######## design 1 ########
### Close-up of the layout, design 1

Region (141, 141) to (161, 161) um. Cells in gray, sequential cells in the stronger gray; small squares are vias.
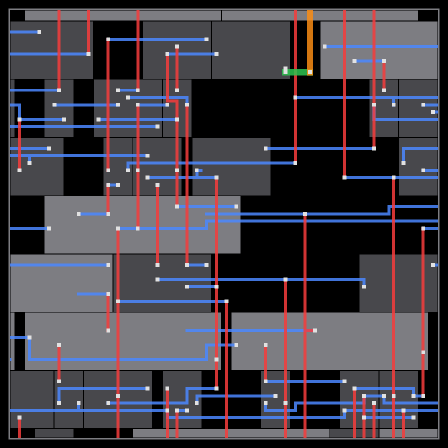

===== src/rtl/out_mem_streamer.sv =====
// Raster-order reader for the output image BRAM: streams w*h pixels as a valid/ready
// byte stream with row/frame markers, plus running checksum and pixel count.
module out_mem_streamer #(
  parameter int AW     = 12,
  parameter int FIFO_D = 2
) (
  input  logic          clk_50,
  input  logic          rst_n,
  input  logic          start,
  input  logic [15:0]   i_out_w,
  input  logic [15:0]   i_out_h,
  output logic          busy,
  output logic          done,
  output logic          o_err_size,
  output logic [AW-1:0] mem_raddr,
  input  logic [7:0]    mem_rdata,
  output logic [7:0]    m_data,
  output logic          m_valid,
  input  logic          m_ready,
  output logic          m_last_row,
  output logic          m_last_frame,
  output logic [31:0]   o_checksum,
  output logic [31:0]   o_pix_count
);

  localparam int PW = (FIFO_D > 1) ? $clog2(FIFO_D) : 1;
  localparam int CW = PW + 2;
  localparam logic [31:0] MAX_PIX = 32'd1 << AW;

  typedef enum logic [2:0] {S_IDLE, S_CHECK, S_RUN, S_DRAIN, S_DONE} state_t;
  state_t state_reg, state_next;

  logic [15:0]   w_reg, h_reg, x_reg, y_reg;
  logic [AW:0]   total_reg, rd_cnt_reg;
  logic [AW-1:0] raddr_reg;
  logic          err_reg;
  logic          inflight_reg, inflight_row_reg, inflight_frame_reg;
  logic [PW-1:0] wr_idx_reg, rd_idx_reg;
  logic [PW:0]   count_reg;
  logic [31:0]   checksum_reg, pix_count_reg;

  logic [31:0]          product;
  logic                 size_bad, accept, fire, issue, x_last, issue_last_frame;
  logic [CW-1:0]        used;
  logic [FIFO_D*10-1:0] fifo_flat;
  logic [9:0]           head;

  assign accept           = (state_reg == S_IDLE) && start;
  assign product          = 32'(w_reg) * 32'(h_reg);
  assign size_bad         = (product == 32'd0) || (product > MAX_PIX);
  assign m_valid          = (count_reg != '0);
  assign fire             = m_valid && m_ready;
  // Credit counts the beat leaving this cycle so a full pipe still sustains 1 pixel/cycle.
  assign used             = CW'(count_reg) + CW'(inflight_reg) - CW'(fire);
  assign issue            = (state_reg == S_RUN) && (rd_cnt_reg != total_reg) && (used < CW'(FIFO_D));
  assign x_last           = (x_reg == w_reg - 16'd1);
  assign issue_last_frame = x_last && (y_reg == h_reg - 16'd1);
  assign mem_raddr        = issue ? rd_cnt_reg[AW-1:0] : raddr_reg;

  assign busy         = (state_reg == S_CHECK) || (state_reg == S_RUN) || (state_reg == S_DRAIN);
  assign done         = (state_reg == S_DONE);
  assign o_err_size   = err_reg;
  assign o_checksum   = checksum_reg;
  assign o_pix_count  = pix_count_reg;
  assign head         = fifo_flat[int'(rd_idx_reg)*10 +: 10];
  assign m_data       = head[7:0];
  assign m_last_row   = head[8];
  assign m_last_frame = head[9];

  always_ff @(posedge clk_50 or negedge rst_n) begin
    if (!rst_n) state_reg <= S_IDLE;
    else        state_reg <= state_next;
  end

  always_comb begin
    state_next = state_reg;
    case (state_reg)
      S_IDLE:  if (start) state_next = S_CHECK;
      // Size errors pass through DRAIN so done lands a fixed two cycles after start.
      S_CHECK: state_next = size_bad ? S_DRAIN : S_RUN;
      S_RUN:   if (issue && issue_last_frame) state_next = S_DRAIN;
      S_DRAIN: if (err_reg || (fire && m_last_frame)) state_next = S_DONE;
      S_DONE:  state_next = S_IDLE;
      default: state_next = S_IDLE;
    endcase
  end

  always_ff @(posedge clk_50 or negedge rst_n) begin
    if (!rst_n) begin
      w_reg              <= '0;
      h_reg              <= '0;
      x_reg              <= '0;
      y_reg              <= '0;
      total_reg          <= '0;
      rd_cnt_reg         <= '0;
      raddr_reg          <= '0;
      err_reg            <= 1'b0;
      inflight_reg       <= 1'b0;
      inflight_row_reg   <= 1'b0;
      inflight_frame_reg <= 1'b0;
      checksum_reg       <= '0;
      pix_count_reg      <= '0;
    end else begin
      if (accept) begin
        w_reg   <= i_out_w;
        h_reg   <= i_out_h;
        err_reg <= 1'b0;
      end
      if (state_reg == S_CHECK) begin
        err_reg    <= size_bad;
        total_reg  <= size_bad ? '0 : product[AW:0];
        rd_cnt_reg <= '0;
        x_reg      <= '0;
        y_reg      <= '0;
      end
      if (issue) begin
        rd_cnt_reg <= rd_cnt_reg + 1'b1;
        raddr_reg  <= rd_cnt_reg[AW-1:0];
        if (x_last) begin
          x_reg <= '0;
          y_reg <= y_reg + 16'd1;
        end else begin
          x_reg <= x_reg + 16'd1;
        end
      end
      inflight_reg       <= issue;
      inflight_row_reg   <= x_last;
      inflight_frame_reg <= issue_last_frame;
      if (accept) begin
        checksum_reg  <= '0;
        pix_count_reg <= '0;
      end else if (fire) begin
        checksum_reg  <= checksum_reg + 32'(m_data);
        pix_count_reg <= pix_count_reg + 32'd1;
      end
    end
  end

  always_ff @(posedge clk_50 or negedge rst_n) begin
    if (!rst_n) begin
      wr_idx_reg <= '0;
      rd_idx_reg <= '0;
      count_reg  <= '0;
    end else begin
      if (inflight_reg) wr_idx_reg <= wr_idx_reg + 1'b1;
      if (fire)         rd_idx_reg <= rd_idx_reg + 1'b1;
      count_reg <= count_reg + (PW+1)'(inflight_reg) - (PW+1)'(fire);
    end
  end

  generate
    for (genvar gi = 0; gi < FIFO_D; gi++) begin : g_fifo
      logic [9:0] entry_reg;
      always_ff @(posedge clk_50 or negedge rst_n) begin
        if (!rst_n)
          entry_reg <= '0;
        else if (inflight_reg && (wr_idx_reg == PW'(gi)))
          entry_reg <= {inflight_frame_reg, inflight_row_reg, mem_rdata};
      end
      assign fifo_flat[gi*10 +: 10] = entry_reg;
    end
  endgenerate

endmodule


===== config.mk =====
export PLATFORM = sky130hd
export DESIGN_NAME = out_mem_streamer
export DESIGN_NICKNAME = d
export VERILOG_FILES = /design/src/rtl/out_mem_streamer.sv
export SDC_FILE = /design/constraint.sdc
export NUM_CORES = 1
export LEC_CHECK = 0
export CORE_MARGIN = 3
export CORE_UTILIZATION = 50
export DETAILED_ROUTE_END_ITERATION = 16
export PLACE_DENSITY = 0.7
export SYNTH_ARGS = -nofsm -noshare
export SYNTH_HDL_FRONTEND = slang
export SYNTH_SLANG_ARGS = --single-unit
export TNS_END_PERCENT = 10

===== constraint.sdc =====
create_clock -name clk_50 -period 9.2 [get_ports clk_50]
set_clock_uncertainty 0.2 [all_clocks]
set_input_delay 2.3 -clock clk_50 [delete_from_list [all_inputs] [get_ports clk_50]]
set_output_delay 2.3 -clock clk_50 [all_outputs]
set_load 0.02 [all_outputs]

######## design 2 ########
$ cat config.mk
export PLATFORM = sky130hd
export DESIGN_NAME = control_sequencer
export DESIGN_NICKNAME = d
export VERILOG_FILES = /design/src/rtl/control_sequencer.sv
export SDC_FILE = /design/constraint.sdc
export NUM_CORES = 1
export LEC_CHECK = 0
export CAP_MARGIN = 20
export CORE_ASPECT_RATIO = 1.4
export CORE_MARGIN = 2
export CORE_UTILIZATION = 35
export CTS_CLUSTER_SIZE = 10
export DETAILED_ROUTE_END_ITERATION = 7
export HOLD_SLACK_MARGIN = 0.15
export PLACE_DENSITY = 0.77
export SLEW_MARGIN = 20
export SYNTH_ARGS = -nofsm -noshare
export SYNTH_HDL_FRONTEND = slang
export SYNTH_SLANG_ARGS = --single-unit
$ cat constraint.sdc
create_clock -name clk -period 1.45 [get_ports clk]
set_input_delay 0.3625 -clock clk [delete_from_list [all_inputs] [get_ports clk]]
set_output_delay 0.3625 -clock clk [all_outputs]
set_load 0.01 [all_outputs]
$ cat src/rtl/control_sequencer.sv
// Hardwired control unit: fetch/decode/execute sequencer for the single-bus datapath.
// Controls are decoded from the current state; the opcode is latched at DEC.
module control_sequencer (
  input  logic        clk,
  input  logic        clr,
  input  logic [31:0] ir,
  input  logic        con,
  output logic [5:0]  src_ctl,
  output logic [7:0]  ld_ctl,
  output logic [3:0]  reg_sel,
  output logic [3:0]  alu_op,
  output logic        IncPC,
  output logic        read,
  output logic        write,
  output logic        run,
  output logic [4:0]  state
);

  typedef enum logic [4:0] {
    S_RST = 5'd0,  S_F0  = 5'd1,  S_F1  = 5'd2,  S_F2  = 5'd3,  S_F3  = 5'd4,
    S_DEC = 5'd5,  S_A0  = 5'd6,  S_A1  = 5'd7,  S_A2  = 5'd8,  S_E0  = 5'd9,
    S_E1  = 5'd10, S_E2  = 5'd11, S_L2  = 5'd12, S_L3  = 5'd13, S_L4  = 5'd14,
    S_L5  = 5'd15, S_S2  = 5'd16, S_S3  = 5'd17, S_S4  = 5'd18, S_B0  = 5'd19,
    S_B1  = 5'd20, S_B2  = 5'd21, S_BR3 = 5'd22, S_HALT = 5'd23
  } state_t;

  localparam logic [4:0] OP_LD   = 5'b00000;
  localparam logic [4:0] OP_LDI  = 5'b00001;
  localparam logic [4:0] OP_ST   = 5'b00010;
  localparam logic [4:0] OP_ADD  = 5'b00011;
  localparam logic [4:0] OP_SUB  = 5'b00100;
  localparam logic [4:0] OP_AND  = 5'b00101;
  localparam logic [4:0] OP_OR   = 5'b00110;
  localparam logic [4:0] OP_BR   = 5'b10010;
  localparam logic [4:0] OP_NOP  = 5'b11010;
  localparam logic [4:0] OP_HALT = 5'b11011;

  state_t     state_q, state_d;
  logic [4:0] op_q, op_d;
  logic       ir_unused;

  assign ir_unused = ^ir[26:0];
  assign state     = state_q;

  // State and latched opcode registers; clr forces RST immediately.
  always_ff @(posedge clk or posedge clr) begin
    if (clr) begin
      state_q <= S_RST;
      op_q    <= OP_NOP;
    end else begin
      state_q <= state_d;
      op_q    <= op_d;
    end
  end

  // Next-state logic; the opcode is captured in DEC so later ir changes are ignored.
  always_comb begin
    state_d = state_q;
    op_d    = op_q;
    case (state_q)
      S_RST: state_d = S_F0;
      S_F0:  state_d = S_F1;
      S_F1:  state_d = S_F2;
      S_F2:  state_d = S_F3;
      S_F3:  state_d = S_DEC;
      S_DEC: begin
        op_d = ir[31:27];
        case (ir[31:27])
          OP_LD, OP_LDI, OP_ST:           state_d = S_E0;
          OP_ADD, OP_SUB, OP_AND, OP_OR:  state_d = S_A0;
          OP_BR:                          state_d = S_B0;
          OP_HALT:                        state_d = S_HALT;
          default:                        state_d = S_F0;
        endcase
      end
      S_A0:  state_d = S_A1;
      S_A1:  state_d = S_A2;
      S_A2:  state_d = S_F0;
      S_E0:  state_d = S_E1;
      S_E1: begin
        case (op_q)
          OP_LDI:  state_d = S_E2;
          OP_LD:   state_d = S_L2;
          default: state_d = S_S2;
        endcase
      end
      S_E2:  state_d = S_F0;
      S_L2:  state_d = S_L3;
      S_L3:  state_d = S_L4;
      S_L4:  state_d = S_L5;
      S_L5:  state_d = S_F0;
      S_S2:  state_d = S_S3;
      S_S3:  state_d = S_S4;
      S_S4:  state_d = S_F0;
      S_B0:  state_d = S_B1;
      S_B1:  state_d = S_B2;
      S_B2:  state_d = S_BR3;
      S_BR3: state_d = S_F0;
      S_HALT: state_d = S_HALT;
      default: state_d = S_RST;
    endcase
  end

  // Control decode. src bits {PC,Zlo,Zhi,MDR,C,R}; ld bits {MAR,PC,MDR,IR,Y,Z,R,CON}.
  always_comb begin
    src_ctl = 6'b000000;
    ld_ctl  = 8'b00000000;
    reg_sel = 4'b0000;
    alu_op  = 4'b0000;
    IncPC   = 1'b0;
    read    = 1'b0;
    write   = 1'b0;
    run     = 1'b1;
    case (state_q)
      S_RST, S_HALT: run = 1'b0;
      S_F0:  begin src_ctl = 6'b100000; ld_ctl = 8'b10000100; IncPC = 1'b1; end
      S_F1:  begin src_ctl = 6'b010000; ld_ctl = 8'b01000000; read = 1'b1; end
      S_F2:  begin ld_ctl = 8'b00100000; read = 1'b1; end
      S_F3:  begin src_ctl = 6'b000100; ld_ctl = 8'b00010000; end
      S_A0:  begin src_ctl = 6'b000001; ld_ctl = 8'b00001000; reg_sel = 4'b0100; end
      S_A1: begin
        src_ctl = 6'b000001;
        ld_ctl  = 8'b00000100;
        reg_sel = 4'b0010;
        case (op_q)
          OP_ADD:  alu_op = 4'b1000;
          OP_SUB:  alu_op = 4'b0100;
          OP_AND:  alu_op = 4'b0010;
          OP_OR:   alu_op = 4'b0001;
          default: alu_op = 4'b0000;
        endcase
      end
      S_A2, S_E2, S_L5: begin
        src_ctl = (state_q == S_L5) ? 6'b000100 : 6'b010000;
        ld_ctl  = 8'b00000010;
        reg_sel = 4'b1000;
      end
      S_E0:  begin src_ctl = 6'b000001; ld_ctl = 8'b00001000; reg_sel = 4'b0101; end
      S_E1, S_B2: begin src_ctl = 6'b000010; ld_ctl = 8'b00000100; alu_op = 4'b1000; end
      S_L2, S_S2: begin src_ctl = 6'b010000; ld_ctl = 8'b10000000; end
      S_L3:  read = 1'b1;
      S_L4:  begin ld_ctl = 8'b00100000; read = 1'b1; end
      S_S3:  begin src_ctl = 6'b000001; ld_ctl = 8'b00100000; reg_sel = 4'b1000; end
      S_S4:  write = 1'b1;
      S_B0:  begin src_ctl = 6'b000001; ld_ctl = 8'b00000001; reg_sel = 4'b1000; end
      S_B1:  begin src_ctl = 6'b100000; ld_ctl = 8'b00001000; end
      S_BR3: begin
        // Branch target is committed only when the condition holds.
        if (con) begin
          src_ctl = 6'b010000;
          ld_ctl  = 8'b01000000;
        end else begin
          src_ctl = 6'b000000;
          ld_ctl  = 8'b00000000;
        end
      end
      default: begin
        src_ctl = 6'b000000;
        ld_ctl  = 8'b00000000;
      end
    endcase
  end

endmodule
######## design 3 ########
<file path="src/rtl/dmem_arbiter_pkg.sv">
// Shared types and constants for the two-port data-memory arbiter.
package dmem_arb_pkg;

  localparam int NUM_PORTS = 2;

  typedef enum logic [1:0] {
    IDLE   = 2'd0,
    ACCESS = 2'd1,
    RESP   = 2'd2
  } state_t;

  // RISC-V load/store width codes (funct3)
  localparam logic [2:0] LB  = 3'b000;
  localparam logic [2:0] LH  = 3'b001;
  localparam logic [2:0] LW  = 3'b010;
  localparam logic [2:0] LBU = 3'b100;
  localparam logic [2:0] LHU = 3'b101;
  localparam logic [2:0] SB  = 3'b000;
  localparam logic [2:0] SH  = 3'b001;
  localparam logic [2:0] SW  = 3'b010;

  // Illegal width code, or a halfword/word that is not naturally aligned.
  function automatic logic bad_access(input logic [2:0] f3, input logic [1:0] a_lo);
    logic illegal;
    illegal = (f3 == 3'b011) || (f3 == 3'b110) || (f3 == 3'b111);
    return illegal
        || ((f3[1:0] == LH[1:0]) && a_lo[0])
        || ((f3[1:0] == LW[1:0]) && (a_lo != 2'b00));
  endfunction

endpackage

</file>
<file path="src/rtl/dmem_arbiter_if.sv">
// Requester and memory bus for the data-memory arbiter.
interface dmem_arb_if #(
  parameter int DM_ADDRESS = 9,
  parameter int DATA_W     = 32
);
  // requester side (bit 0 = MEM stage, bit 1 = debug/loader)
  logic [1:0]                 req;
  logic [1:0]                 we;
  logic [1:0][DM_ADDRESS-1:0] addr;
  logic [1:0][DATA_W-1:0]     wdata;
  logic [1:0][2:0]            funct3;
  logic [1:0]                 gnt;
  logic [1:0]                 rvalid;
  logic [1:0]                 err;
  logic [DATA_W-1:0]          rdata;
  // memory side
  logic                       MemRead;
  logic                       MemWrite;
  logic [DM_ADDRESS-1:0]      a;
  logic [DATA_W-1:0]          wd;
  logic [2:0]                 Funct3;
  logic [DATA_W-1:0]          rd;

  // arbiter view
  modport slave (
    input  req, we, addr, wdata, funct3, rd,
    output gnt, rvalid, err, rdata, MemRead, MemWrite, a, wd, Funct3
  );

  // environment view: requesters plus the memory that returns rd
  modport master (
    output req, we, addr, wdata, funct3, rd,
    input  gnt, rvalid, err, rdata, MemRead, MemWrite, a, wd, Funct3
  );
endinterface

</file>
<file path="src/rtl/dmem_rr_pick.sv">
// Two-way round-robin pick: on a tie the port not served last wins.
module dmem_rr_pick (
  input  logic [1:0] req,
  input  logic       last,
  output logic [1:0] grant
);

  // one-hot grant; a lone requester always wins
  always_comb begin
    grant = 2'b00;
    case (req)
      2'b01:   grant = 2'b01;
      2'b10:   grant = 2'b10;
      2'b11:   grant = last ? 2'b01 : 2'b10;
      default: grant = 2'b00;
    endcase
  end

endmodule

</file>
<file path="src/rtl/dmem_arbiter.sv">
// Two-port data-memory arbiter: IDLE grants, ACCESS drives memory, RESP answers.
module dmem_arbiter
  import dmem_arb_pkg::*;
#(
  parameter int DM_ADDRESS = 9,
  parameter int DATA_W     = 32
) (
  input  logic     clk,
  input  logic     reset,
  dmem_arb_if.slave bus
);

  state_t                state_q, state_d;
  logic                  owner_q, owner_d;
  logic                  last_q, last_d;   // port served last; 1 at reset so port 0 is next
  logic                  we_q, we_d;
  logic                  flag_q, flag_d;
  logic [DM_ADDRESS-1:0] addr_q, addr_d;
  logic [DATA_W-1:0]     wdata_q, wdata_d;
  logic [DATA_W-1:0]     rdata_q, rdata_d;
  logic [2:0]            f3_q, f3_d;
  logic [NUM_PORTS-1:0]  pick;
  logic                  sel;

  dmem_rr_pick u_pick (
    .req   (bus.req),
    .last  (last_q),
    .grant (pick)
  );

  assign sel = pick[1];

  // state and latched request registers
  always_ff @(posedge clk or posedge reset) begin
    if (reset) begin
      state_q <= IDLE;
      owner_q <= 1'b0;
      last_q  <= 1'b1;
      we_q    <= 1'b0;
      flag_q  <= 1'b0;
      addr_q  <= '0;
      wdata_q <= '0;
      rdata_q <= '0;
      f3_q    <= '0;
    end else begin
      state_q <= state_d;
      owner_q <= owner_d;
      last_q  <= last_d;
      we_q    <= we_d;
      flag_q  <= flag_d;
      addr_q  <= addr_d;
      wdata_q <= wdata_d;
      rdata_q <= rdata_d;
      f3_q    <= f3_d;
    end
  end

  // next-state, capture of the granted request, and response data
  always_comb begin
    state_d = state_q;
    owner_d = owner_q;
    last_d  = last_q;
    we_d    = we_q;
    flag_d  = flag_q;
    addr_d  = addr_q;
    wdata_d = wdata_q;
    rdata_d = rdata_q;
    f3_d    = f3_q;
    case (state_q)
      IDLE: begin
        if (|bus.req) begin
          state_d = ACCESS;
          owner_d = sel;
          last_d  = sel;
          we_d    = bus.we[sel];
          addr_d  = bus.addr[sel];
          wdata_d = bus.wdata[sel];
          f3_d    = bus.funct3[sel];
          flag_d  = bad_access(bus.funct3[sel], bus.addr[sel][1:0]);
        end
      end
      ACCESS: begin
        state_d = RESP;
        rdata_d = (!we_q && !flag_q) ? bus.rd : '0;
      end
      RESP: begin
        state_d = IDLE;
        rdata_d = '0;
      end
      default: state_d = IDLE;
    endcase
  end

  // requester-side outputs; gnt is held off while reset is asserted
  always_comb begin
    bus.gnt    = '0;
    bus.rvalid = '0;
    bus.err    = '0;
    bus.rdata  = rdata_q;
    if (state_q == IDLE && !reset) bus.gnt = pick;
    if (state_q == RESP) begin
      bus.rvalid[owner_q] = 1'b1;
      bus.err[owner_q]    = flag_q;
    end
  end

  // memory-side outputs, live only during ACCESS
  always_comb begin
    bus.MemRead  = 1'b0;
    bus.MemWrite = 1'b0;
    bus.a        = '0;
    bus.wd       = '0;
    bus.Funct3   = '0;
    if (state_q == ACCESS) begin
      bus.a        = addr_q;
      bus.wd       = wdata_q;
      bus.Funct3   = f3_q;
      bus.MemRead  = !we_q && !flag_q;
      bus.MemWrite = we_q && !flag_q;
    end
  end

endmodule

</file>
<file path="src/flat_wrapper.sv">
// flat-port wrapper written by rule: the top's interface ports become plain ports
module dmem_arbiter_flat import dmem_arb_pkg::*;
#(
  parameter int DM_ADDRESS = 9,
  parameter int DATA_W     = 32
)
  (clk, reset, bus_req, bus_we, bus_addr, bus_wdata, bus_funct3, bus_rd, bus_gnt, bus_rvalid, bus_err, bus_rdata, bus_MemRead, bus_MemWrite, bus_a, bus_wd, bus_Funct3);
  dmem_arb_if #(.DM_ADDRESS(DM_ADDRESS), .DATA_W(DATA_W)) bus_i ();
  input  logic clk;
  input  logic reset;
  input wire logic [$bits(bus_i.req)-1:0] bus_req;
  input wire logic [$bits(bus_i.we)-1:0] bus_we;
  input wire logic [$bits(bus_i.addr)-1:0] bus_addr;
  input wire logic [$bits(bus_i.wdata)-1:0] bus_wdata;
  input wire logic [$bits(bus_i.funct3)-1:0] bus_funct3;
  input wire logic [$bits(bus_i.rd)-1:0] bus_rd;
  output wire logic [$bits(bus_i.gnt)-1:0] bus_gnt;
  output wire logic [$bits(bus_i.rvalid)-1:0] bus_rvalid;
  output wire logic [$bits(bus_i.err)-1:0] bus_err;
  output wire logic [$bits(bus_i.rdata)-1:0] bus_rdata;
  output wire logic [$bits(bus_i.MemRead)-1:0] bus_MemRead;
  output wire logic [$bits(bus_i.MemWrite)-1:0] bus_MemWrite;
  output wire logic [$bits(bus_i.a)-1:0] bus_a;
  output wire logic [$bits(bus_i.wd)-1:0] bus_wd;
  output wire logic [$bits(bus_i.Funct3)-1:0] bus_Funct3;
  assign bus_i.req = bus_req;
  assign bus_i.we = bus_we;
  assign bus_i.addr = bus_addr;
  assign bus_i.wdata = bus_wdata;
  assign bus_i.funct3 = bus_funct3;
  assign bus_i.rd = bus_rd;
  assign bus_gnt = bus_i.gnt;
  assign bus_rvalid = bus_i.rvalid;
  assign bus_err = bus_i.err;
  assign bus_rdata = bus_i.rdata;
  assign bus_MemRead = bus_i.MemRead;
  assign bus_MemWrite = bus_i.MemWrite;
  assign bus_a = bus_i.a;
  assign bus_wd = bus_i.wd;
  assign bus_Funct3 = bus_i.Funct3;
  dmem_arbiter #(.DM_ADDRESS(DM_ADDRESS), .DATA_W(DATA_W)) u_core (.clk(clk), .reset(reset), .bus(bus_i));
endmodule
</file>
<file path="config.mk">
export PLATFORM = sky130hd
export DESIGN_NAME = dmem_arbiter_flat
export DESIGN_NICKNAME = d
export VERILOG_FILES = /design/src/rtl/dmem_arbiter_pkg.sv /design/src/rtl/dmem_arbiter_if.sv /design/src/rtl/dmem_rr_pick.sv /design/src/rtl/dmem_arbiter.sv /design/src/flat_wrapper.sv
export SDC_FILE = /design/constraint.sdc
export NUM_CORES = 1
export LEC_CHECK = 0
export CORE_MARGIN = 1.5
export CORE_UTILIZATION = 25
export DETAILED_ROUTE_END_ITERATION = 8
export GPL_ROUTABILITY_DRIVEN = 0
export SLEW_MARGIN = 40
export SYNTH_ARGS = -nofsm -noshare
export SYNTH_HDL_FRONTEND = slang
export SYNTH_SLANG_ARGS = --single-unit
</file>
<file path="constraint.sdc">
create_clock -name clk -period 6.5 [get_ports clk]
set_clock_uncertainty 0.15 [all_clocks]
set_input_delay 0.65 -clock clk [delete_from_list [all_inputs] [get_ports clk]]
set_output_delay 0.65 -clock clk [all_outputs]
set_load 0.1 [all_outputs]
</file>
######## design 4 ########
File: config.mk
export PLATFORM = sky130hd
export DESIGN_NAME = id_ex_hazard_reg
export DESIGN_NICKNAME = d
export VERILOG_FILES = /design/src/rtl/id_ex_hazard_reg.sv
export SDC_FILE = /design/constraint.sdc
export NUM_CORES = 1
export LEC_CHECK = 0
export ABC_AREA = 0
export CORE_MARGIN = 3
export CORE_UTILIZATION = 25
export CTS_CLUSTER_SIZE = 25
export DETAILED_ROUTE_END_ITERATION = 10
export SLEW_MARGIN = 20
export SYNTH_ARGS = -nofsm -noshare
export SYNTH_HDL_FRONTEND = slang
export SYNTH_SLANG_ARGS = --single-unit
File: constraint.sdc
create_clock -name CLK -period 1.9 [get_ports CLK]
set_input_delay 0.38 -clock CLK [delete_from_list [all_inputs] [get_ports CLK]]
set_output_delay 0.38 -clock CLK [all_outputs]
set_load 0.01 [all_outputs]
File: src/rtl/id_ex_hazard_reg.sv
// ID/EX pipeline register for the 5-stage RV32I core with load-use hazard
// detection, one-cycle bubble insertion, flush squash and a stall-cycle counter.
module id_ex_hazard_reg #(
    parameter int XLEN   = 32,
    parameter int REG_AW = 5,
    parameter int CNT_W  = 16
) (
    input  logic              CLK,
    input  logic              RSTn,
    input  logic              ID_VALID,
    input  logic [6:0]        ID_OP,
    input  logic [REG_AW-1:0] ID_RS1,
    input  logic [REG_AW-1:0] ID_RS2,
    input  logic [REG_AW-1:0] ID_RD,
    input  logic              ID_RS1_used,
    input  logic              ID_RS2_used,
    input  logic              ID_RegWrite,
    input  logic              ID_MemRead,
    input  logic              ID_MemWrite,
    input  logic [XLEN-1:0]   ID_RD1,
    input  logic [XLEN-1:0]   ID_RD2,
    input  logic [XLEN-1:0]   ID_IMM,
    input  logic [XLEN-1:0]   ID_PC,
    input  logic              FLUSH,
    input  logic              HOLD,
    output logic              ID_EX_VALID,
    output logic [6:0]        ID_EX_OP,
    output logic [REG_AW-1:0] ID_EX_RS1,
    output logic [REG_AW-1:0] ID_EX_RS2,
    output logic [REG_AW-1:0] ID_EX_RD,
    output logic              ID_EX_RS1_used,
    output logic              ID_EX_RS2_used,
    output logic              ID_EX_RegWrite,
    output logic              ID_EX_MemRead,
    output logic              ID_EX_MemWrite,
    output logic [XLEN-1:0]   ID_EX_RD1,
    output logic [XLEN-1:0]   ID_EX_RD2,
    output logic [XLEN-1:0]   ID_EX_IMM,
    output logic [XLEN-1:0]   ID_EX_PC,
    output logic              STALL,
    output logic [CNT_W-1:0]  STALL_CNT,
    output logic              dbg_state
);

    localparam logic [6:0] NOP_OP = 7'b0010011;

    typedef enum logic {
        RUN       = 1'b0,
        LU_BUBBLE = 1'b1
    } state_t;

    state_t state_q;
    state_t state_d;
    logic   hz;
    logic   rs1_match;
    logic   rs2_match;

    // Handshake: ID_VALID marks a real instruction in IF/ID; it advances into
    // ID_EX on an edge where HOLD, FLUSH and STALL are all low. STALL=1 tells
    // the front end to keep PC and IF/ID unchanged for this cycle.
    always_comb begin
        rs1_match = ID_RS1_used & (ID_RS1 == ID_EX_RD);
        rs2_match = ID_RS2_used & (ID_RS2 == ID_EX_RD);
        hz        = ID_VALID & ID_EX_VALID & ID_EX_MemRead &
                    (ID_EX_RD != '0) & (rs1_match | rs2_match);
    end

    assign STALL     = RSTn & hz & ~FLUSH & ~HOLD;
    assign dbg_state = state_q;

    always_comb begin
        state_d = state_q;
        case (state_q)
            RUN:       if (STALL) state_d = LU_BUBBLE;
            LU_BUBBLE: if (!HOLD) state_d = RUN;
            default:   state_d = RUN;
        endcase
    end

    always_ff @(posedge CLK or negedge RSTn) begin
        if (!RSTn) state_q <= RUN;
        else       state_q <= state_d;
    end

    always_ff @(posedge CLK or negedge RSTn) begin
        if (!RSTn) begin
            ID_EX_VALID    <= 1'b0;
            ID_EX_OP       <= '0;
            ID_EX_RS1      <= '0;
            ID_EX_RS2      <= '0;
            ID_EX_RD       <= '0;
            ID_EX_RS1_used <= 1'b0;
            ID_EX_RS2_used <= 1'b0;
            ID_EX_RegWrite <= 1'b0;
            ID_EX_MemRead  <= 1'b0;
            ID_EX_MemWrite <= 1'b0;
            ID_EX_RD1      <= '0;
            ID_EX_RD2      <= '0;
            ID_EX_IMM      <= '0;
            ID_EX_PC       <= '0;
        end else if (!HOLD) begin
            if (FLUSH || STALL) begin
                ID_EX_VALID    <= 1'b0;
                ID_EX_OP       <= NOP_OP;
                ID_EX_RS1      <= '0;
                ID_EX_RS2      <= '0;
                ID_EX_RD       <= '0;
                ID_EX_RS1_used <= 1'b0;
                ID_EX_RS2_used <= 1'b0;
                ID_EX_RegWrite <= 1'b0;
                ID_EX_MemRead  <= 1'b0;
                ID_EX_MemWrite <= 1'b0;
                ID_EX_RD1      <= '0;
                ID_EX_RD2      <= '0;
                ID_EX_IMM      <= '0;
                ID_EX_PC       <= '0;
            end else begin
                // x0 is never marked as written so it can't be a forwarding source
                ID_EX_VALID    <= ID_VALID;
                ID_EX_OP       <= ID_OP;
                ID_EX_RS1      <= ID_RS1;
                ID_EX_RS2      <= ID_RS2;
                ID_EX_RD       <= ID_RD;
                ID_EX_RS1_used <= ID_RS1_used;
                ID_EX_RS2_used <= ID_RS2_used;
                ID_EX_RegWrite <= ID_RegWrite & ID_VALID & (ID_RD != '0);
                ID_EX_MemRead  <= ID_MemRead & ID_VALID;
                ID_EX_MemWrite <= ID_MemWrite & ID_VALID;
                ID_EX_RD1      <= ID_RD1;
                ID_EX_RD2      <= ID_RD2;
                ID_EX_IMM      <= ID_IMM;
                ID_EX_PC       <= ID_PC;
            end
        end
    end

    always_ff @(posedge CLK or negedge RSTn) begin
        if (!RSTn)                         STALL_CNT <= '0;
        else if (STALL && STALL_CNT != '1) STALL_CNT <= STALL_CNT + 1'b1;
    end

    // ID_EX holds a bubble in LU_BUBBLE, so a second hazard is impossible there.
    a_no_hz_in_bubble: assert property (@(posedge CLK) disable iff (!RSTn)
        (state_q == LU_BUBBLE) |-> !hz);

endmodule

### M2 wires, design 3

Scale: 3 px per um.
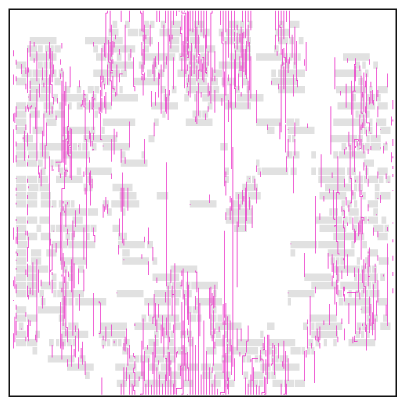
share of all routed wire: 46%
main direction: vertical
wire length on this layer: 4890 um
longest straight run: 73.1 um
via count: 3445
routed wire length: 10.7 mm
met2 usage: 21.8%

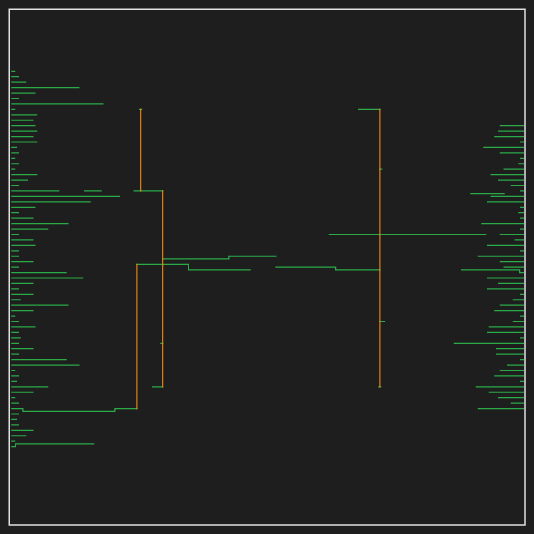
*Wiring by layer, design 3*
Scale: 4 px per um. Two of the layers only.
legend:
  orange:
    layer: met4
    wire_length: 175 um
  green:
    layer: met3
    wire_length: 877 um
Wirelength per Cell: 12.8 um
gr usage total: 13.1%

==> impl_metrics.py, design 3 <==
# Metrics from the implementation run
metrics = {
    "run_status": {
        "status": "completed",
    },
    "critical_path": {
        "critPathMaxStageDelay_ns": 0.57,
        "cp.arrival_ns": 2.53,
        "crit_chain": "clkdlybuf4s50_1, a21boi_4, nand2_1, nor2_1, buf_2",
        "crit_slowest_cell": "clkdlybuf4s50_1",
        "crit_path_start_kind": "input pin",
    },
    "clock_network": {
        "postCtsSetupBuffers": 0,
        "path_clk_slew_ns": 0.06,
    },
    "global_routing": {
        "grt_max_degree": 94,
    },
    "yosys": {
        "ys.warnings.count": 0,
        "synth.most_common_cell": "nand2_1",
        "postSynthSeqShare_pct": 52.1,
        "synth.cellmix.compoundShare_pct": 11.6,
    },
    "route": {
        "dr_wl_met3_um": 876,
    },
}
## design 3: worst paths after layout
kind | from | endpoint | slack, ns | cells after the start
max | bus_req[1] | bus_gnt[1] | 3.17 | 5
min | u_core.wdata_q[23]$_DFFE_PP0P_ | u_core.wdata_q[23]$_DFFE_PP0P_ | 0.33 | 2
max reg2reg | u_core.last_q$_DFFE_PP1P_ | u_core.addr_q[3]$_DFFE_PP0P_ | 4.28 | 4
min reg2reg | u_core.wdata_q[23]$_DFFE_PP0P_ | u_core.wdata_q[23]$_DFFE_PP0P_ | 0.33 | 2
max in group asynchronous | reset | u_core.wdata_q[30]$_DFFE_PP0P_ | 4.49 | 3
min in group asynchronous | reset | u_core.wdata_q[24]$_DFFE_PP0P_ | 0.64 | 2
## design 3: cell type report
cell class                      count  area (um^2)  share of cell area [%]
Sequential cell                    82         2050                    33.7
Timing Repair Buffer              214         1710                    28.1
Multi-Input combinational cell    275         1650                    27.1
Tap cell                          211          264                    4.33
Clock buffer                       11          233                    3.81
Inverter                           35          133                    2.17
Clock inverter                      5         55.1                   0.902
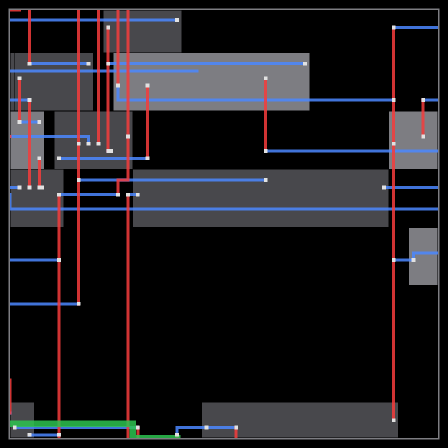
*Close-up of the layout, design 4*
Region (118, 118) to (138, 138) um. Cells in gray, sequential cells in the stronger gray; small squares are vias.
legend:
  green:
    layer: met3
  red:
    layer: met2
  blue:
    layer: met1
sequential cells in the window: 1
cells with their middle in the window: 7
most frequent: a32o_1 (2), clkdlybuf4s50_1 (2)
netlist names of flops here include: ID_EX_RD2 (1)

==> impl_metrics.py, design 4 <==
# Metrics from the implementation run
metrics = {
    "global_routing": {
        "grt_pass1_wl_mm": 35.6,
    },
    "die": {
        "die_w_um": 171,
    },
    "critical_path": {
        "cp-endpoint": "STALL",
        "regToRegEndpoint": "STALL_CNT[1]$_DFFE_PN0P_",
        "worstSetupStartpoint": "ID_RS1[1]",
        "criticalPathCategory": "input pin to output pin",
    },
    "clock_network": {
        "clkLatencyLatePin_ns": 0.42,
    },
    "placed_design": {
        "dp_worst_setup_slack_ns": -0.680,
    },
    "run_status": {
        "status": "finished, violations left",
        "violations": "setup timing",
    },
    "timing": {
        "slew_headroom_pct": 55.6,
        "setup_slack_ns": -0.180,
        "setup-violations-final": 61,
    },
    "finish": {
        "regArea_um2": 4330,
        "finalNonFillerCells": 1172,
    },
    "route": {
        "wire_per_inst_um": 19.9,
    },
}
-- design 4: per-layer routing --
layer / up-vias / wire, um / part of all wire (%) / global-route usage [%]
li1: 2616 / - / - / -
met1: 2960 / 9600 / 41 / 19.6
met2: 236 / 11300 / 48 / 25.5
met3: 27 / 1890 / 8.1 / 5.24
met4: 0 / 508 / 2.2 / 4.69
met5: - / 0 / 0 / 0
-- design 4: worst max-delay path, stage by stage --
cell and delay [ns]:
clkdlybuf4s50_1 0.52, xnor2_2 0.13, nand4_1 0.13, o22ai_2 0.18, buf_6 0.14, nand2_4 0.05, inv_2 0.06, buf_6 0.10
-- design 4: cells by family after synthesis --
| kind of cell | Yosys count | synth area share (%) |
|---|---|---|
| DFF | 173 | 63.8 |
| AOI/OAI and AO/OA | 163 | 23.6 |
| muxes | 1 | 0.166 |
| adders and majority gates | 1 | 0.184 |
| xor gates and xnor gates | 24 | 3.10 |
| and+or+nand+nor | 53 | 4.26 |
| buffers and inverters | 56 | 4.89 |
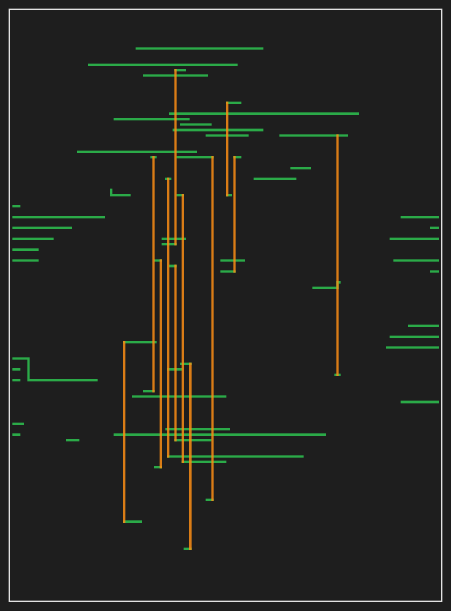
*Wiring by layer, design 2*
Scale: 8 px per um. Two of the layers only.
legend:
  orange:
    layer: met4
    wire_length: 311 um
  green:
    layer: met3
    wire_length: 320 um
via count: 1833
routed wire length: 6.75 mm
gr usage total: 30.2%
Wirelength per Cell: 21.0 um

==> impl_metrics.py, design 2 <==
# Metrics from the implementation run
metrics = {
    "timing": {
        "setup_slack_ns": -0.587,
        "setup-violations-final": 39,
        "fin_crit_ns": 2.04,
        "period_used_pct": 140,
        "skew_ns": 0.00844,
    },
    "run_status": {
        "violations": "setup timing",
        "status": "finished, violations left",
    },
    "route": {
        "drt_iter0_drc": 84,
        "drc": 0,
        "ant_nets": 0,
    },
    "critical_path": {
        "critical_path_depth": 6,
        "end_kind": "output pin",
        "worstReg2RegStart": "state[0]$_DFF_PP0_",
        "criticalPathCategory": "register to output pin",
    },
    "finish": {
        "final_common_cell": "buf_4",
        "drive_gt1_share_pct": 73.8,
    },
    "clock_network": {
        "path_clk_slew_ns": 0.05,
        "htree_levels": 1,
        "clockRootBuffer": "clkbuf_8",
        "postCtsSetupBuffers": 34,
    },
    "die": {
        "die_w_um": 53.9,
    },
    "hold_path": {
        "min_path_type": "input pin to asynchronous set/reset pin",
    },
}
[design 2: metal layers]
layer	vias up	wire (um)	global-route usage, %
met5	-	0	0
met4	0	310	17.1
met3	25	320	3.66
met2	88	3500	53.0
met1	911	2620	33.6
li1	809	-	-
[design 2: final cells by class]
class / instances / area, um^2 / share of cell area, %
inverter: 2 / 7.51 / 0.274
sequential: 10 / 260 / 9.50
tap: 40 / 50.0 / 1.83
timing repair buffer: 139 / 1190 / 43.6
clock buffer: 4 / 55.1 / 2.01
multi-input combinational: 127 / 1170 / 42.8
[design 2: stage by stage]
stage / hold WS, ns / setup slack (ns) / cell area, um^2 / instances
after floorplan: 0.200 / -0.208 / 1330 / 154
after global placement: 0.631 / -0.683 / 2040 / 269
after detailed placement: 0.630 / -0.727 / 2040 / 269
after CTS: 0.414 / -0.496 / 2470 / 305
after global routing: 0.446 / -0.661 / 2740 / 322
final: 0.400 / -0.587 / 2740 / 322
[design 2: registers in the layout (all words and copies together) (netlist names)]
signal / flops
op_q: 5
state: 5
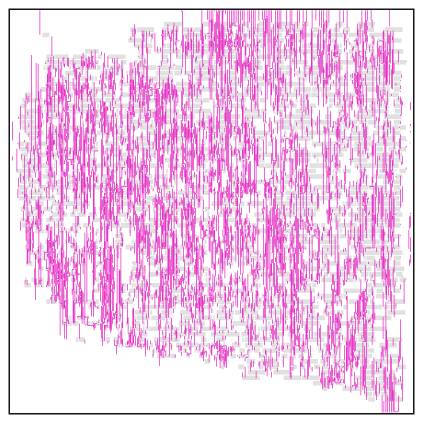
*M2 wires, design 1*
Scale: 2 px per um.
share of all routed wire: 48%
longest straight run: 50.7 um
met2 usage: 40.4%
via count: 15100
routed wire length: 48.1 mm

About 'Close-up of the layout' of design 1:
legend:
  red:
    layer: met2
  orange:
    layer: met4
  green:
    layer: met3
  blue:
    layer: met1
most frequent: dfrtp_1 (5), nor2_1 (3), clkdlybuf4s50_1 (3)
netlist names of flops here include: o_pix_count (3), o_checksum (2)
cells with their middle in the window: 25
sequential cells in the window: 5

==> impl_metrics.py, design 1 <==
# Metrics from the implementation run
metrics = {
    "finish": {
        "buffers": 153,
        "area_growth_pct": 12.0,
        "comb_cells": 1542,
        "diodes": 0,
    },
    "clock_network": {
        "clock_path_buffers": 2,
        "cts_made_buffers": 17,
        "htree_levels": 4,
    },
    "timing": {
        "slew_violations": 0,
        "fin_tns_setup_ns": 0,
        "finalHoldViolations": 0,
        "max_freq_mhz": 121,
        "rsz0062_at_grt": "no",
        "fin_crit_ns": 8.25,
    },
    "global_routing": {
        "grt_pass1_vias": 15400,
        "grt_remaining_overflow": 0,
    },
    "route": {
        "dr_wl_met3_mm": 2.67,
        "viasPerCell": 5.66,
    },
    "yosys": {
        "ys_sh_adder_pct": 28.4,
        "postSynthCellCount": 2098,
        "synth-simple-area-share_pct": 19.3,
    },
    "hold_path": {
        "holdCritStartpoint": "wr_idx_reg$_DFFE_PN0P_",
        "min_path_cells": 1,
    },
    "placed_design": {
        "placed_area_um2": 20800,
    },
    "critical_path": {
        "criticalPathCategory": "input pin to output pin",
        "rr_worst_depth": 18,
        "crit_path_start_kind": "input pin",
    },
    "run_status": {
        "status": "completed",
    },
    "die": {
        "core_um2": 37100,
    },
}
[design 1: cells in the final DEF (no fill, tap or decap), types with 23 or more instances in the layout]
master and instances:
and2_1 106, dfrtp_1 197, nand3_1 56, nand2_1 282, a21oi_1 75, fa_1 196, nor2_1 106, xnor2_1 71
o21ai_0 65, xor2_1 49, nand4_1 23, mux2_2 72, clkdlybuf4s50_1 132, nor3_1 27, o21ai_1 27, ha_1 120
and3_1 33, a31oi_1 23, inv_1 239
[design 1: critical path, cell delays in order]
cell	delay, ns
clkdlybuf4s50_1	0.40
nand2_1	0.07
buf_4	0.19
inv_2	0.06
ha_1	0.26
inv_1	0.06
ha_1	0.13
inv_1	0.05
fa_1	0.53
nand3_1	0.15
nor3_2	0.36
buf_4	0.26
mux2_2	0.36
clkdlybuf4s50_1	0.56
[design 1: logic make-up after synthesis]
logic type                 count (synthesis)
and+or+nand+nor                          741
AOI/OAI and AO/OA                        287
xor gates and xnor gates                 120
buffers and inverters                    359
muxes                                     78
DFF                                      197
adders and majority gates                316
[design 1: routing by layer]
layer  global-route usage (%)  up-vias
met2                     40.4      457
met1                     32.4     7564
met3                     4.25       97
li1                         -     6992
met5                        0        -
met4                     7.75        0

######## design 5 ########
### Close-up of the layout, design 5

Region (66, 49) to (86, 69) um. Cells in gray, sequential cells in the stronger gray; small squares are vias.
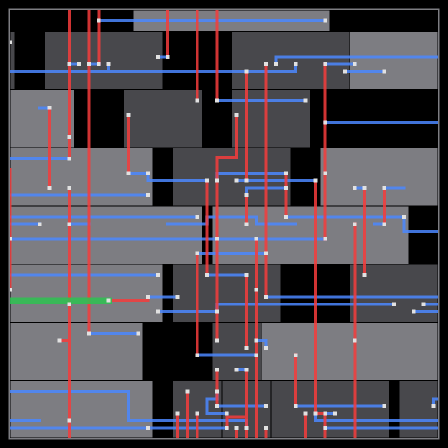

<file path="config.mk">
export PLATFORM = sky130hd
export DESIGN_NAME = beam_counter_gen
export DESIGN_NICKNAME = d
export VERILOG_FILES = /design/src/rtl/beam_pkg.sv /design/src/rtl/cck_div.sv /design/src/rtl/beam_counter_gen.sv
export SDC_FILE = /design/constraint.sdc
export NUM_CORES = 1
export LEC_CHECK = 0
export CORE_ASPECT_RATIO = 0.75
export CORE_MARGIN = 4
export CORE_UTILIZATION = 50
export CTS_CLUSTER_DIAMETER = 100
export DETAILED_ROUTE_END_ITERATION = 10
export PLACE_DENSITY = 0.86
export SLEW_MARGIN = 10
export SYNTH_ARGS = -nofsm -noshare
export SYNTH_HDL_FRONTEND = slang
export SYNTH_SLANG_ARGS = --single-unit
</file>
<file path="constraint.sdc">
create_clock -name PAD_C28M -period 5.8 [get_ports PAD_C28M]
set_input_delay 0.58 -clock PAD_C28M [delete_from_list [all_inputs] [get_ports PAD_C28M]]
set_output_delay 0.58 -clock PAD_C28M [all_outputs]
set_load 0.03 [all_outputs]
</file>
<file path="src/rtl/beam_pkg.sv">
// Shared constants and types for the beam-position generator.
package beam_pkg;

  // Counter widths
  localparam int unsigned DefHctrW    = 9;
  localparam int unsigned DefVctrW    = 11;

  // Last counts of the short line / short frame in each standard
  localparam int unsigned DefPalHtot  = 226;
  localparam int unsigned DefNtscHtot = 226;
  localparam int unsigned DefPalVtot  = 311;
  localparam int unsigned DefNtscVtot = 261;

  // Sync windows: start is the first asserted count, stop the first deasserted count
  localparam int unsigned DefHsStart  = 18;
  localparam int unsigned DefHsStop   = 35;
  localparam int unsigned DefVsStart  = 2;
  localparam int unsigned DefVsStop   = 5;

  typedef enum logic {
    MODE_NTSC = 1'b0,
    MODE_PAL  = 1'b1
  } mode_e;

endpackage

</file>
<file path="src/rtl/cck_div.sv">
// Divide-by-8 of the master clock producing the colour-clock enable.
module cck_div (
  input  logic clk_i,
  input  logic rst_ni,
  output logic cck_en_o
);

  logic [2:0] div_q, div_d;

  // Free-running count; 7 wraps to 0 by overflow.
  always_comb begin
    div_d = div_q + 3'd1;
  end

  // Divider state register.
  always_ff @(posedge clk_i or negedge rst_ni) begin
    if (!rst_ni) begin
      div_q <= '0;
    end else begin
      div_q <= div_d;
    end
  end

  assign cck_en_o = (div_q == 3'd7);

endmodule

</file>
<file path="src/rtl/beam_counter_gen.sv">
// Beam-position generator: CCK-rate H/V counters, syncs, line/frame strobes and light-pen latch.
module beam_counter_gen
  import beam_pkg::*;
#(
  parameter int unsigned HCTR_W    = DefHctrW,
  parameter int unsigned VCTR_W    = DefVctrW,
  parameter int unsigned PAL_HTOT  = DefPalHtot,
  parameter int unsigned NTSC_HTOT = DefNtscHtot,
  parameter int unsigned PAL_VTOT  = DefPalVtot,
  parameter int unsigned NTSC_VTOT = DefNtscVtot,
  parameter int unsigned HS_START  = DefHsStart,
  parameter int unsigned HS_STOP   = DefHsStop,
  parameter int unsigned VS_START  = DefVsStart,
  parameter int unsigned VS_STOP   = DefVsStop
) (
  input  logic              PAD_C28M,
  input  logic              PAD_NRST,
  input  logic              nntsc_pal,
  input  logic              interlace,
  input  logic              varbeam,
  input  logic [HCTR_W-1:0] htotal,
  input  logic [VCTR_W-1:0] vtotal,
  input  logic              nlp,
  output logic              cck_en,
  output logic [HCTR_W-1:0] hctr,
  output logic [VCTR_W-1:0] vctr,
  output logic              lol,
  output logic              lof,
  output logic              line_stb,
  output logic              frame_stb,
  output logic              hsync_n,
  output logic              vsync_n,
  output logic              csync_n,
  output logic [HCTR_W-1:0] lp_h,
  output logic [VCTR_W-1:0] lp_v,
  output logic              lp_valid
);

  mode_e             mode_q, mode_d;
  logic [HCTR_W-1:0] hctr_q, hctr_d, htot;
  logic [VCTR_W-1:0] vctr_q, vctr_d, vtot;
  logic [HCTR_W:0]   hlast;
  logic [VCTR_W:0]   vlast;
  logic              lol_q, lol_d, lof_q, lof_d;
  logic              line_wrap, frame_wrap, lol_allowed;
  logic              line_stb_q, frame_stb_q;
  logic              hs_n, vs_n, hsync_q, vsync_q, csync_q;
  logic              lp_meta_q, lp_sync_q, lp_prev_q, pen_fall;
  logic [HCTR_W-1:0] lp_h_q, lp_h_d;
  logic [VCTR_W-1:0] lp_v_q, lp_v_d;
  logic              lp_valid_q, lp_valid_d;

  cck_div u_cck_div (
    .clk_i    (PAD_C28M),
    .rst_ni   (PAD_NRST),
    .cck_en_o (cck_en)
  );

  // Select the active totals: programmable in variable-beam mode, else per latched standard.
  always_comb begin
    if (varbeam) begin
      htot = htotal;
      vtot = vtotal;
    end else if (mode_q == MODE_PAL) begin
      htot = HCTR_W'(PAL_HTOT);
      vtot = VCTR_W'(PAL_VTOT);
    end else begin
      htot = HCTR_W'(NTSC_HTOT);
      vtot = VCTR_W'(NTSC_VTOT);
    end
  end

  // One extra bit so HTOT+lol / VTOT+lof cannot alias onto a small count.
  assign hlast = {1'b0, htot} + {{HCTR_W{1'b0}}, lol_q};
  assign vlast = {1'b0, vtot} + {{VCTR_W{1'b0}}, lof_q};

  // A total set below the current count is never matched; all-ones is the fallback wrap point.
  assign line_wrap   = cck_en && (({1'b0, hctr_q} == hlast) || (&hctr_q));
  assign frame_wrap  = line_wrap && (({1'b0, vctr_q} == vlast) || (&vctr_q));
  assign lol_allowed = (mode_q == MODE_NTSC) && !varbeam;

  // Counter, line/frame length and mode next-state; everything advances only on cck_en.
  always_comb begin
    hctr_d = hctr_q;
    vctr_d = vctr_q;
    lol_d  = lol_q;
    lof_d  = lof_q;
    mode_d = mode_q;
    if (cck_en) begin
      hctr_d = line_wrap ? '0 : hctr_q + HCTR_W'(1);
      if (!lol_allowed) begin
        lol_d = 1'b0;
      end else if (line_wrap) begin
        lol_d = ~lol_q;
      end
      if (line_wrap) begin
        vctr_d = frame_wrap ? '0 : vctr_q + VCTR_W'(1);
      end
      if (frame_wrap) begin
        lof_d  = interlace ? ~lof_q : 1'b1;
        mode_d = nntsc_pal ? MODE_PAL : MODE_NTSC;
      end
    end
  end

  // Beam state and strobe registers; strobes coincide with the counters reading 0.
  always_ff @(posedge PAD_C28M or negedge PAD_NRST) begin
    if (!PAD_NRST) begin
      hctr_q      <= '0;
      vctr_q      <= '0;
      lol_q       <= 1'b0;
      lof_q       <= 1'b1;
      mode_q      <= MODE_PAL;
      line_stb_q  <= 1'b0;
      frame_stb_q <= 1'b0;
    end else begin
      hctr_q      <= hctr_d;
      vctr_q      <= vctr_d;
      lol_q       <= lol_d;
      lof_q       <= lof_d;
      mode_q      <= mode_d;
      line_stb_q  <= line_wrap;
      frame_stb_q <= frame_wrap;
    end
  end

  assign hs_n = !((hctr_q >= HCTR_W'(HS_START)) && (hctr_q < HCTR_W'(HS_STOP)));
  assign vs_n = !((vctr_q >= VCTR_W'(VS_START)) && (vctr_q < VCTR_W'(VS_STOP)));

  // Syncs are decoded from the current counters and registered, so they trail by one clock.
  always_ff @(posedge PAD_C28M or negedge PAD_NRST) begin
    if (!PAD_NRST) begin
      hsync_q <= 1'b1;
      vsync_q <= 1'b1;
      csync_q <= 1'b1;
    end else begin
      hsync_q <= hs_n;
      vsync_q <= vs_n;
      csync_q <= hs_n & vs_n;
    end
  end

  // Two-flop synchroniser plus a history flop for falling-edge detect; idles high.
  always_ff @(posedge PAD_C28M or negedge PAD_NRST) begin
    if (!PAD_NRST) begin
      lp_meta_q <= 1'b1;
      lp_sync_q <= 1'b1;
      lp_prev_q <= 1'b1;
    end else begin
      lp_meta_q <= nlp;
      lp_sync_q <= lp_meta_q;
      lp_prev_q <= lp_sync_q;
    end
  end

  assign pen_fall = lp_prev_q & ~lp_sync_q;

  // First pen edge per frame is captured; the frame-wrap clear beats a simultaneous edge.
  always_comb begin
    lp_h_d     = lp_h_q;
    lp_v_d     = lp_v_q;
    lp_valid_d = lp_valid_q;
    if (frame_wrap) begin
      lp_valid_d = 1'b0;
    end else if (pen_fall && !lp_valid_q) begin
      lp_h_d     = hctr_q;
      lp_v_d     = vctr_q;
      lp_valid_d = 1'b1;
    end
  end

  // Pen latch registers; position holds across the frame-wrap clear.
  always_ff @(posedge PAD_C28M or negedge PAD_NRST) begin
    if (!PAD_NRST) begin
      lp_h_q     <= '0;
      lp_v_q     <= '0;
      lp_valid_q <= 1'b0;
    end else begin
      lp_h_q     <= lp_h_d;
      lp_v_q     <= lp_v_d;
      lp_valid_q <= lp_valid_d;
    end
  end

  assign hctr      = hctr_q;
  assign vctr      = vctr_q;
  assign lol       = lol_q;
  assign lof       = lof_q;
  assign line_stb  = line_stb_q;
  assign frame_stb = frame_stb_q;
  assign hsync_n   = hsync_q;
  assign vsync_n   = vsync_q;
  assign csync_n   = csync_q;
  assign lp_h      = lp_h_q;
  assign lp_v      = lp_v_q;
  assign lp_valid  = lp_valid_q;

endmodule

</file>
######## design 6 ########
$ cat src/rtl/captura_numero.sv
// ---------------------------------------------------------------------------
// captura_numero
//
// Reader side of the keypad scanner capture handshake. Each accepted key
// (one-hot column/row with pressed_valid) is latched, decoded and
// acknowledged once with a single-cycle ack_read. Digits accumulate into a
// multi-digit entry held both as BCD and as binary. '*' clears the entry
// and '#' commits it to committed_value.
//
// Ports
//   clk              in   single clock, all state on the rising edge
//   rst_n            in   asynchronous active-low reset
//   pressed_col_in   in   one-hot key column (MSB = column 0)
//   pressed_row_in   in   one-hot key row    (MSB = row 0)
//   pressed_valid    in   writer holds high while a key is available
//   ack_read         out  one-cycle acknowledge of the latched key
//   digits           out  BCD entry, newest digit in bits [3:0]
//   digit_count      out  number of digits currently held
//   value            out  binary equivalent of digits
//   committed_value  out  last committed entry
//   commit_valid     out  one-cycle pulse when committed_value updates
//   clear_pulse      out  one-cycle pulse on '*'
//   key_error        out  one-cycle pulse on an unmapped / non-one-hot key
//   overflow         out  one-cycle pulse on a digit while the entry is full
// ---------------------------------------------------------------------------
module captura_numero #(
    parameter int WIDTH      = 4,
    parameter int MAX_DIGITS = 4,
    parameter int VALUE_W    = 14
) (
    input  logic                              clk,
    input  logic                              rst_n,
    input  logic [WIDTH-1:0]                  pressed_col_in,
    input  logic [WIDTH-1:0]                  pressed_row_in,
    input  logic                              pressed_valid,
    output logic                              ack_read,
    output logic [4*MAX_DIGITS-1:0]           digits,
    output logic [$clog2(MAX_DIGITS+1)-1:0]   digit_count,
    output logic [VALUE_W-1:0]                value,
    output logic [VALUE_W-1:0]                committed_value,
    output logic                              commit_valid,
    output logic                              clear_pulse,
    output logic                              key_error,
    output logic                              overflow
);

    localparam int CNT_W = $clog2(MAX_DIGITS+1);

    localparam logic [1:0] IDLE      = 2'd0;
    localparam logic [1:0] DECODE    = 2'd1;
    localparam logic [1:0] ACK       = 2'd2;
    localparam logic [1:0] WAIT_DROP = 2'd3;

    logic [1:0]              r_state;
    logic [WIDTH-1:0]        r_col;
    logic [WIDTH-1:0]        r_row;
    logic [4*MAX_DIGITS-1:0] r_digits;
    logic [CNT_W-1:0]        r_count;
    logic [VALUE_W-1:0]      r_value;
    logic [VALUE_W-1:0]      r_committed;
    logic                    r_commit_valid;
    logic                    r_clear_pulse;
    logic                    r_key_error;
    logic                    r_overflow;

    int                      w_col_idx;
    int                      w_row_idx;
    logic                    w_code_ok;
    logic                    w_is_digit;
    logic                    w_is_star;
    logic                    w_is_hash;
    logic [3:0]              w_digit;
    logic                    w_full;
    logic [VALUE_W+3:0]      w_value_next;

    // Decode the latched key. Column/row index 0 is the MSB of the one-hot
    // code. Rows 0..2 carry digits 1..9; row 3 carries '*', 0 and '#'.
    // The last column (index 3) has no keys mapped and is an error.
    always_comb begin
        w_col_idx  = 0;
        w_row_idx  = 0;
        w_is_digit = 1'b0;
        w_is_star  = 1'b0;
        w_is_hash  = 1'b0;
        w_digit    = 4'd0;
        for (int i = 0; i < WIDTH; i++) begin
            if (r_col[WIDTH-1-i]) w_col_idx = i;
            if (r_row[WIDTH-1-i]) w_row_idx = i;
        end
        w_code_ok = $onehot(r_col) && $onehot(r_row);
        if (w_code_ok && (w_col_idx < 3)) begin
            if (w_row_idx < 3) begin
                w_is_digit = 1'b1;
                w_digit    = 4'(w_row_idx * 3 + w_col_idx + 1);
            end else if (w_row_idx == 3) begin
                case (w_col_idx)
                    0:       w_is_star  = 1'b1;
                    1:       w_is_digit = 1'b1;
                    default: w_is_hash  = 1'b1;
                endcase
            end
        end
    end

    assign w_full = (r_count == CNT_W'(MAX_DIGITS));

    // Widened so the multiply-add cannot wrap before truncation.
    assign w_value_next = ({4'd0, r_value} * (VALUE_W+4)'(10))
                          + (VALUE_W+4)'(w_digit);

    always_ff @(posedge clk or negedge rst_n) begin
        if (!rst_n) begin
            r_state        <= IDLE;
            r_col          <= '0;
            r_row          <= '0;
            r_digits       <= '0;
            r_count        <= '0;
            r_value        <= '0;
            r_committed    <= '0;
            r_commit_valid <= 1'b0;
            r_clear_pulse  <= 1'b0;
            r_key_error    <= 1'b0;
            r_overflow     <= 1'b0;
        end else begin
            // Pulses are only ever raised in DECODE, so they last one cycle.
            r_commit_valid <= 1'b0;
            r_clear_pulse  <= 1'b0;
            r_key_error    <= 1'b0;
            r_overflow     <= 1'b0;
            case (r_state)
                IDLE: begin
                    if (pressed_valid) begin
                        r_col   <= pressed_col_in;
                        r_row   <= pressed_row_in;
                        r_state <= DECODE;
                    end
                end
                DECODE: begin
                    r_state <= ACK;
                    if (w_is_digit) begin
                        if (w_full) begin
                            r_overflow <= 1'b1;
                        end else begin
                            r_digits <= {r_digits[4*MAX_DIGITS-5:0], w_digit};
                            r_value  <= w_value_next[VALUE_W-1:0];
                            r_count  <= r_count + CNT_W'(1);
                        end
                    end else if (w_is_star) begin
                        r_digits      <= '0;
                        r_value       <= '0;
                        r_count       <= '0;
                        r_clear_pulse <= 1'b1;
                    end else if (w_is_hash) begin
                        // An empty entry is silently ignored on '#'.
                        if (r_count != '0) begin
                            r_committed    <= r_value;
                            r_commit_valid <= 1'b1;
                            r_digits       <= '0;
                            r_value        <= '0;
                            r_count        <= '0;
                        end
                    end else begin
                        r_key_error <= 1'b1;
                    end
                end
                ACK: begin
                    r_state <= WAIT_DROP;
                end
                default: begin
                    // Hold until the writer releases the key so it is
                    // consumed exactly once.
                    if (!pressed_valid) r_state <= IDLE;
                end
            endcase
        end
    end

    assign ack_read        = (r_state == ACK);
    assign digits          = r_digits;
    assign digit_count     = r_count;
    assign value           = r_value;
    assign committed_value = r_committed;
    assign commit_valid    = r_commit_valid;
    assign clear_pulse     = r_clear_pulse;
    assign key_error       = r_key_error;
    assign overflow        = r_overflow;

endmodule

$ cat config.mk
export PLATFORM = sky130hd
export DESIGN_NAME = captura_numero
export DESIGN_NICKNAME = d
export VERILOG_FILES = /design/src/rtl/captura_numero.sv
export SDC_FILE = /design/constraint.sdc
export NUM_CORES = 1
export LEC_CHECK = 0
export CAP_MARGIN = 10
export CORE_MARGIN = 10
export CORE_UTILIZATION = 50
export CTS_BUF_LIST = sky130_fd_sc_hd__clkbuf_8
export DETAILED_ROUTE_END_ITERATION = 10
export PLACE_DENSITY = 0.79
export SLEW_MARGIN = 30
export SYNTH_ARGS = -nofsm -noshare
export SYNTH_HDL_FRONTEND = slang
export SYNTH_SLANG_ARGS = --single-unit
export TNS_END_PERCENT = 100
$ cat constraint.sdc
create_clock -name clk -period 3.7 [get_ports clk]
set_input_delay 0.37 -clock clk [delete_from_list [all_inputs] [get_ports clk]]
set_output_delay 0.37 -clock clk [all_outputs]
set_load 0.01 [all_outputs]
######## design 7 ########
--- src/rtl/uart_tx_fifo.sv ---
// Byte FIFO that drains into the 8N1 UART transmitter one launch at a time, paced by tx_complete.
// Optional sticky overflow flag (ovf/ovf_clr) is built only when UART_TX_FIFO_OVF_EN is defined.
module uart_tx_fifo #(
    parameter int DEPTH_LOG2 = 4
) (
    input  logic                  sourceClk,
    input  logic                  reset,
    input  logic                  wr_en,
    input  logic [7:0]            wr_data,
    output logic                  full,
    output logic                  empty,
    output logic [DEPTH_LOG2:0]   count,
    output logic                  busy,
    output logic                  tx_cs,
    output logic                  tx_en,
    output logic [7:0]            tx_byte,
    input  logic                  tx_complete
`ifdef UART_TX_FIFO_OVF_EN
    ,
    output logic                  ovf,
    input  logic                  ovf_clr
`endif
);

    localparam int                  DEPTH     = 1 << DEPTH_LOG2;
    localparam logic [DEPTH_LOG2:0] DEPTH_CNT = (DEPTH_LOG2 + 1)'(DEPTH);

    typedef enum logic [1:0] {
        S_IDLE,
        S_LAUNCH,
        S_WAIT
    } state_t;

    logic [7:0]            mem [DEPTH];
    logic [DEPTH_LOG2-1:0] wr_ptr;
    logic [DEPTH_LOG2-1:0] rd_ptr;
    state_t                state;
    logic                  push;
    logic                  pop;

    // Status flags come straight off the registered occupancy, so they never see a same-cycle bypass.
    assign full  = (count == DEPTH_CNT);
    assign empty = (count == '0);
    assign push  = wr_en && !full;
    assign pop   = (state == S_IDLE) && (count != '0);

    // NOTE: the storage array has no reset; flushing only clears pointers and count, which is enough.
    always_ff @(posedge sourceClk) begin
        if (push) begin
            mem[wr_ptr] <= wr_data;
        end
    end

    always_ff @(posedge sourceClk or negedge reset) begin
        if (!reset) begin
            wr_ptr <= '0;
            rd_ptr <= '0;
            count  <= '0;
        end else begin
            if (push) wr_ptr <= wr_ptr + 1'b1;
            if (pop)  rd_ptr <= rd_ptr + 1'b1;
            case ({push, pop})
                2'b10:   count <= count + 1'b1;
                2'b01:   count <= count - 1'b1;
                default: count <= count;
            endcase
        end
    end

    // Launch sequencer: one-cycle active-low request, then hold busy until the transmitter reports done.
    always_ff @(posedge sourceClk or negedge reset) begin
        if (!reset) begin
            state   <= S_IDLE;
            tx_en   <= 1'b1;
            tx_cs   <= 1'b0;
            tx_byte <= 8'h00;
            busy    <= 1'b0;
        end else begin
            tx_cs <= 1'b1;
            case (state)
                S_IDLE: begin
                    if (pop) begin
                        state   <= S_LAUNCH;
                        tx_en   <= 1'b0;
                        busy    <= 1'b1;
                        tx_byte <= mem[rd_ptr];
                    end
                end
                S_LAUNCH: begin
                    state <= S_WAIT;
                    tx_en <= 1'b1;
                end
                S_WAIT: begin
                    if (tx_complete) begin
                        state <= S_IDLE;
                        busy  <= 1'b0;
                    end
                end
                default: begin
                    state <= S_IDLE;
                    tx_en <= 1'b1;
                    busy  <= 1'b0;
                end
            endcase
        end
    end

`ifdef UART_TX_FIFO_OVF_EN
    // A drop in the same cycle as a clear must leave the flag set.
    always_ff @(posedge sourceClk or negedge reset) begin
        if (!reset) begin
            ovf <= 1'b0;
        end else if (wr_en && full) begin
            ovf <= 1'b1;
        end else if (ovf_clr) begin
            ovf <= 1'b0;
        end
    end
`endif

endmodule

--- config.mk ---
export PLATFORM = sky130hd
export DESIGN_NAME = uart_tx_fifo
export DESIGN_NICKNAME = d
export VERILOG_FILES = /design/src/rtl/uart_tx_fifo.sv
export SDC_FILE = /design/constraint.sdc
export NUM_CORES = 1
export LEC_CHECK = 0
export CORE_ASPECT_RATIO = 1.4
export CORE_MARGIN = 2
export CORE_UTILIZATION = 25
export CTS_CLUSTER_SIZE = 16
export DETAILED_ROUTE_END_ITERATION = 10
export SLEW_MARGIN = 10
export SYNTH_ARGS = -nofsm -noshare
export SYNTH_HDL_FRONTEND = slang
export SYNTH_SLANG_ARGS = --single-unit
--- constraint.sdc ---
create_clock -name sourceClk -period 3.9 [get_ports sourceClk]
set_input_delay 0.585 -clock sourceClk [delete_from_list [all_inputs] [get_ports sourceClk]]
set_output_delay 0.585 -clock sourceClk [all_outputs]
set_load 0.03 [all_outputs]
######## design 8 ########
[src/rtl/instr_mem_loader.sv]
// Instruction memory loader.
// Collects a stream of program bytes, packs them little-endian into 32-bit
// words and writes each word to consecutive word addresses of the
// instruction memory, starting at BASE_ADDR. A load of len words is
// requested with start; done stays high until the next accepted start.
module instr_mem_loader #(
  parameter int                 ADDR_W    = 15,
  parameter logic [ADDR_W-1:0]  BASE_ADDR = '0
) (
  input  logic              clk,
  input  logic              rst_n,
  input  logic              start,
  input  logic [ADDR_W:0]   len,
  input  logic [7:0]        byte_in,
  input  logic              byte_valid,
  output logic              byte_ready,
  output logic [ADDR_W-1:0] mem_addr,
  output logic [31:0]       mem_data_in,
  output logic [7:0]        mem_mask_wren,
  output logic              mem_wren,
  output logic              mem_chip_sel,
  output logic              busy,
  output logic              done
);

  typedef enum logic [1:0] {
    IDLE    = 2'd0,
    COLLECT = 2'd1,
    WRITE   = 2'd2,
    DONE    = 2'd3
  } state_t;

  localparam logic [ADDR_W-1:0] ADDR_ONE  = ADDR_W'(1);
  localparam logic [ADDR_W:0]   COUNT_ONE = (ADDR_W + 1)'(1);

  state_t            state_reg, state_next;
  logic [ADDR_W:0]   len_reg, len_next;
  logic [ADDR_W:0]   count_reg, count_next;
  logic [ADDR_W-1:0] addr_reg, addr_next;
  logic [1:0]        idx_reg, idx_next;
  // Lower three bytes of the word being assembled; the fourth byte goes
  // straight into the write-data register on the closing transfer.
  logic [23:0]       word_reg, word_next;
  // Write data is kept separate from the assembly buffer so that the memory
  // data bus does not follow partial words while collecting.
  logic [31:0]       data_reg, data_next;

  logic              xfer;
  logic [2:0]        lane_hit;

  assign xfer = (state_reg == COLLECT) && byte_valid;

  // One strobe per lower byte lane: lane gi captures transfer index gi.
  genvar gi;
  generate
    for (gi = 0; gi < 3; gi++) begin : g_lane
      assign lane_hit[gi] = xfer && (idx_reg == 2'(gi));
    end
  endgenerate

  // Next-state and datapath updates; every next value defaults to hold.
  always_comb begin
    state_next = state_reg;
    len_next   = len_reg;
    count_next = count_reg;
    addr_next  = addr_reg;
    idx_next   = idx_reg;
    word_next  = word_reg;
    data_next  = data_reg;

    for (int i = 0; i < 3; i++) begin
      if (lane_hit[i]) begin
        word_next[8*i +: 8] = byte_in;
      end
    end

    case (state_reg)
      IDLE, DONE: begin
        if (start) begin
          if (len != '0) begin
            len_next   = len;
            addr_next  = BASE_ADDR;
            idx_next   = 2'd0;
            count_next = '0;
            state_next = COLLECT;
          end else begin
            state_next = DONE;
          end
        end
      end
      COLLECT: begin
        if (byte_valid) begin
          idx_next = idx_reg + 2'd1;
          if (idx_reg == 2'd3) begin
            data_next  = {byte_in, word_reg};
            state_next = WRITE;
          end
        end
      end
      WRITE: begin
        addr_next  = addr_reg + ADDR_ONE;
        count_next = count_reg + COUNT_ONE;
        if ((count_reg + COUNT_ONE) == len_reg) begin
          state_next = DONE;
        end else begin
          state_next = COLLECT;
        end
      end
      default: state_next = IDLE;
    endcase
  end

  // State and datapath registers with asynchronous active-low reset.
  always_ff @(posedge clk or negedge rst_n) begin
    if (!rst_n) begin
      state_reg <= IDLE;
      len_reg   <= '0;
      count_reg <= '0;
      addr_reg  <= BASE_ADDR;
      idx_reg   <= 2'd0;
      word_reg  <= '0;
      data_reg  <= '0;
    end else begin
      state_reg <= state_next;
      len_reg   <= len_next;
      count_reg <= count_next;
      addr_reg  <= addr_next;
      idx_reg   <= idx_next;
      word_reg  <= word_next;
      data_reg  <= data_next;
    end
  end

  // Status and memory strobes are decoded from the state alone.
  always_comb begin
    byte_ready    = (state_reg == COLLECT);
    busy          = (state_reg == COLLECT) || (state_reg == WRITE);
    done          = (state_reg == DONE);
    mem_wren      = (state_reg == WRITE);
    mem_chip_sel  = (state_reg == WRITE);
    mem_mask_wren = {8{state_reg == WRITE}};
    mem_addr      = addr_reg;
    mem_data_in   = data_reg;
  end

endmodule
[config.mk]
export PLATFORM = sky130hd
export DESIGN_NAME = instr_mem_loader
export DESIGN_NICKNAME = d
export VERILOG_FILES = /design/src/rtl/instr_mem_loader.sv
export SDC_FILE = /design/constraint.sdc
export NUM_CORES = 1
export LEC_CHECK = 0
export CAP_MARGIN = 5
export CORE_MARGIN = 1.5
export CORE_UTILIZATION = 27
export CTS_BUF_LIST = sky130_fd_sc_hd__clkbuf_8
export DETAILED_ROUTE_END_ITERATION = 7
export PLACE_DENSITY = 0.51
export SKIP_LAST_GASP = 1
export SLEW_MARGIN = 15
export SYNTH_ARGS = -nofsm -noshare
export SYNTH_HDL_FRONTEND = slang
export SYNTH_SLANG_ARGS = --single-unit
export TNS_END_PERCENT = 5
[constraint.sdc]
create_clock -name clk -period 3.01 [get_ports clk]
set_input_delay 0.301 -clock clk [delete_from_list [all_inputs] [get_ports clk]]
set_output_delay 0.301 -clock clk [all_outputs]
set_load 0.005 [all_outputs]
### Clock routing, design 8

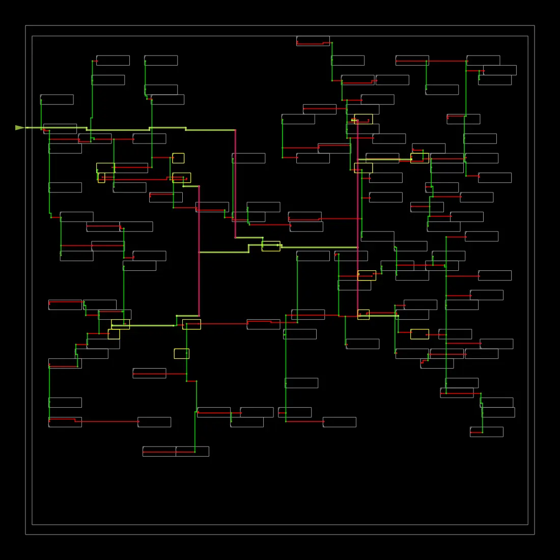
Clk. pwr: 858 uW
Layout Skew: 0.0110 ns
clk ins delay skew pair: 0.39 ns

==> impl_metrics.py, design 8 <==
# Metrics from the implementation run
metrics = {
    "run_status": {
        "status": "completed",
    },
    "finish": {
        "diodes": 0,
        "regArea_um2": 2680,
    },
    "timing": {
        "rsz0062_at_grt": "no",
    },
    "route": {
        "drc": 0,
        "maxUsedRoutingLayer": "met4",
    },
    "critical_path": {
        "worstSetupStartpoint": "count_reg[0]$_DFFE_PN0P_",
        "crit_fanout": 7,
    },
    "yosys": {
        "synth.most_common_cell": "dfrtp_1",
        "synth_nets": 493,
    },
    "pwr": {
        "combPwrFrac_pct": 40.8,
        "powerDensity_nw_per_um2": 812,
        "p_int_uw": 3490,
        "seqPwrFrac_pct": 42.9,
    },
    "placed_design": {
        "placed_cells_incl_taps": 761,
    },
    "global_routing": {
        "grt_max_degree": 107,
    },
}
design 8: routing by layer:
metal	global-route usage, %	up-vias
li1	-	1778
met1	17.6	1850
met2	21.1	89
met3	3.37	16
met4	4.12	0
met5	0	-
design 8: kinds of logic (layout without fill, tap and decap cells):
| family | after synthesis | in the layout | share of synthesized area, % |
|---|---|---|---|
| buf+inv | 36 | 124 | 3.42 |
| simple gates | 139 | 139 | 14.1 |
| mux | 72 | 72 | 15.6 |
| xor+xnor | 34 | 34 | 5.74 |
| fa+ha+maj | 10 | 10 | 2.41 |
| flops | 107 | 107 | 51.6 |
| compound gates | 57 | 57 | 7.16 |
design 8: final cells by class:
class / instances / share of cell area [%]
flip-flops and latches: 107 / 41.2
clock buffers: 10 / 2.12
repair buffers: 101 / 15.2
well taps: 234 / 4.50
multi-input cells: 312 / 35.9
inverters: 8 / 0.462
clock inverters: 5 / 0.654
design 8: layout by cell type (no fill, tap or decap), drive strengths merged, types with 14 or more instances in the layout:
master and n:
dfrtp 107, nand2 39, xnor2 18, nand3 19
mux2 70, buf 14, nor2 29, xor2 16
o21ai 23, clkdlybuf4s50 86
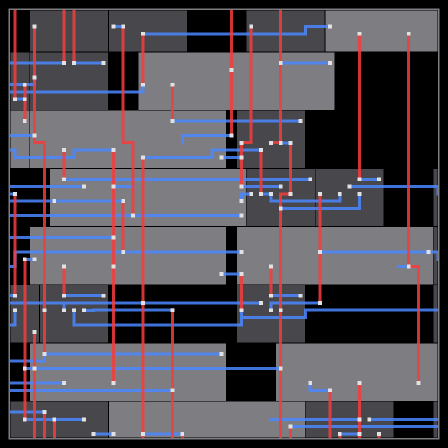
*Close-up of the layout, design 6*
Region (69, 69) to (89, 89) um. Cells in gray, sequential cells in the stronger gray; small squares are vias.
legend:
  blue:
    layer: met1
  red:
    layer: met2
most frequent: dfrtp_1 (9), a22o_1 (5), clkdlybuf4s50_1 (4)
sequential cells in the window: 9
cells with their middle in the window: 20
netlist names of flops here include: digits (9)

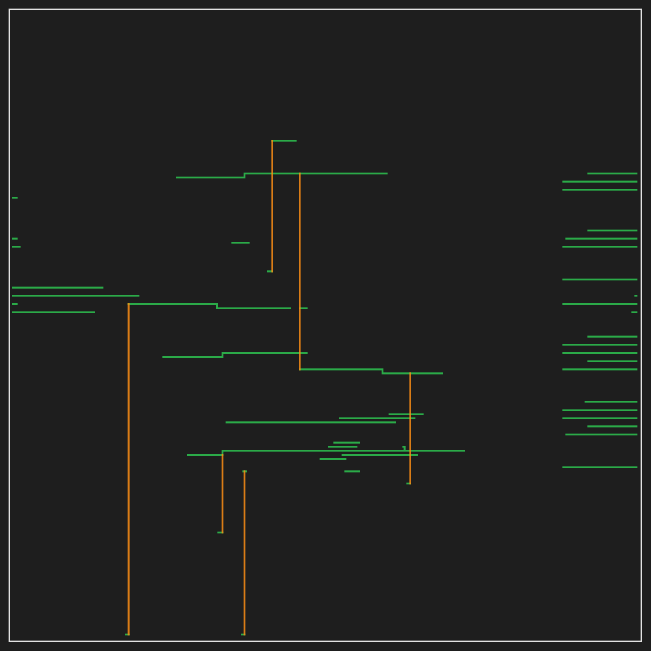
*Wiring by layer, design 6*
Scale: 6 px per um. Two of the layers only.
legend:
  green:
    layer: met3
    wire_length: 503 um
  orange:
    layer: met4
    wire_length: 168 um
routed wire length: 8.51 mm
via count: 2807

==> impl_metrics.py, design 6 <==
# Metrics from the implementation run
metrics = {
    "run_status": {
        "status": "finished, violations left",
        "violations": "setup timing",
    },
    "run": {
        "warning_count": 36,
        "maxCapViolCount": 0,
    },
    "pwr": {
        "power.total_uw": 2920,
        "pg_comb_uw": 1430,
        "powerDensity_nw_per_um2": 605,
        "p_leak_uw": 0.00228,
        "switchingPower_uw": 1060,
    },
    "timing": {
        "max_freq_mhz": 252,
        "slew_violations": 0,
        "hold_slack_ns": 0.116,
        "finalHoldViolations": 0,
        "setup-violations-final": 6,
        "setup_slack_ns": -0.276,
    },
    "yosys": {
        "postSynthCellCount": 323,
        "postSynthSeqShare_pct": 41.5,
        "async_flop_share_pct": 100,
    },
    "critical_path": {
        "regToRegEndpoint": "value[13]$_DFFE_PN0P_",
        "cp.arrival_ns": 4.25,
        "crit_fanout": 2,
        "crit_path_start_kind": "register",
        "crit_chain": "inv_2, fa_1, inv_1, ha_2, ha_4, nor4_4, nand3_2, nor2_4, and3_4, ha_4, inv_2, fa_2, nor2b_4, o2111ai_2, and4bb_2, nand4_1, or4_1, nand3_1",
        "worstSetupStartpoint": "r_col[0]$_DFFE_PN0P_",
    },
    "die": {
        "die_h_um": 105,
        "core_um2": 6910,
        "io_pins": 63,
        "die_w_um": 105,
    },
    "placed_design": {
        "placed_area_um2": 4470,
    },
    "route": {
        "wire_per_inst_um": 16.6,
        "drc": 0,
        "drt_iter0_drc": 127,
    },
    "finish": {
        "diodes": 0,
        "area_growth_pct": 33.3,
    },
    "global_routing": {
        "grt_pass1_vias": 2920,
    },
    "clock_network": {
        "postCtsSetupBuffers": 6,
    },
}
==> design 6: cell families (layout without fill, tap and decap cells) <==
kind of cell	Yosys count	after routing	share of synthesized area (%)
buffers and inverters	36	130	4.56
muxes	28	28	9.50
adders and majority gates	42	42	15.5
xor gates and xnor gates	16	16	3.87
DFF	60	60	41.5
and+or+nand+nor	78	78	12.4
AOI/OAI and AO/OA	63	63	12.6
==> design 6: registers in the layout, indices dropped and copies added, names as in the netlist <==
signal	flops
commit_valid	1
r_row	4
r_col	4
value	13
digit_count	3
committed_value	14
overflow	1
clear_pulse	1
key_error	1
r_state	2
digits	16
==> design 6: final cells by class <==
| class | count | area (um^2) |
|---|---|---|
| fillers | 540 | 2080 |
| multi-input cells | 227 | 2070 |
| flip-flops and latches | 60 | 1500 |
| repair buffers | 90 | 838 |
| clock buffers | 9 | 124 |
| well taps | 96 | 120 |
| inverters | 24 | 90.1 |
| clock inverters | 7 | 85.1 |
==> design 6: per-layer routing <==
metal	global-route usage [%]	routed length (um)	up-vias
met3	4.79	503	14
met5	0	0	-
met1	18.7	3670	1383
met4	6.47	167	0
met2	25.8	4170	65
li1	-	-	1345
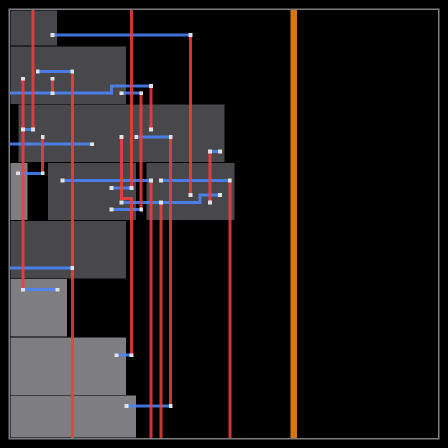
*Close-up of the layout, design 7*
Region (93, 134) to (113, 154) um. Cells in gray, sequential cells in the stronger gray; small squares are vias.
legend:
  red:
    layer: met2
  orange:
    layer: met4
  blue:
    layer: met1
cells with their middle in the window: 6
most frequent: mux4_1 (2), mux2_2 (2)
netlist names of flops here include: mem (1)
sequential cells in the window: 1

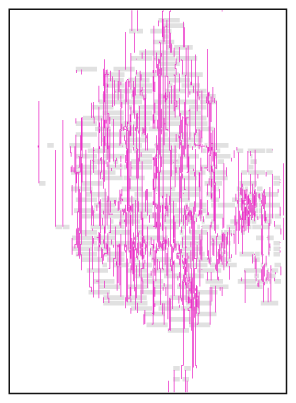
*M2 wires, design 7*
Scale: 2 px per um.
nets with wire on the layer: 348
longest straight run: 111 um
routed wire length: 12.8 mm
met2 usage: 18.4%
via count: 3150

==> impl_metrics.py, design 7 <==
# Metrics from the implementation run
metrics = {
    "run_status": {
        "status": "completed",
    },
    "critical_path": {
        "cp.arrival_ns": 3.42,
        "crit_fanout": 13,
        "cp.buffers_inverters": 1,
        "crit_chain": "nor4_4, a21boi_2, inv_1, ha_1, xor2_1, ha_1, a21boi_0, o32ai_1, nor4b_1, xnor2_1",
        "regToRegEndpoint": "count[4]$_DFFE_PN0P_",
    },
    "finish": {
        "reg.largest.list": "mem x128, tx_byte x8, count x5",
        "diodes": 0,
        "comb_cells": 157,
        "nets": 397,
        "num-clock-buffers": 17,
        "finalNonFillerCells": 703,
        "regArea_um2": 4500,
    },
    "global_routing": {
        "use_met3_pct": 2.52,
        "antenna_found_initial": 0,
    },
    "timing": {
        "slew_headroom_pct": 22.4,
    },
    "yosys": {
        "avgSynthCellArea_um2": 18.7,
        "area_leaders": "edfxtp_1 (61%), dfrtp_1 (10%), mux4_2 (6.8%)",
        "synthFlopType": "edfxtp_1",
        "netlist_area_um2": 6270,
        "synth_nets": 356,
        "postSynthSeqShare_pct": 71.7,
    },
    "clock_network": {
        "cts_hold_buf": 0,
        "cts_sinks": 154,
        "clockRootBuffer": "clkbuf_16",
    },
    "hold_path": {
        "min_to": "tx_en$_DFFE_PN1P_",
    },
    "placed_design": {
        "hpwl_mm": 8.73,
        "dp_worst_setup_slack_ns": 0.577,
    },
    "route": {
        "ant_nets": 0,
        "maxUsedRoutingLayer": "met4",
        "dr_wl_met3_um": 623,
    },
    "pwr": {
        "powerDensity_nw_per_um2": 755,
    },
    "die": {
        "io_pins": 30,
    },
}
[design 7: power by group through the flow]
stage	sequential, uW	combinational (uW)	clock (uW)
finish	2420	1730	1490
detailed placement	2470	1740	0
CTS	2430	1750	1520
global route	2470	1880	1580
floorplan	2360	1280	0
global placement	2450	1690	0
[design 7: placed cells by master, fill, tap and decap left out, types with 2 or more instances in the layout]
cell / Yosys / final
edfxtp_1: 128 / 128
clkdlybuf4s50_1: 0 / 29
dfrtp_1: 25 / 24
nor2_1: 21 / 21
mux4_2: 19 / 19
clkbuf_16: 0 / 17
o22ai_1: 16 / 16
mux4_1: 13 / 13
buf_4: 1 / 12
mux2_2: 11 / 11
a21oi_1: 11 / 11
nand2_1: 9 / 9
ha_1: 9 / 9
xnor2_1: 7 / 7
clkinv_2: 0 / 6
inv_1: 5 / 5
nand2b_1: 5 / 5
nor3_1: 5 / 5
o21ai_0: 5 / 5
xor2_1: 4 / 4
clkinvlp_4: 0 / 4
a21boi_2: 1 / 2
nor3b_1: 2 / 2
a21boi_0: 3 / 2
nor4b_1: 2 / 2
nand4_1: 2 / 2
clkinv_1: 0 / 2
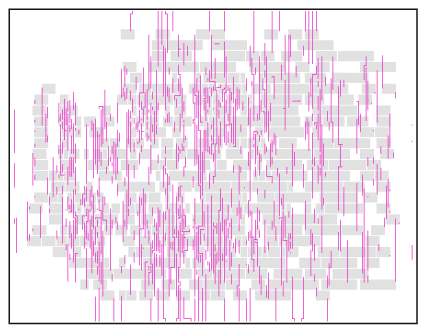
*M2 wires, design 5*
Scale: 4 px per um.
nets with wire on the layer: 353
wire length on this layer: 3210 um
longest straight run: 26.7 um
main direction: vertical
share of all routed wire: 43%
via count: 2607
routed wire length: 7.50 mm
met2 usage: 27.8%

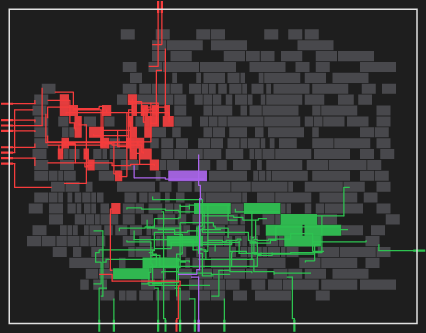
*Port wiring, design 5*
Scale: 4 px per um.
legend:
  red:
    port: vtotal
    bits: 11
    direction: input
    edge: 8 west, 2 north, 1 south
    end_cells: 30
    wire: 547 um
  green:
    port: hctr
    bits: 9
    direction: output
    edge: 8 south, 1 east
    end_cells: 9
    wire: 832 um
  purple:
    port: lof
    bits: 1
    direction: output
    edge: south
    end_cells: 1
    wire: 69.7 um
# IOs: 75
I/O Buffers: 74

## Picture notes: 'Close-up of the layout' of design 5
legend:
  green:
    layer: met3
  blue:
    layer: met1
  red:
    layer: met2
most frequent: dfrtp_1 (8), mux2_4 (4), clkdlybuf4s50_1 (2)
netlist names of flops here include: vctr (4), lp_v (3)
cells with their middle in the window: 19
sequential cells in the window: 8

==> impl_metrics.py, design 5 <==
# Metrics from the implementation run
metrics = {
    "route": {
        "maxUsedRoutingLayer": "met4",
        "dr_wl_met3_um": 548,
        "drt_iter0_drc": 306,
    },
    "yosys": {
        "synth_nets": 351,
        "netlist_area_um2": 3280,
        "ys.flops": 55,
        "synth.comb.largest_family": "simple AND/OR/NAND/NOR gates",
        "avgSynthCellArea_um2": 10.5,
        "async_flop_share_pct": 100,
        "ys_sh_adder_pct": 4.19,
    },
    "placed_design": {
        "hpwl_mm": 5.71,
    },
    "pwr": {
        "largestPowerGroup": "sequential cells",
        "powerDensity_nw_per_um2": 201,
        "vdd_drop_max_mv": 0.105,
    },
    "timing": {
        "period_used_pct": 75.8,
        "slew_headroom_pct": 36.0,
        "max_freq_mhz": 228,
        "slew_violations": 0,
    },
    "critical_path": {
        "criticalPathCategory": "input pin to register",
        "rr_worst_depth": 10,
        "cp-endpoint": "mode_q$_DFFE_PN1P_",
        "critPathTopFamily": "simple AND/OR/NAND/NOR gates",
        "critical_path_depth": 12,
    },
    "global_routing": {
        "use_met3_pct": 4.00,
        "grt_max_degree": 56,
        "grt_pass1_vias": 2422,
    },
    "clock_network": {
        "cts_hold_buf": 0,
        "clockRootBuffer": "clkbuf_8",
        "htree_levels": 2,
        "cts_tree": "built",
    },
    "finish": {
        "fin_util_pct": 65.1,
        "nNonClkInverters": 8,
        "nets": 419,
        "area_growth_pct": 26.0,
        "diodes": 0,
        "final_common_cell": "clkdlybuf4s50_1",
        "nFillCells": 522,
    },
    "die": {
        "core_um2": 6350,
        "die_w_um": 102,
    },
    "run_status": {
        "status": "completed",
    },
    "hold_path": {
        "min_path_type": "input pin to asynchronous set/reset pin",
    },
    "run": {
        "maxCapViolCount": 0,
    },
}
design 5: cells in the mapped netlist (all sizes together) (2+ instances only):
cell type,count
a211oi,3
o21ai,9
clkbuf,6
or4,3
a31oi,2
o211ai,2
nand3,21
nand4,11
mux2i,8
xor2,18
nor2b,2
buf,9
or3,5
nand2,26
dfrtp,47
a22o,2
and3,6
xnor2,19
mux2,23
nor2,24
or2,2
ha,11
dfstp,8
nor4,9
and2,5
inv,8
nand2b,9
design 5: per-stage QoR:
| stage | power (uW) | hold WS [ns] | area (um^2) | setup WS [ns] | instances |
|---|---|---|---|---|---|
| final | 833 | 0.369 | 4140 | 1.41 | 464 |
| after global routing | 874 | 0.370 | 4140 | 1.14 | 464 |
| after CTS | 840 | 0.369 | 4140 | 1.45 | 464 |
| after detailed placement | 623 | 0.349 | 4040 | 1.11 | 456 |
| after global placement | 618 | 0.348 | 4040 | 1.21 | 456 |
| after floorplan | 540 | 0.284 | 3280 | 2.28 | 314 |

######## design 9 ########
## src/rtl/pc_predict_unit.sv

```systemverilog
`timescale 1ns/1ps
`default_nettype none
//============================================================================
// Module   : pc_predict_unit
// Brief    : Fetch-PC register with a direct-mapped BTB, D-stage branch/jump
//            resolution, mispredict flush and exception/ERET redirects.
//            Define PC_PERF_CNT_EN to add branch/mispredict counters.
// Revision : 1.0  initial release
//============================================================================
module pc_predict_unit #(
   parameter int unsigned      WIDTH     = 32,
   parameter logic [WIDTH-1:0] RESET_PC  = 32'h0000_3000,
   parameter logic [WIDTH-1:0] EXC_VEC   = 32'h0000_4180,
   parameter int unsigned      BTB_DEPTH = 8
) (
   input  logic             clk,
   input  logic             reset,
   input  logic             stall_i,
   input  logic             d_valid,
   input  logic [WIDTH-1:0] d_pc,
   input  logic [2:0]       d_type,
   input  logic [25:0]      d_imm26,
   input  logic [15:0]      d_imm16,
   input  logic [WIDTH-1:0] d_reg,
   input  logic             d_zero,
   input  logic             d_pred_taken,
   input  logic [WIDTH-1:0] d_pred_target,
   input  logic             exc_req,
   input  logic             eret_req,
   input  logic [WIDTH-1:0] epc,
   output logic [WIDTH-1:0] pc_o,
   output logic             pred_taken_o,
   output logic [WIDTH-1:0] pred_target_o,
   output logic             flush_o
`ifdef PC_PERF_CNT_EN
   ,
   output logic [31:0]      br_cnt_o,
   output logic [31:0]      mispred_cnt_o
`endif
);

   localparam int unsigned      c_idx_w  = $clog2(BTB_DEPTH);
   localparam int unsigned      c_tag_w  = WIDTH - c_idx_w - 2;
   localparam logic [WIDTH-1:0] c_pc_inc = WIDTH'(4);

   localparam logic [2:0] c_type_seq = 3'b000;
   localparam logic [2:0] c_type_j   = 3'b001;
   localparam logic [2:0] c_type_jr  = 3'b010;
   localparam logic [2:0] c_type_beq = 3'b011;

   logic [WIDTH-1:0]     r_pc;
   logic [BTB_DEPTH-1:0] r_btb_vld;
   logic [c_tag_w-1:0]   r_btb_tag [BTB_DEPTH];
   logic [WIDTH-1:0]     r_btb_tgt [BTB_DEPTH];

   logic [c_idx_w-1:0]   w_f_idx;
   logic [c_tag_w-1:0]   w_f_tag;
   logic                 w_f_hit;
   logic [c_idx_w-1:0]   w_d_idx;
   logic [c_tag_w-1:0]   w_d_tag;
   logic                 w_d_hit;

   logic [WIDTH-1:0]     w_seq_pc;
   logic [WIDTH-1:0]     w_br_off;
   logic [WIDTH-1:0]     w_jmp_tgt;
   logic                 w_taken;
   logic [WIDTH-1:0]     w_target;
   logic [WIDTH-1:0]     w_redirect;
   logic                 w_mispred;
   logic                 w_upd;
   logic                 w_btb_wr;
   logic                 w_btb_inv;
   logic [WIDTH-1:0]     w_next_pc;

   // Fetch-side lookup
   assign w_f_idx       = r_pc[c_idx_w+1:2];
   assign w_f_tag       = r_pc[WIDTH-1:c_idx_w+2];
   assign w_f_hit       = r_btb_vld[w_f_idx] && (r_btb_tag[w_f_idx] == w_f_tag);
   assign pc_o          = r_pc;
   assign pred_taken_o  = w_f_hit;
   assign pred_target_o = w_f_hit ? r_btb_tgt[w_f_idx] : '0;

   // Decode-side lookup, used to invalidate stale entries on not-taken branches
   assign w_d_idx = d_pc[c_idx_w+1:2];
   assign w_d_tag = d_pc[WIDTH-1:c_idx_w+2];
   assign w_d_hit = r_btb_vld[w_d_idx] && (r_btb_tag[w_d_idx] == w_d_tag);

   assign w_seq_pc  = d_pc + c_pc_inc;
   assign w_br_off  = {{(WIDTH-18){d_imm16[15]}}, d_imm16, 2'b00};
   assign w_jmp_tgt = {d_pc[WIDTH-1:28], d_imm26, 2'b00};

   always_comb begin
      w_taken  = 1'b0;
      w_target = w_seq_pc;
      case (d_type)
         c_type_j: begin
            w_taken  = 1'b1;
            w_target = w_jmp_tgt;
         end
         c_type_jr: begin
            w_taken  = 1'b1;
            w_target = d_reg;
         end
         c_type_beq: begin
            w_taken  = d_zero;
            w_target = w_seq_pc + w_br_off;
         end
         default: begin
            w_taken  = 1'b0;
            w_target = w_seq_pc;
         end
      endcase
   end

   assign w_redirect = w_taken ? w_target : w_seq_pc;
   assign w_mispred  = d_valid &&
                       ((w_taken != d_pred_taken) ||
                        (w_taken && (d_pred_target != w_target)));
   assign flush_o    = exc_req | eret_req | w_mispred;

   always_comb begin
      w_next_pc = r_pc + c_pc_inc;
      if (exc_req) begin
         w_next_pc = EXC_VEC;
      end else if (eret_req) begin
         w_next_pc = epc;
      end else if (w_mispred) begin
         w_next_pc = w_redirect;
      end else if (stall_i) begin
         w_next_pc = r_pc;
      end else if (w_f_hit) begin
         w_next_pc = r_btb_tgt[w_f_idx];
      end
   end

   always_ff @(posedge clk or posedge reset) begin
      if (reset) begin
         r_pc <= RESET_PC;
      end else begin
         r_pc <= w_next_pc;
      end
   end

   // Resolved control transfers train the BTB regardless of concurrent redirects
   assign w_upd     = d_valid && (d_type != c_type_seq);
   assign w_btb_wr  = w_upd && w_taken;
   assign w_btb_inv = w_upd && !w_taken && w_d_hit;

   always_ff @(posedge clk or posedge reset) begin
      if (reset) begin
         r_btb_vld <= '0;
      end else if (w_btb_wr) begin
         r_btb_vld[w_d_idx] <= 1'b1;
      end else if (w_btb_inv) begin
         r_btb_vld[w_d_idx] <= 1'b0;
      end
   end

   // Tag/target payload is qualified by the valid bits, so it needs no reset
   always_ff @(posedge clk) begin
      if (w_btb_wr) begin
         r_btb_tag[w_d_idx] <= w_d_tag;
         r_btb_tgt[w_d_idx] <= w_target;
      end
   end

`ifdef PC_PERF_CNT_EN
   logic [31:0] r_br_cnt;
   logic [31:0] r_mispred_cnt;

   always_ff @(posedge clk or posedge reset) begin
      if (reset) begin
         r_br_cnt      <= '0;
         r_mispred_cnt <= '0;
      end else begin
         if (w_upd && (r_br_cnt != 32'hFFFF_FFFF)) begin
            r_br_cnt <= r_br_cnt + 32'd1;
         end
         if (w_mispred && (r_mispred_cnt != 32'hFFFF_FFFF)) begin
            r_mispred_cnt <= r_mispred_cnt + 32'd1;
         end
      end
   end

   assign br_cnt_o      = r_br_cnt;
   assign mispred_cnt_o = r_mispred_cnt;
`else
   // Counter hardware is not built in this configuration.
`endif

endmodule
`default_nettype wire

```

## config.mk

```make
export PLATFORM = sky130hd
export DESIGN_NAME = pc_predict_unit
export DESIGN_NICKNAME = d
export VERILOG_FILES = /design/src/rtl/pc_predict_unit.sv
export SDC_FILE = /design/constraint.sdc
export NUM_CORES = 1
export LEC_CHECK = 0
export CAP_MARGIN = 20
export CORE_ASPECT_RATIO = 0.9
export CORE_MARGIN = 4
export CORE_UTILIZATION = 45
export DETAILED_ROUTE_END_ITERATION = 10
export PLACE_DENSITY = 0.69
export REMOVE_ABC_BUFFERS = 1
export SLEW_MARGIN = 30
export SYNTH_ARGS = -nofsm -noshare
export SYNTH_HDL_FRONTEND = slang
export SYNTH_SLANG_ARGS = --single-unit
```

## constraint.sdc

```tcl
create_clock -name clk -period 19.5 [get_ports clk]
set_clock_uncertainty 0.05 [all_clocks]
set_input_delay 3.9 -clock clk [delete_from_list [all_inputs] [get_ports clk]]
set_output_delay 3.9 -clock clk [all_outputs]
set_load 0.01 [all_outputs]
```

######## design 10 ########
==> src/rtl/usb_pkt_rx.sv <==
// USB packet receiver: parses PID/token/handshake/data packets from the ULPI link byte stream.
// Optional CRC16 payload check enabled by defining USB_PKT_RX_CRC16_CHECK_EN.
module usb_pkt_rx (
  input  logic        CLK_60M,
  input  logic        RST_USB,
  input  logic [7:0]  USB_DATA_OUT,
  input  logic        USB_DATA_OUT_STRB,
  input  logic        USB_DATA_OUT_END,
  input  logic        USB_DATA_OUT_FAIL,
  output logic [3:0]  PID,
  output logic [6:0]  TOKEN_ADDR,
  output logic [3:0]  TOKEN_ENDP,
  output logic        TOKEN_VALID,
  output logic        HS_VALID,
  output logic [7:0]  DATA_BYTE,
  output logic        DATA_STRB,
  output logic        DATA_END,
  output logic [10:0] DATA_LEN,
  output logic        PKT_ERR
);

  typedef enum logic [2:0] {
    ST_IDLE, ST_PID, ST_TOKEN, ST_DATA, ST_HS, ST_DISCARD
  } state_t;

  localparam logic [10:0] MAX_DATA_BYTES = 11'd1026;

  state_t      r_state;
  state_t      w_route;
  state_t      w_state_eff;
  logic [7:0]  r_pid_byte;
  logic [10:0] r_cnt;
  logic [7:0]  r_buf0;
  logic [7:0]  r_buf1;
  logic [7:0]  r_tok_b1;
  logic [2:0]  r_tok_b2;
  logic [4:0]  r_crc5;
  logic        w_pid_ok;
  logic        w_crc5_ok;
  logic        w_crc16_ok;
  logic        w_start;
  logic        w_data_take;

  function automatic logic [4:0] crc5_upd(input logic [4:0] crc, input logic [7:0] d);
    logic [4:0] c;
    c = crc;
    for (int i = 0; i < 8; i++) begin
      if (c[0] ^ d[i]) c = (c >> 1) ^ 5'h14;
      else             c = c >> 1;
    end
    return c;
  endfunction

  // ST_PID is a one-cycle decode stage: whatever arrives while in it is handled
  // as if the FSM were already in the state the PID routes to.
  // NOTE: every signal written in always_comb gets a default first so no latch is inferred.
  always_comb begin
    w_route  = ST_DISCARD;
    w_pid_ok = (r_pid_byte[7:4] == ~r_pid_byte[3:0]);
    if (w_pid_ok) begin
      case (r_pid_byte[3:0])
        4'h1, 4'h9, 4'h5, 4'hD: w_route = ST_TOKEN;
        4'h3, 4'hB, 4'h7, 4'hF: w_route = ST_DATA;
        4'h2, 4'hA, 4'hE, 4'h6: w_route = ST_HS;
        default:                w_route = ST_DISCARD;
      endcase
    end
    w_state_eff = (r_state == ST_PID) ? w_route : r_state;
  end

  assign w_crc5_ok   = (r_crc5 == 5'h06);
  assign w_start     = (r_state == ST_IDLE) && USB_DATA_OUT_STRB;
  assign w_data_take = (r_state != ST_IDLE) && !USB_DATA_OUT_FAIL && (w_state_eff == ST_DATA) &&
                       USB_DATA_OUT_STRB && (r_cnt != MAX_DATA_BYTES);

`ifdef USB_PKT_RX_CRC16_CHECK_EN
  logic [15:0] r_crc16;

  function automatic logic [15:0] crc16_upd(input logic [15:0] crc, input logic [7:0] d);
    logic [15:0] c;
    c = crc;
    for (int i = 0; i < 8; i++) begin
      if (c[0] ^ d[i]) c = (c >> 1) ^ 16'hA001;
      else             c = c >> 1;
    end
    return c;
  endfunction

  always_ff @(posedge CLK_60M) begin
    if (RST_USB)          r_crc16 <= 16'h0000;
    else if (w_start)     r_crc16 <= 16'hFFFF;
    else if (w_data_take) r_crc16 <= crc16_upd(r_crc16, USB_DATA_OUT);
  end

  assign w_crc16_ok = (r_crc16 == 16'hB001);
`else
  assign w_crc16_ok = 1'b1;
`endif

  // NOTE: sequential state uses non-blocking assignments so every register samples pre-edge values.
  always_ff @(posedge CLK_60M) begin
    if (RST_USB) begin
      r_state     <= ST_IDLE;
      r_pid_byte  <= 8'h00;
      r_cnt       <= 11'd0;
      r_buf0      <= 8'h00;
      r_buf1      <= 8'h00;
      r_tok_b1    <= 8'h00;
      r_tok_b2    <= 3'd0;
      r_crc5      <= 5'h00;
      PID         <= 4'h0;
      TOKEN_ADDR  <= 7'h00;
      TOKEN_ENDP  <= 4'h0;
      TOKEN_VALID <= 1'b0;
      HS_VALID    <= 1'b0;
      DATA_BYTE   <= 8'h00;
      DATA_STRB   <= 1'b0;
      DATA_END    <= 1'b0;
      DATA_LEN    <= 11'd0;
      PKT_ERR     <= 1'b0;
    end else begin
      TOKEN_VALID <= 1'b0;
      HS_VALID    <= 1'b0;
      DATA_STRB   <= 1'b0;
      DATA_END    <= 1'b0;
      PKT_ERR     <= 1'b0;

      if (r_state == ST_IDLE) begin
        if (USB_DATA_OUT_STRB) begin
          r_pid_byte <= USB_DATA_OUT;
          r_cnt      <= 11'd0;
          r_crc5     <= 5'h1F;
          r_state    <= ST_PID;
        end
      end else if (USB_DATA_OUT_FAIL) begin
        PKT_ERR <= 1'b1;
        r_state <= ST_IDLE;
      end else begin
        r_state <= w_state_eff;
        case (w_state_eff)
          ST_TOKEN: begin
            if (USB_DATA_OUT_END) begin
              if ((r_cnt == 11'd2) && w_crc5_ok) begin
                TOKEN_VALID <= 1'b1;
                PID         <= r_pid_byte[3:0];
                TOKEN_ADDR  <= r_tok_b1[6:0];
                TOKEN_ENDP  <= {r_tok_b2, r_tok_b1[7]};
              end else begin
                PKT_ERR <= 1'b1;
              end
              r_state <= ST_IDLE;
            end else if (USB_DATA_OUT_STRB) begin
              if (r_cnt == 11'd2) begin
                r_state <= ST_DISCARD;
              end else begin
                if (r_cnt == 11'd0) r_tok_b1 <= USB_DATA_OUT;
                else                r_tok_b2 <= USB_DATA_OUT[2:0];
                r_crc5 <= crc5_upd(r_crc5, USB_DATA_OUT);
                r_cnt  <= r_cnt + 11'd1;
              end
            end
          end
          ST_HS: begin
            if (USB_DATA_OUT_END) begin
              HS_VALID <= 1'b1;
              PID      <= r_pid_byte[3:0];
              r_state  <= ST_IDLE;
            end else if (USB_DATA_OUT_STRB) begin
              r_state <= ST_DISCARD;
            end
          end
          ST_DATA: begin
            if (USB_DATA_OUT_END) begin
              if ((r_cnt >= 11'd2) && w_crc16_ok) begin
                DATA_END <= 1'b1;
                DATA_LEN <= r_cnt - 11'd2;
                PID      <= r_pid_byte[3:0];
              end else begin
                PKT_ERR <= 1'b1;
              end
              r_state <= ST_IDLE;
            end else if (USB_DATA_OUT_STRB) begin
              if (!w_data_take) begin
                r_state <= ST_DISCARD;
              end else begin
                // The two most recent bytes stay buffered; they become the CRC at END.
                if (r_cnt >= 11'd2) begin
                  DATA_BYTE <= r_buf1;
                  DATA_STRB <= 1'b1;
                end
                r_buf1 <= r_buf0;
                r_buf0 <= USB_DATA_OUT;
                r_cnt  <= r_cnt + 11'd1;
              end
            end
          end
          ST_DISCARD: begin
            if (USB_DATA_OUT_END) begin
              PKT_ERR <= 1'b1;
              r_state <= ST_IDLE;
            end
          end
          default: r_state <= ST_IDLE;
        endcase
      end
    end
  end

endmodule

==> config.mk <==
export PLATFORM = sky130hd
export DESIGN_NAME = usb_pkt_rx
export DESIGN_NICKNAME = d
export VERILOG_FILES = /design/src/rtl/usb_pkt_rx.sv
export SDC_FILE = /design/constraint.sdc
export NUM_CORES = 1
export LEC_CHECK = 0
export CORE_UTILIZATION = 37
export DETAILED_ROUTE_END_ITERATION = 8
export SLEW_MARGIN = 10
export SYNTH_ARGS = -nofsm -noshare
export SYNTH_HDL_FRONTEND = slang
export SYNTH_SLANG_ARGS = --single-unit
export TNS_END_PERCENT = 20
==> constraint.sdc <==
create_clock -name CLK_60M -period 2.5 [get_ports CLK_60M]
set_input_delay 0.625 -clock CLK_60M [delete_from_list [all_inputs] [get_ports CLK_60M]]
set_output_delay 0.625 -clock CLK_60M [all_outputs]
set_load 0.01 [all_outputs]
######## design 11 ########
==> config.mk <==
export PLATFORM = sky130hd
export DESIGN_NAME = fetch_sequencer
export DESIGN_NICKNAME = d
export VERILOG_FILES = /design/src/rtl/fetch_sequencer_pkg.sv /design/src/rtl/fetch_ack_timer.sv /design/src/rtl/fetch_sequencer.sv
export SDC_FILE = /design/constraint.sdc
export NUM_CORES = 1
export LEC_CHECK = 0
export ABC_CLOCK_PERIOD_IN_PS = 2730
export CAP_MARGIN = 10
export CELL_PAD_IN_SITES_DETAIL_PLACEMENT = 2
export CELL_PAD_IN_SITES_GLOBAL_PLACEMENT = 2
export CORE_MARGIN = 3
export CORE_UTILIZATION = 28
export CTS_BUF_LIST = sky130_fd_sc_hd__clkbuf_4
export DETAILED_ROUTE_END_ITERATION = 12
export HOLD_SLACK_MARGIN = 0.15
export PLACE_DENSITY_LB_ADDON = 0.1
export SLEW_MARGIN = 0
export SYNTH_ARGS = -nofsm -noshare
export SYNTH_HDL_FRONTEND = slang
export SYNTH_HIERARCHICAL = 1
export SYNTH_SLANG_ARGS = --single-unit
==> constraint.sdc <==
create_clock -name i_clk -period 2.73 [get_ports i_clk]
set_input_delay 0.6825 -clock i_clk [delete_from_list [all_inputs] [get_ports i_clk]]
set_output_delay 0.6825 -clock i_clk [all_outputs]
set_load 0.02 [all_outputs]
==> src/rtl/fetch_sequencer_pkg.sv <==
// Shared core types for the fetch/execute sequencer: state and trap encodings
// plus the program-counter width.
package fetch_sequencer_pkg;

    localparam int PC_W = 16;

    typedef enum logic [2:0] {
        FS_IDLE   = 3'd0,
        FS_FETCH1 = 3'd1,
        FS_CHECK  = 3'd2,
        FS_FETCH2 = 3'd3,
        FS_EXEC   = 3'd4,
        FS_HALT   = 3'd5,
        FS_TRAP   = 3'd6
    } fetch_state_e;

    typedef enum logic [1:0] {
        FE_NONE        = 2'd0,
        FE_DECODE      = 2'd1,
        FE_BUS_TIMEOUT = 2'd2
    } fetch_err_e;

    function automatic logic is_fetch_state(input fetch_state_e s);
        return (s == FS_FETCH1) || (s == FS_FETCH2);
    endfunction

endpackage

==> src/rtl/fetch_ack_timer.sv <==
// Counts request cycles without an acknowledge; o_expire flags the last
// cycle in which an ack can still arrive before a bus-timeout trap.
module fetch_ack_timer #(
    parameter int ACK_TIMEOUT = 16
) (
    input  logic i_clk,
    input  logic i_rst,
    input  logic i_clr,
    input  logic i_en,
    output logic o_expire
);

    localparam logic [7:0] LAST_CNT = 8'(ACK_TIMEOUT - 1);

    logic [7:0] cnt_q;
    logic [7:0] cnt_d;

    // Saturates at LAST_CNT so a stalled owner cannot wrap back to a safe count.
    always_comb begin
        cnt_d = cnt_q;
        if (i_clr) begin
            cnt_d = '0;
        end else if (i_en && (cnt_q != LAST_CNT)) begin
            cnt_d = cnt_q + 8'd1;
        end
    end

    // NOTE: state registers use <= so every flop samples pre-edge values;
    // blocking = here would let one flop see another's new value in the same edge.
    always_ff @(posedge i_clk) begin
        if (i_rst) begin
            cnt_q <= '0;
        end else begin
            cnt_q <= cnt_d;
        end
    end

    assign o_expire = (cnt_q == LAST_CNT);

endmodule

==> src/rtl/fetch_sequencer.sv <==
// Instruction fetch/execute sequencer: fetches one or two words into IR1/IR2,
// launches execution, applies branches, and traps on decode or bus errors.
module fetch_sequencer
    import fetch_sequencer_pkg::*;
#(
    parameter logic [PC_W-1:0] RESET_PC    = 16'h0000,
    parameter int              ACK_TIMEOUT = 16
) (
    input  logic            i_clk,
    input  logic            i_rst,
    output logic            o_mem_req,
    output logic [PC_W-1:0] o_mem_addr,
    input  logic            i_mem_ack,
    input  logic [15:0]     i_mem_rdata,
    output logic [15:0]     o_ir1,
    output logic [15:0]     o_ir2,
    input  logic            i_ext_word,
    input  logic            i_dec_err,
    output logic            o_ir_valid,
    output logic            o_exec_start,
    input  logic            i_exec_done,
    input  logic            i_pc_load,
    input  logic [PC_W-1:0] i_pc_target,
    input  logic            i_halt,
    output logic [PC_W-1:0] o_pc,
    output logic [2:0]      o_state,
    output logic            o_err,
    output logic [1:0]      o_err_code
);

    fetch_state_e    state_q, state_d;
    fetch_err_e      err_code_q, err_code_d;
    logic [PC_W-1:0] pc_q, pc_d;
    logic [15:0]     ir1_q, ir1_d;
    logic [15:0]     ir2_q, ir2_d;
    logic            exec_first_q;
    logic            ir_valid_q;
    logic            err_q;
    logic            fetching;
    logic            ack_expire;

    assign fetching = is_fetch_state(state_q);

    fetch_ack_timer #(
        .ACK_TIMEOUT(ACK_TIMEOUT)
    ) u_ack_timer (
        .i_clk    (i_clk),
        .i_rst    (i_rst),
        .i_clr    (!fetching || i_mem_ack),
        .i_en     (fetching && !i_mem_ack),
        .o_expire (ack_expire)
    );

    // NOTE: every variable gets its hold value first so no branch can leave
    // one unassigned and infer a latch.
    always_comb begin
        state_d    = state_q;
        err_code_d = err_code_q;
        pc_d       = pc_q;
        ir1_d      = ir1_q;
        ir2_d      = ir2_q;

        unique case (state_q)
            FS_IDLE: begin
                state_d = i_halt ? FS_HALT : FS_FETCH1;
            end
            FS_FETCH1, FS_FETCH2: begin
                // An ack in the expiry cycle still wins over the timeout.
                if (i_mem_ack) begin
                    pc_d = pc_q + 16'd1;
                    if (state_q == FS_FETCH1) begin
                        ir1_d   = i_mem_rdata;
                        ir2_d   = '0;
                        state_d = FS_CHECK;
                    end else begin
                        ir2_d   = i_mem_rdata;
                        state_d = FS_EXEC;
                    end
                end else if (ack_expire) begin
                    state_d    = FS_TRAP;
                    err_code_d = FE_BUS_TIMEOUT;
                end
            end
            FS_CHECK: begin
                if (i_dec_err) begin
                    state_d    = FS_TRAP;
                    err_code_d = FE_DECODE;
                end else if (i_ext_word) begin
                    state_d = FS_FETCH2;
                end else begin
                    state_d = FS_EXEC;
                end
            end
            FS_EXEC: begin
                if (i_dec_err) begin
                    state_d    = FS_TRAP;
                    err_code_d = FE_DECODE;
                end else if (i_exec_done) begin
                    pc_d    = i_pc_load ? i_pc_target : pc_q;
                    state_d = i_halt ? FS_HALT : FS_FETCH1;
                end
            end
            FS_HALT: begin
                if (!i_halt) begin
                    state_d = FS_FETCH1;
                end
            end
            FS_TRAP: begin
                state_d = FS_TRAP;
            end
            default: begin
                state_d = FS_IDLE;
            end
        endcase
    end

    always_ff @(posedge i_clk) begin
        if (i_rst) begin
            state_q      <= FS_IDLE;
            err_code_q   <= FE_NONE;
            pc_q         <= RESET_PC;
            ir1_q        <= '0;
            ir2_q        <= '0;
            exec_first_q <= 1'b0;
            ir_valid_q   <= 1'b0;
            err_q        <= 1'b0;
        end else begin
            state_q      <= state_d;
            err_code_q   <= err_code_d;
            pc_q         <= pc_d;
            ir1_q        <= ir1_d;
            ir2_q        <= ir2_d;
            exec_first_q <= (state_d == FS_EXEC) && (state_q != FS_EXEC);
            ir_valid_q   <= (state_d == FS_EXEC);
            err_q        <= (state_d == FS_TRAP);
        end
    end

    assign o_mem_req    = fetching;
    assign o_mem_addr   = pc_q;
    assign o_exec_start = (state_q == FS_EXEC) && exec_first_q;
    assign o_ir1        = ir1_q;
    assign o_ir2        = ir2_q;
    assign o_ir_valid   = ir_valid_q;
    assign o_pc         = pc_q;
    assign o_state      = state_q;
    assign o_err        = err_q;
    assign o_err_code   = err_code_q;

endmodule
### Close-up of the layout, design 11

Region (74, 74) to (94, 94) um. Cells in gray, sequential cells in the stronger gray; small squares are vias.
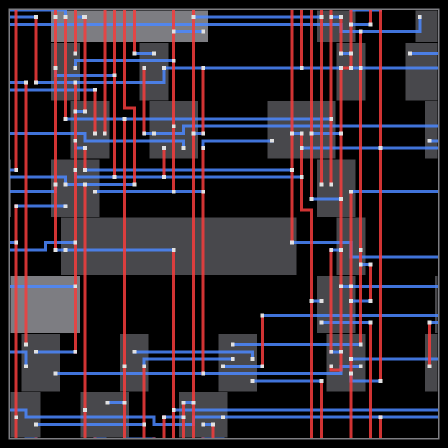
legend:
  red:
    layer: met2
  blue:
    layer: met1
sequential cells in the window: 1
most frequent: nand2_1 (4), o21ai_1 (3)
netlist names of flops here include: o_mem_addr (1)
cells with their middle in the window: 21

==> impl_metrics.py, design 11 <==
# Metrics from the implementation run
metrics = {
    "pwr": {
        "vdd_drop_max_mv": 0.270,
    },
    "finish": {
        "fin_util_pct": 40.3,
        "finalNonFillerCells": 620,
    },
    "run": {
        "maxCapViolCount": 0,
    },
    "placed_design": {
        "placed_cells_incl_taps": 604,
        "placed_area_um2": 4290,
    },
    "yosys": {
        "synth_chip_area_um2": 3180,
        "ys.warnings.count": 6,
    },
    "route": {
        "wl_mm": 11.3,
    },
    "run_status": {
        "status": "completed",
    },
    "critical_path": {
        "r2r_setup_slack_ns": 0.75,
        "crit_path_start_kind": "register",
    },
    "timing": {
        "slew_headroom_pct": 59.3,
        "setup-violations-final": 0,
    },
    "clock_network": {
        "path_clk_slew_ns": 0.11,
    },
}
design 11: routing by layer:
metal | GRT usage, % | vias up | wire length [um] | share of wire [%]
li1 | - | 1547 | - | -
met1 | 21.4 | 1578 | 4760 | 42
met2 | 32.7 | 78 | 5750 | 51
met3 | 4.69 | 13 | 585 | 5.2
met4 | 5.21 | 0 | 161 | 1.4
met5 | 0 | - | 0 | 0
design 11: cell families after synthesis:
kind of cell / synth area share (%)
compound gates: 23.1
xor+xnor: 0.276
fa+ha+maj: 0.787
buf+inv: 8.39
flops: 40.3
mux: 0.945
simple gates: 26.2
design 11: power by group:
part           switching (uW)  total (uW)  leakage, uW  internal, uW
sequential               46.1        1020     0.000518           977
combinational             313         556     0.000885           244
clock                     375         660    0.0000738           285
total                     734        2240      0.00148          1510
design 11: worst register-to-register path, stage by stage, from the launching register on:
cell,delay (ns)
dfxtp_1,0.50
nor3b_2,0.25
buf_4,0.33
a21o_1,0.46
a21oi_1,0.14
a211oi_1,0.23
design 11: sequential cells by signal, indices dropped and copies added (netlist names):
name               count
o_ir1                 16
o_ir2                 16
o_mem_addr            16
u_ack_timer/cnt_q      8
o_state                3
o_err_code             2
exec_first_q           1
o_err                  1
o_ir_valid             1
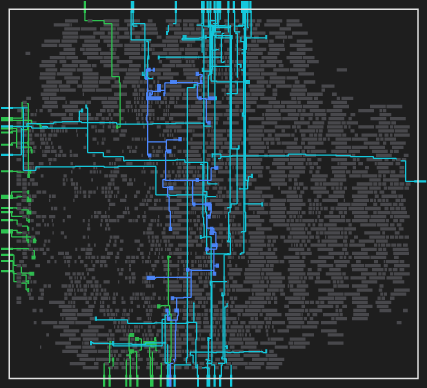
*Port wiring, design 9*
Scale: 1.5 px per um.
legend:
  cyan:
    port: pred_target_o
    bits: 32
    direction: output
    edge: 19 north, 9 south, 3 west, 1 east
    end_cells: 32
    wire: 3550 um
  green:
    port: d_imm26
    bits: 26
    direction: input
    edge: 17 west, 8 south, 1 north
    end_cells: 29
    wire: 685 um
  blue:
    port: eret_req
    bits: 1
    direction: input
    edge: south
    end_cells: 42
    wire: 554 um
I/O Buffers: 246
# IOs: 247

==> impl_metrics.py, design 9 <==
# Metrics from the implementation run
metrics = {
    "timing": {
        "hold_slack_ns": 0.499,
        "period_used_pct": 78.8,
        "tightest_slew_ns": 1.04,
    },
    "finish": {
        "area_growth_pct": 18.1,
        "drive_gt1_share_pct": 13.5,
        "largest_register": "r_btb_tgt",
    },
    "critical_path": {
        "critPathMaxStageDelay_ns": 0.94,
        "critical_path_depth": 19,
        "r2r_setup_slack_ns": 13.65,
        "rr_worst_depth": 14,
        "criticalPathCategory": "input pin to output pin",
        "crit_slowest_cell": "clkdlybuf4s50_1",
    },
    "hold_path": {
        "min_path_type": "register to register",
    },
    "clock_network": {
        "htree_levels": 2,
        "cts_sinks": 512,
        "path_clk_slew_ns": 0.06,
    },
    "yosys": {
        "synth.comb.largest_family": "AND-OR/OR-AND gates",
        "avgSynthCellArea_um2": 12.7,
        "synth.distinct_cells": 111,
        "area_leaders": "edfxtp_1 (50%), mux4_2 (9.6%), dfrtp_1 (3.4%)",
        "async_flop_share_pct": 7.81,
        "yosys_cells": 2211,
    },
    "run": {
        "maxCapViolCount": 0,
    },
    "route": {
        "wl_mm": 103,
        "firstDrtPassIters": 5,
        "wire_per_inst_um": 31.4,
    },
    "pwr": {
        "p_int_uw": 2010,
        "pwr-share-clk_pct": 36.4,
    },
    "run_status": {
        "status": "completed",
    },
    "global_routing": {
        "grt_pass1_wl_mm": 148,
    },
    "die": {
        "core_um2": 61500,
        "die_h_um": 245,
    },
    "placed_design": {
        "hpwl_mm": 71.6,
    },
}
-- design 9: tightest hold or removal path, delay by kind of cell (launching register included) --
kind	cells	cell delay [ns]
flip-flops	1	0.35
AND-OR/OR-AND	2	0.16
-- design 9: cells by family (layout without fill, tap and decap cells) --
kind of cell	count (synthesis)	in the layout
buffers and inverters	199	432
other	0	3
AOI/OAI and AO/OA	565	565
xor gates and xnor gates	117	117
adders and majority gates	35	35
and+or+nand+nor	586	586
muxes	197	197
DFF	512	512
-- design 9: final cells by class --
type                            count  area, um^2
Fill cell                        5129       28300
Sequential cell                   512       15200
Multi-Input combinational cell   1500       12200
Timing Repair Buffer              287        2850
Clock buffer                       69        1410
Tap cell                          836        1050
Clock inverter                     29         318
Inverter                           47         178
Antenna cell                        3        7.51
-- design 9: layer usage --
layer	share of wire, %	up-vias
met1	39	11000
met4	4.3	0
met2	45	1539
met5	0	-
li1	-	9225
met3	11	230
-- design 9: power groups by stage --
stage / Sequential [uW] / Clock [uW] / Combinational [uW]
floorplan: 1300 / 0 / 275
global placement: 1300 / 0 / 469
detailed placement: 1300 / 0 / 474
CTS: 1280 / 1020 / 477
global route: 1280 / 1070 / 513
finish: 1280 / 1010 / 487
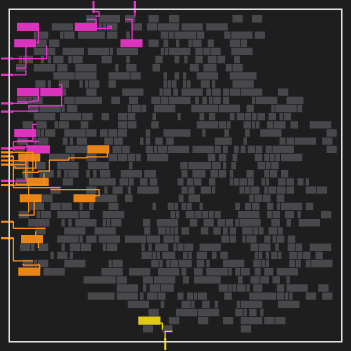
*Port wiring, design 10*
Scale: 3 px per um.
legend:
  orange:
    port: TOKEN_ADDR
    bits: 7
    direction: output
    edge: west
    end_cells: 7
    wire: 208 um
  yellow:
    port: PKT_ERR
    bits: 1
    direction: output
    edge: south
    end_cells: 1
    wire: 8.20 um
  magenta:
    port: DATA_BYTE
    bits: 8
    direction: output
    edge: 6 west, 2 north
    end_cells: 8
    wire: 176 um
# IOs: 52
I/O Buffers: 51

==> impl_metrics.py, design 10 <==
# Metrics from the implementation run
metrics = {
    "critical_path": {
        "cp-endpoint": "TOKEN_ENDP[3]$_SDFFE_PP0P_",
        "criticalPathCategory": "register to register",
        "crit_required_ns": 2.71,
        "end_kind": "register",
        "rr_worst_depth": 8,
        "cp.arrival_ns": 2.55,
        "worstSetupStartpoint": "r_pid_byte[6]$_SDFFE_PP0P_",
    },
    "yosys": {
        "ys_top_cells_by_count": "dfxtp_1 (96), nor2_1 (79), mux2i_1 (55)",
    },
    "finish": {
        "clock_area_share_pct": 5.18,
        "final_common_cell": "dfxtp_1",
        "drive_gt1_share_pct": 14.8,
        "final_layout_top_logic_cells": "dfxtp_1 (96), nor2_1 (79), mux2i_1 (55)",
    },
    "route": {
        "vias": 3654,
        "wl_mm": 10.9,
    },
    "timing": {
        "setup_slack_ns": 0.161,
        "fin_crit_ns": 2.34,
    },
    "run_status": {
        "status": "completed",
    },
    "clock_network": {
        "htree_levels": 3,
        "clockRootBuffer": "clkbuf_16",
    },
    "global_routing": {
        "grt_pass1_wl_mm": 17.6,
        "grt_remaining_overflow": 0,
    },
    "run": {
        "maxCapViolCount": 0,
    },
}
==> design 10: flip-flops by register name, indices dropped and copies added (netlist names), 3 cells and up, named ones only <==
register and flops:
r_buf0 8, r_crc5 5, DATA_LEN 11, TOKEN_ENDP 4, r_tok_b2 3, r_pid_byte 8
r_tok_b1 8, TOKEN_ADDR 7, PID 4, r_cnt 11, DATA_BYTE 8, r_state 3
r_buf1 8
==> design 10: critical path: cells and delay by family (launching register included) <==
kind | cells | cell delay, ns
xor+xnor | 1 | 0.19
buf+inv | 2 | 0.46
flops | 1 | 0.35
compound gates | 1 | 0.48
mux | 1 | 0.21
simple gates | 3 | 0.53
==> design 10: cell families (layout without fill, tap and decap cells) <==
family	after synthesis	count (layout)	synth area share [%]
AND/OR/NAND/NOR	201	201	22.4
flip-flops	96	96	44.2
AND-OR/OR-AND	64	64	10.1
multiplexers	55	55	12.7
buffers and inverters	36	132	3.34
XOR/XNOR	29	29	5.85
adder cells (fa/ha/maj)	5	5	1.44
==> design 10: power by group <==
group	total [uW]	leakage [uW]	switching, uW	internal (uW)
clock network	1380	0.000146	607	776
logic	281	0.00138	153	128
registers	1560	0.000777	14.9	1550


## Gallery

Port wiring.
picture 1
Scale: 3 px per um.
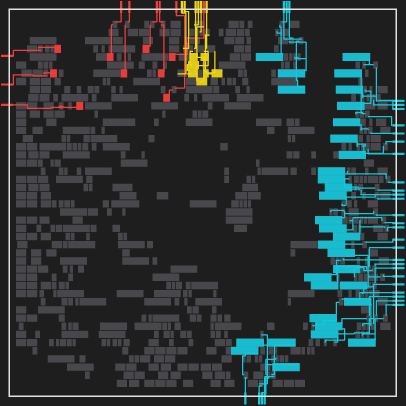
picture 2
Scale: 2 px per um.
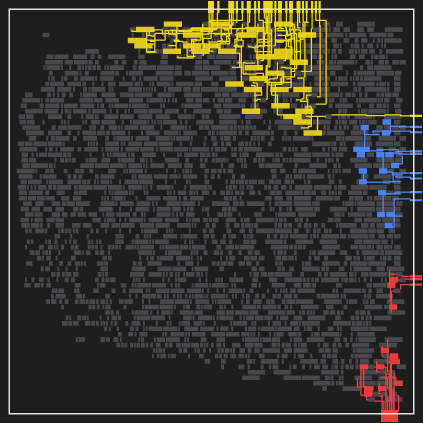
picture 3
Scale: 4 px per um.
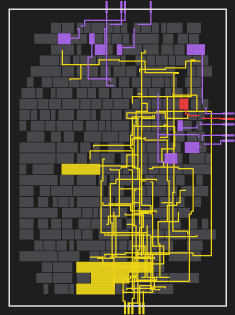
picture 4
Scale: 3 px per um.
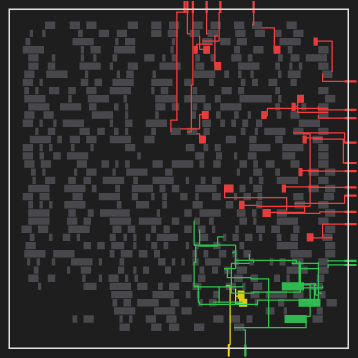
picture 5
Scale: 2 px per um.
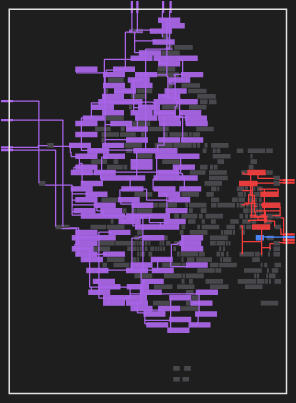
picture 6
Scale: 2 px per um.
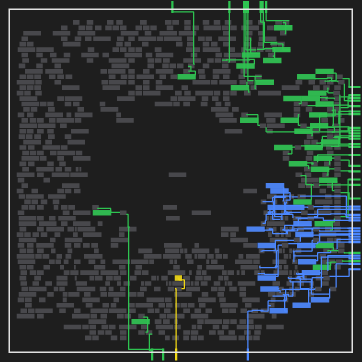
| from | picture |
|---|---|
| design 3 | picture 1 |
| design 2 | picture 3 |
| design 11 | picture 4 |
| design 1 | picture 2 |
| design 7 | picture 5 |
| design 4 | picture 6 |
Of these, most cells: picture 2

Key to picture 1:
legend:
  cyan:
    port: bus_rdata
    bits: 32
    direction: output
    edge: 25 east, 4 south, 3 north
    end_cells: 32
    wire: 740 um
  yellow:
    port: bus_funct3
    bits: 6
    direction: input
    edge: north
    end_cells: 7
    wire: 156 um
  red:
    port: bus_a
    bits: 9
    direction: output
    edge: 6 north, 3 west
    end_cells: 9
    wire: 195 um


## Gallery

Clock routing.
(a)
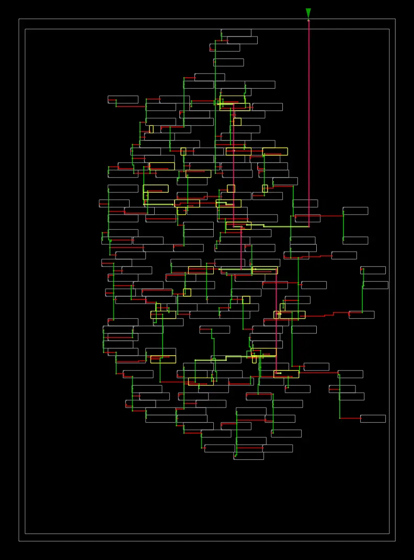
(b)
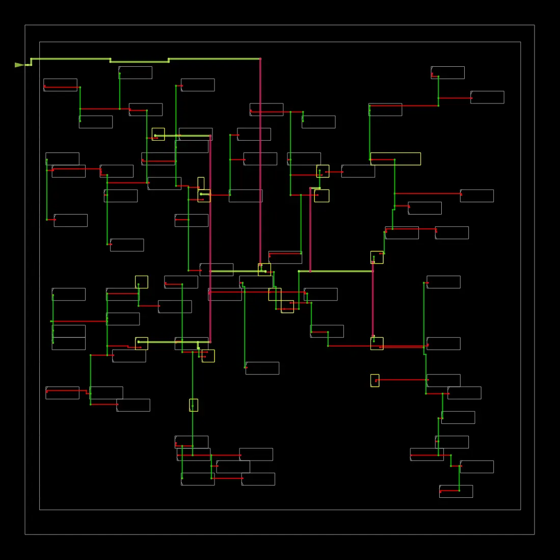
(c)
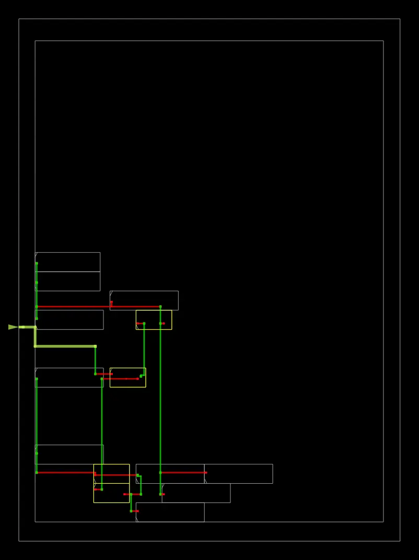
(d)
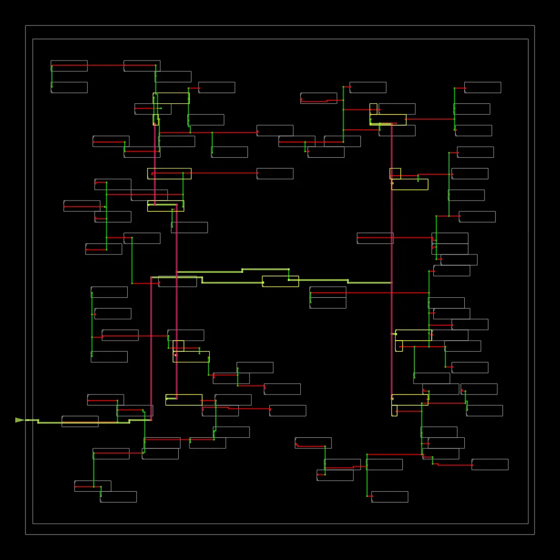
(e)
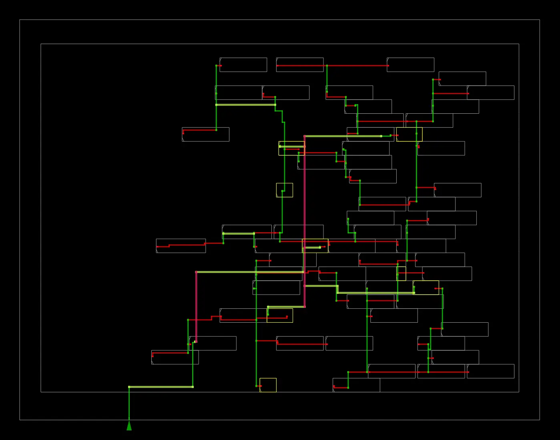
(f)
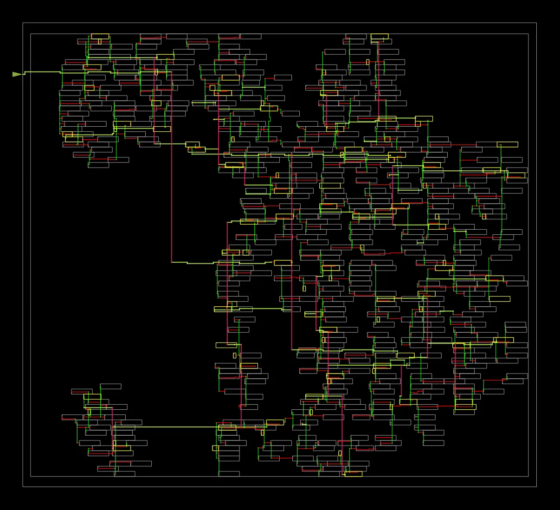
- most sequential cells: (f)
Design 2 is (c).
Design 9 is (f).
Design 3 is (d).
Design 11 is (b).
Design 7 is (a).
Design 5 is (e).

No activity file was given, so power comes from the tool's default toggle rates.
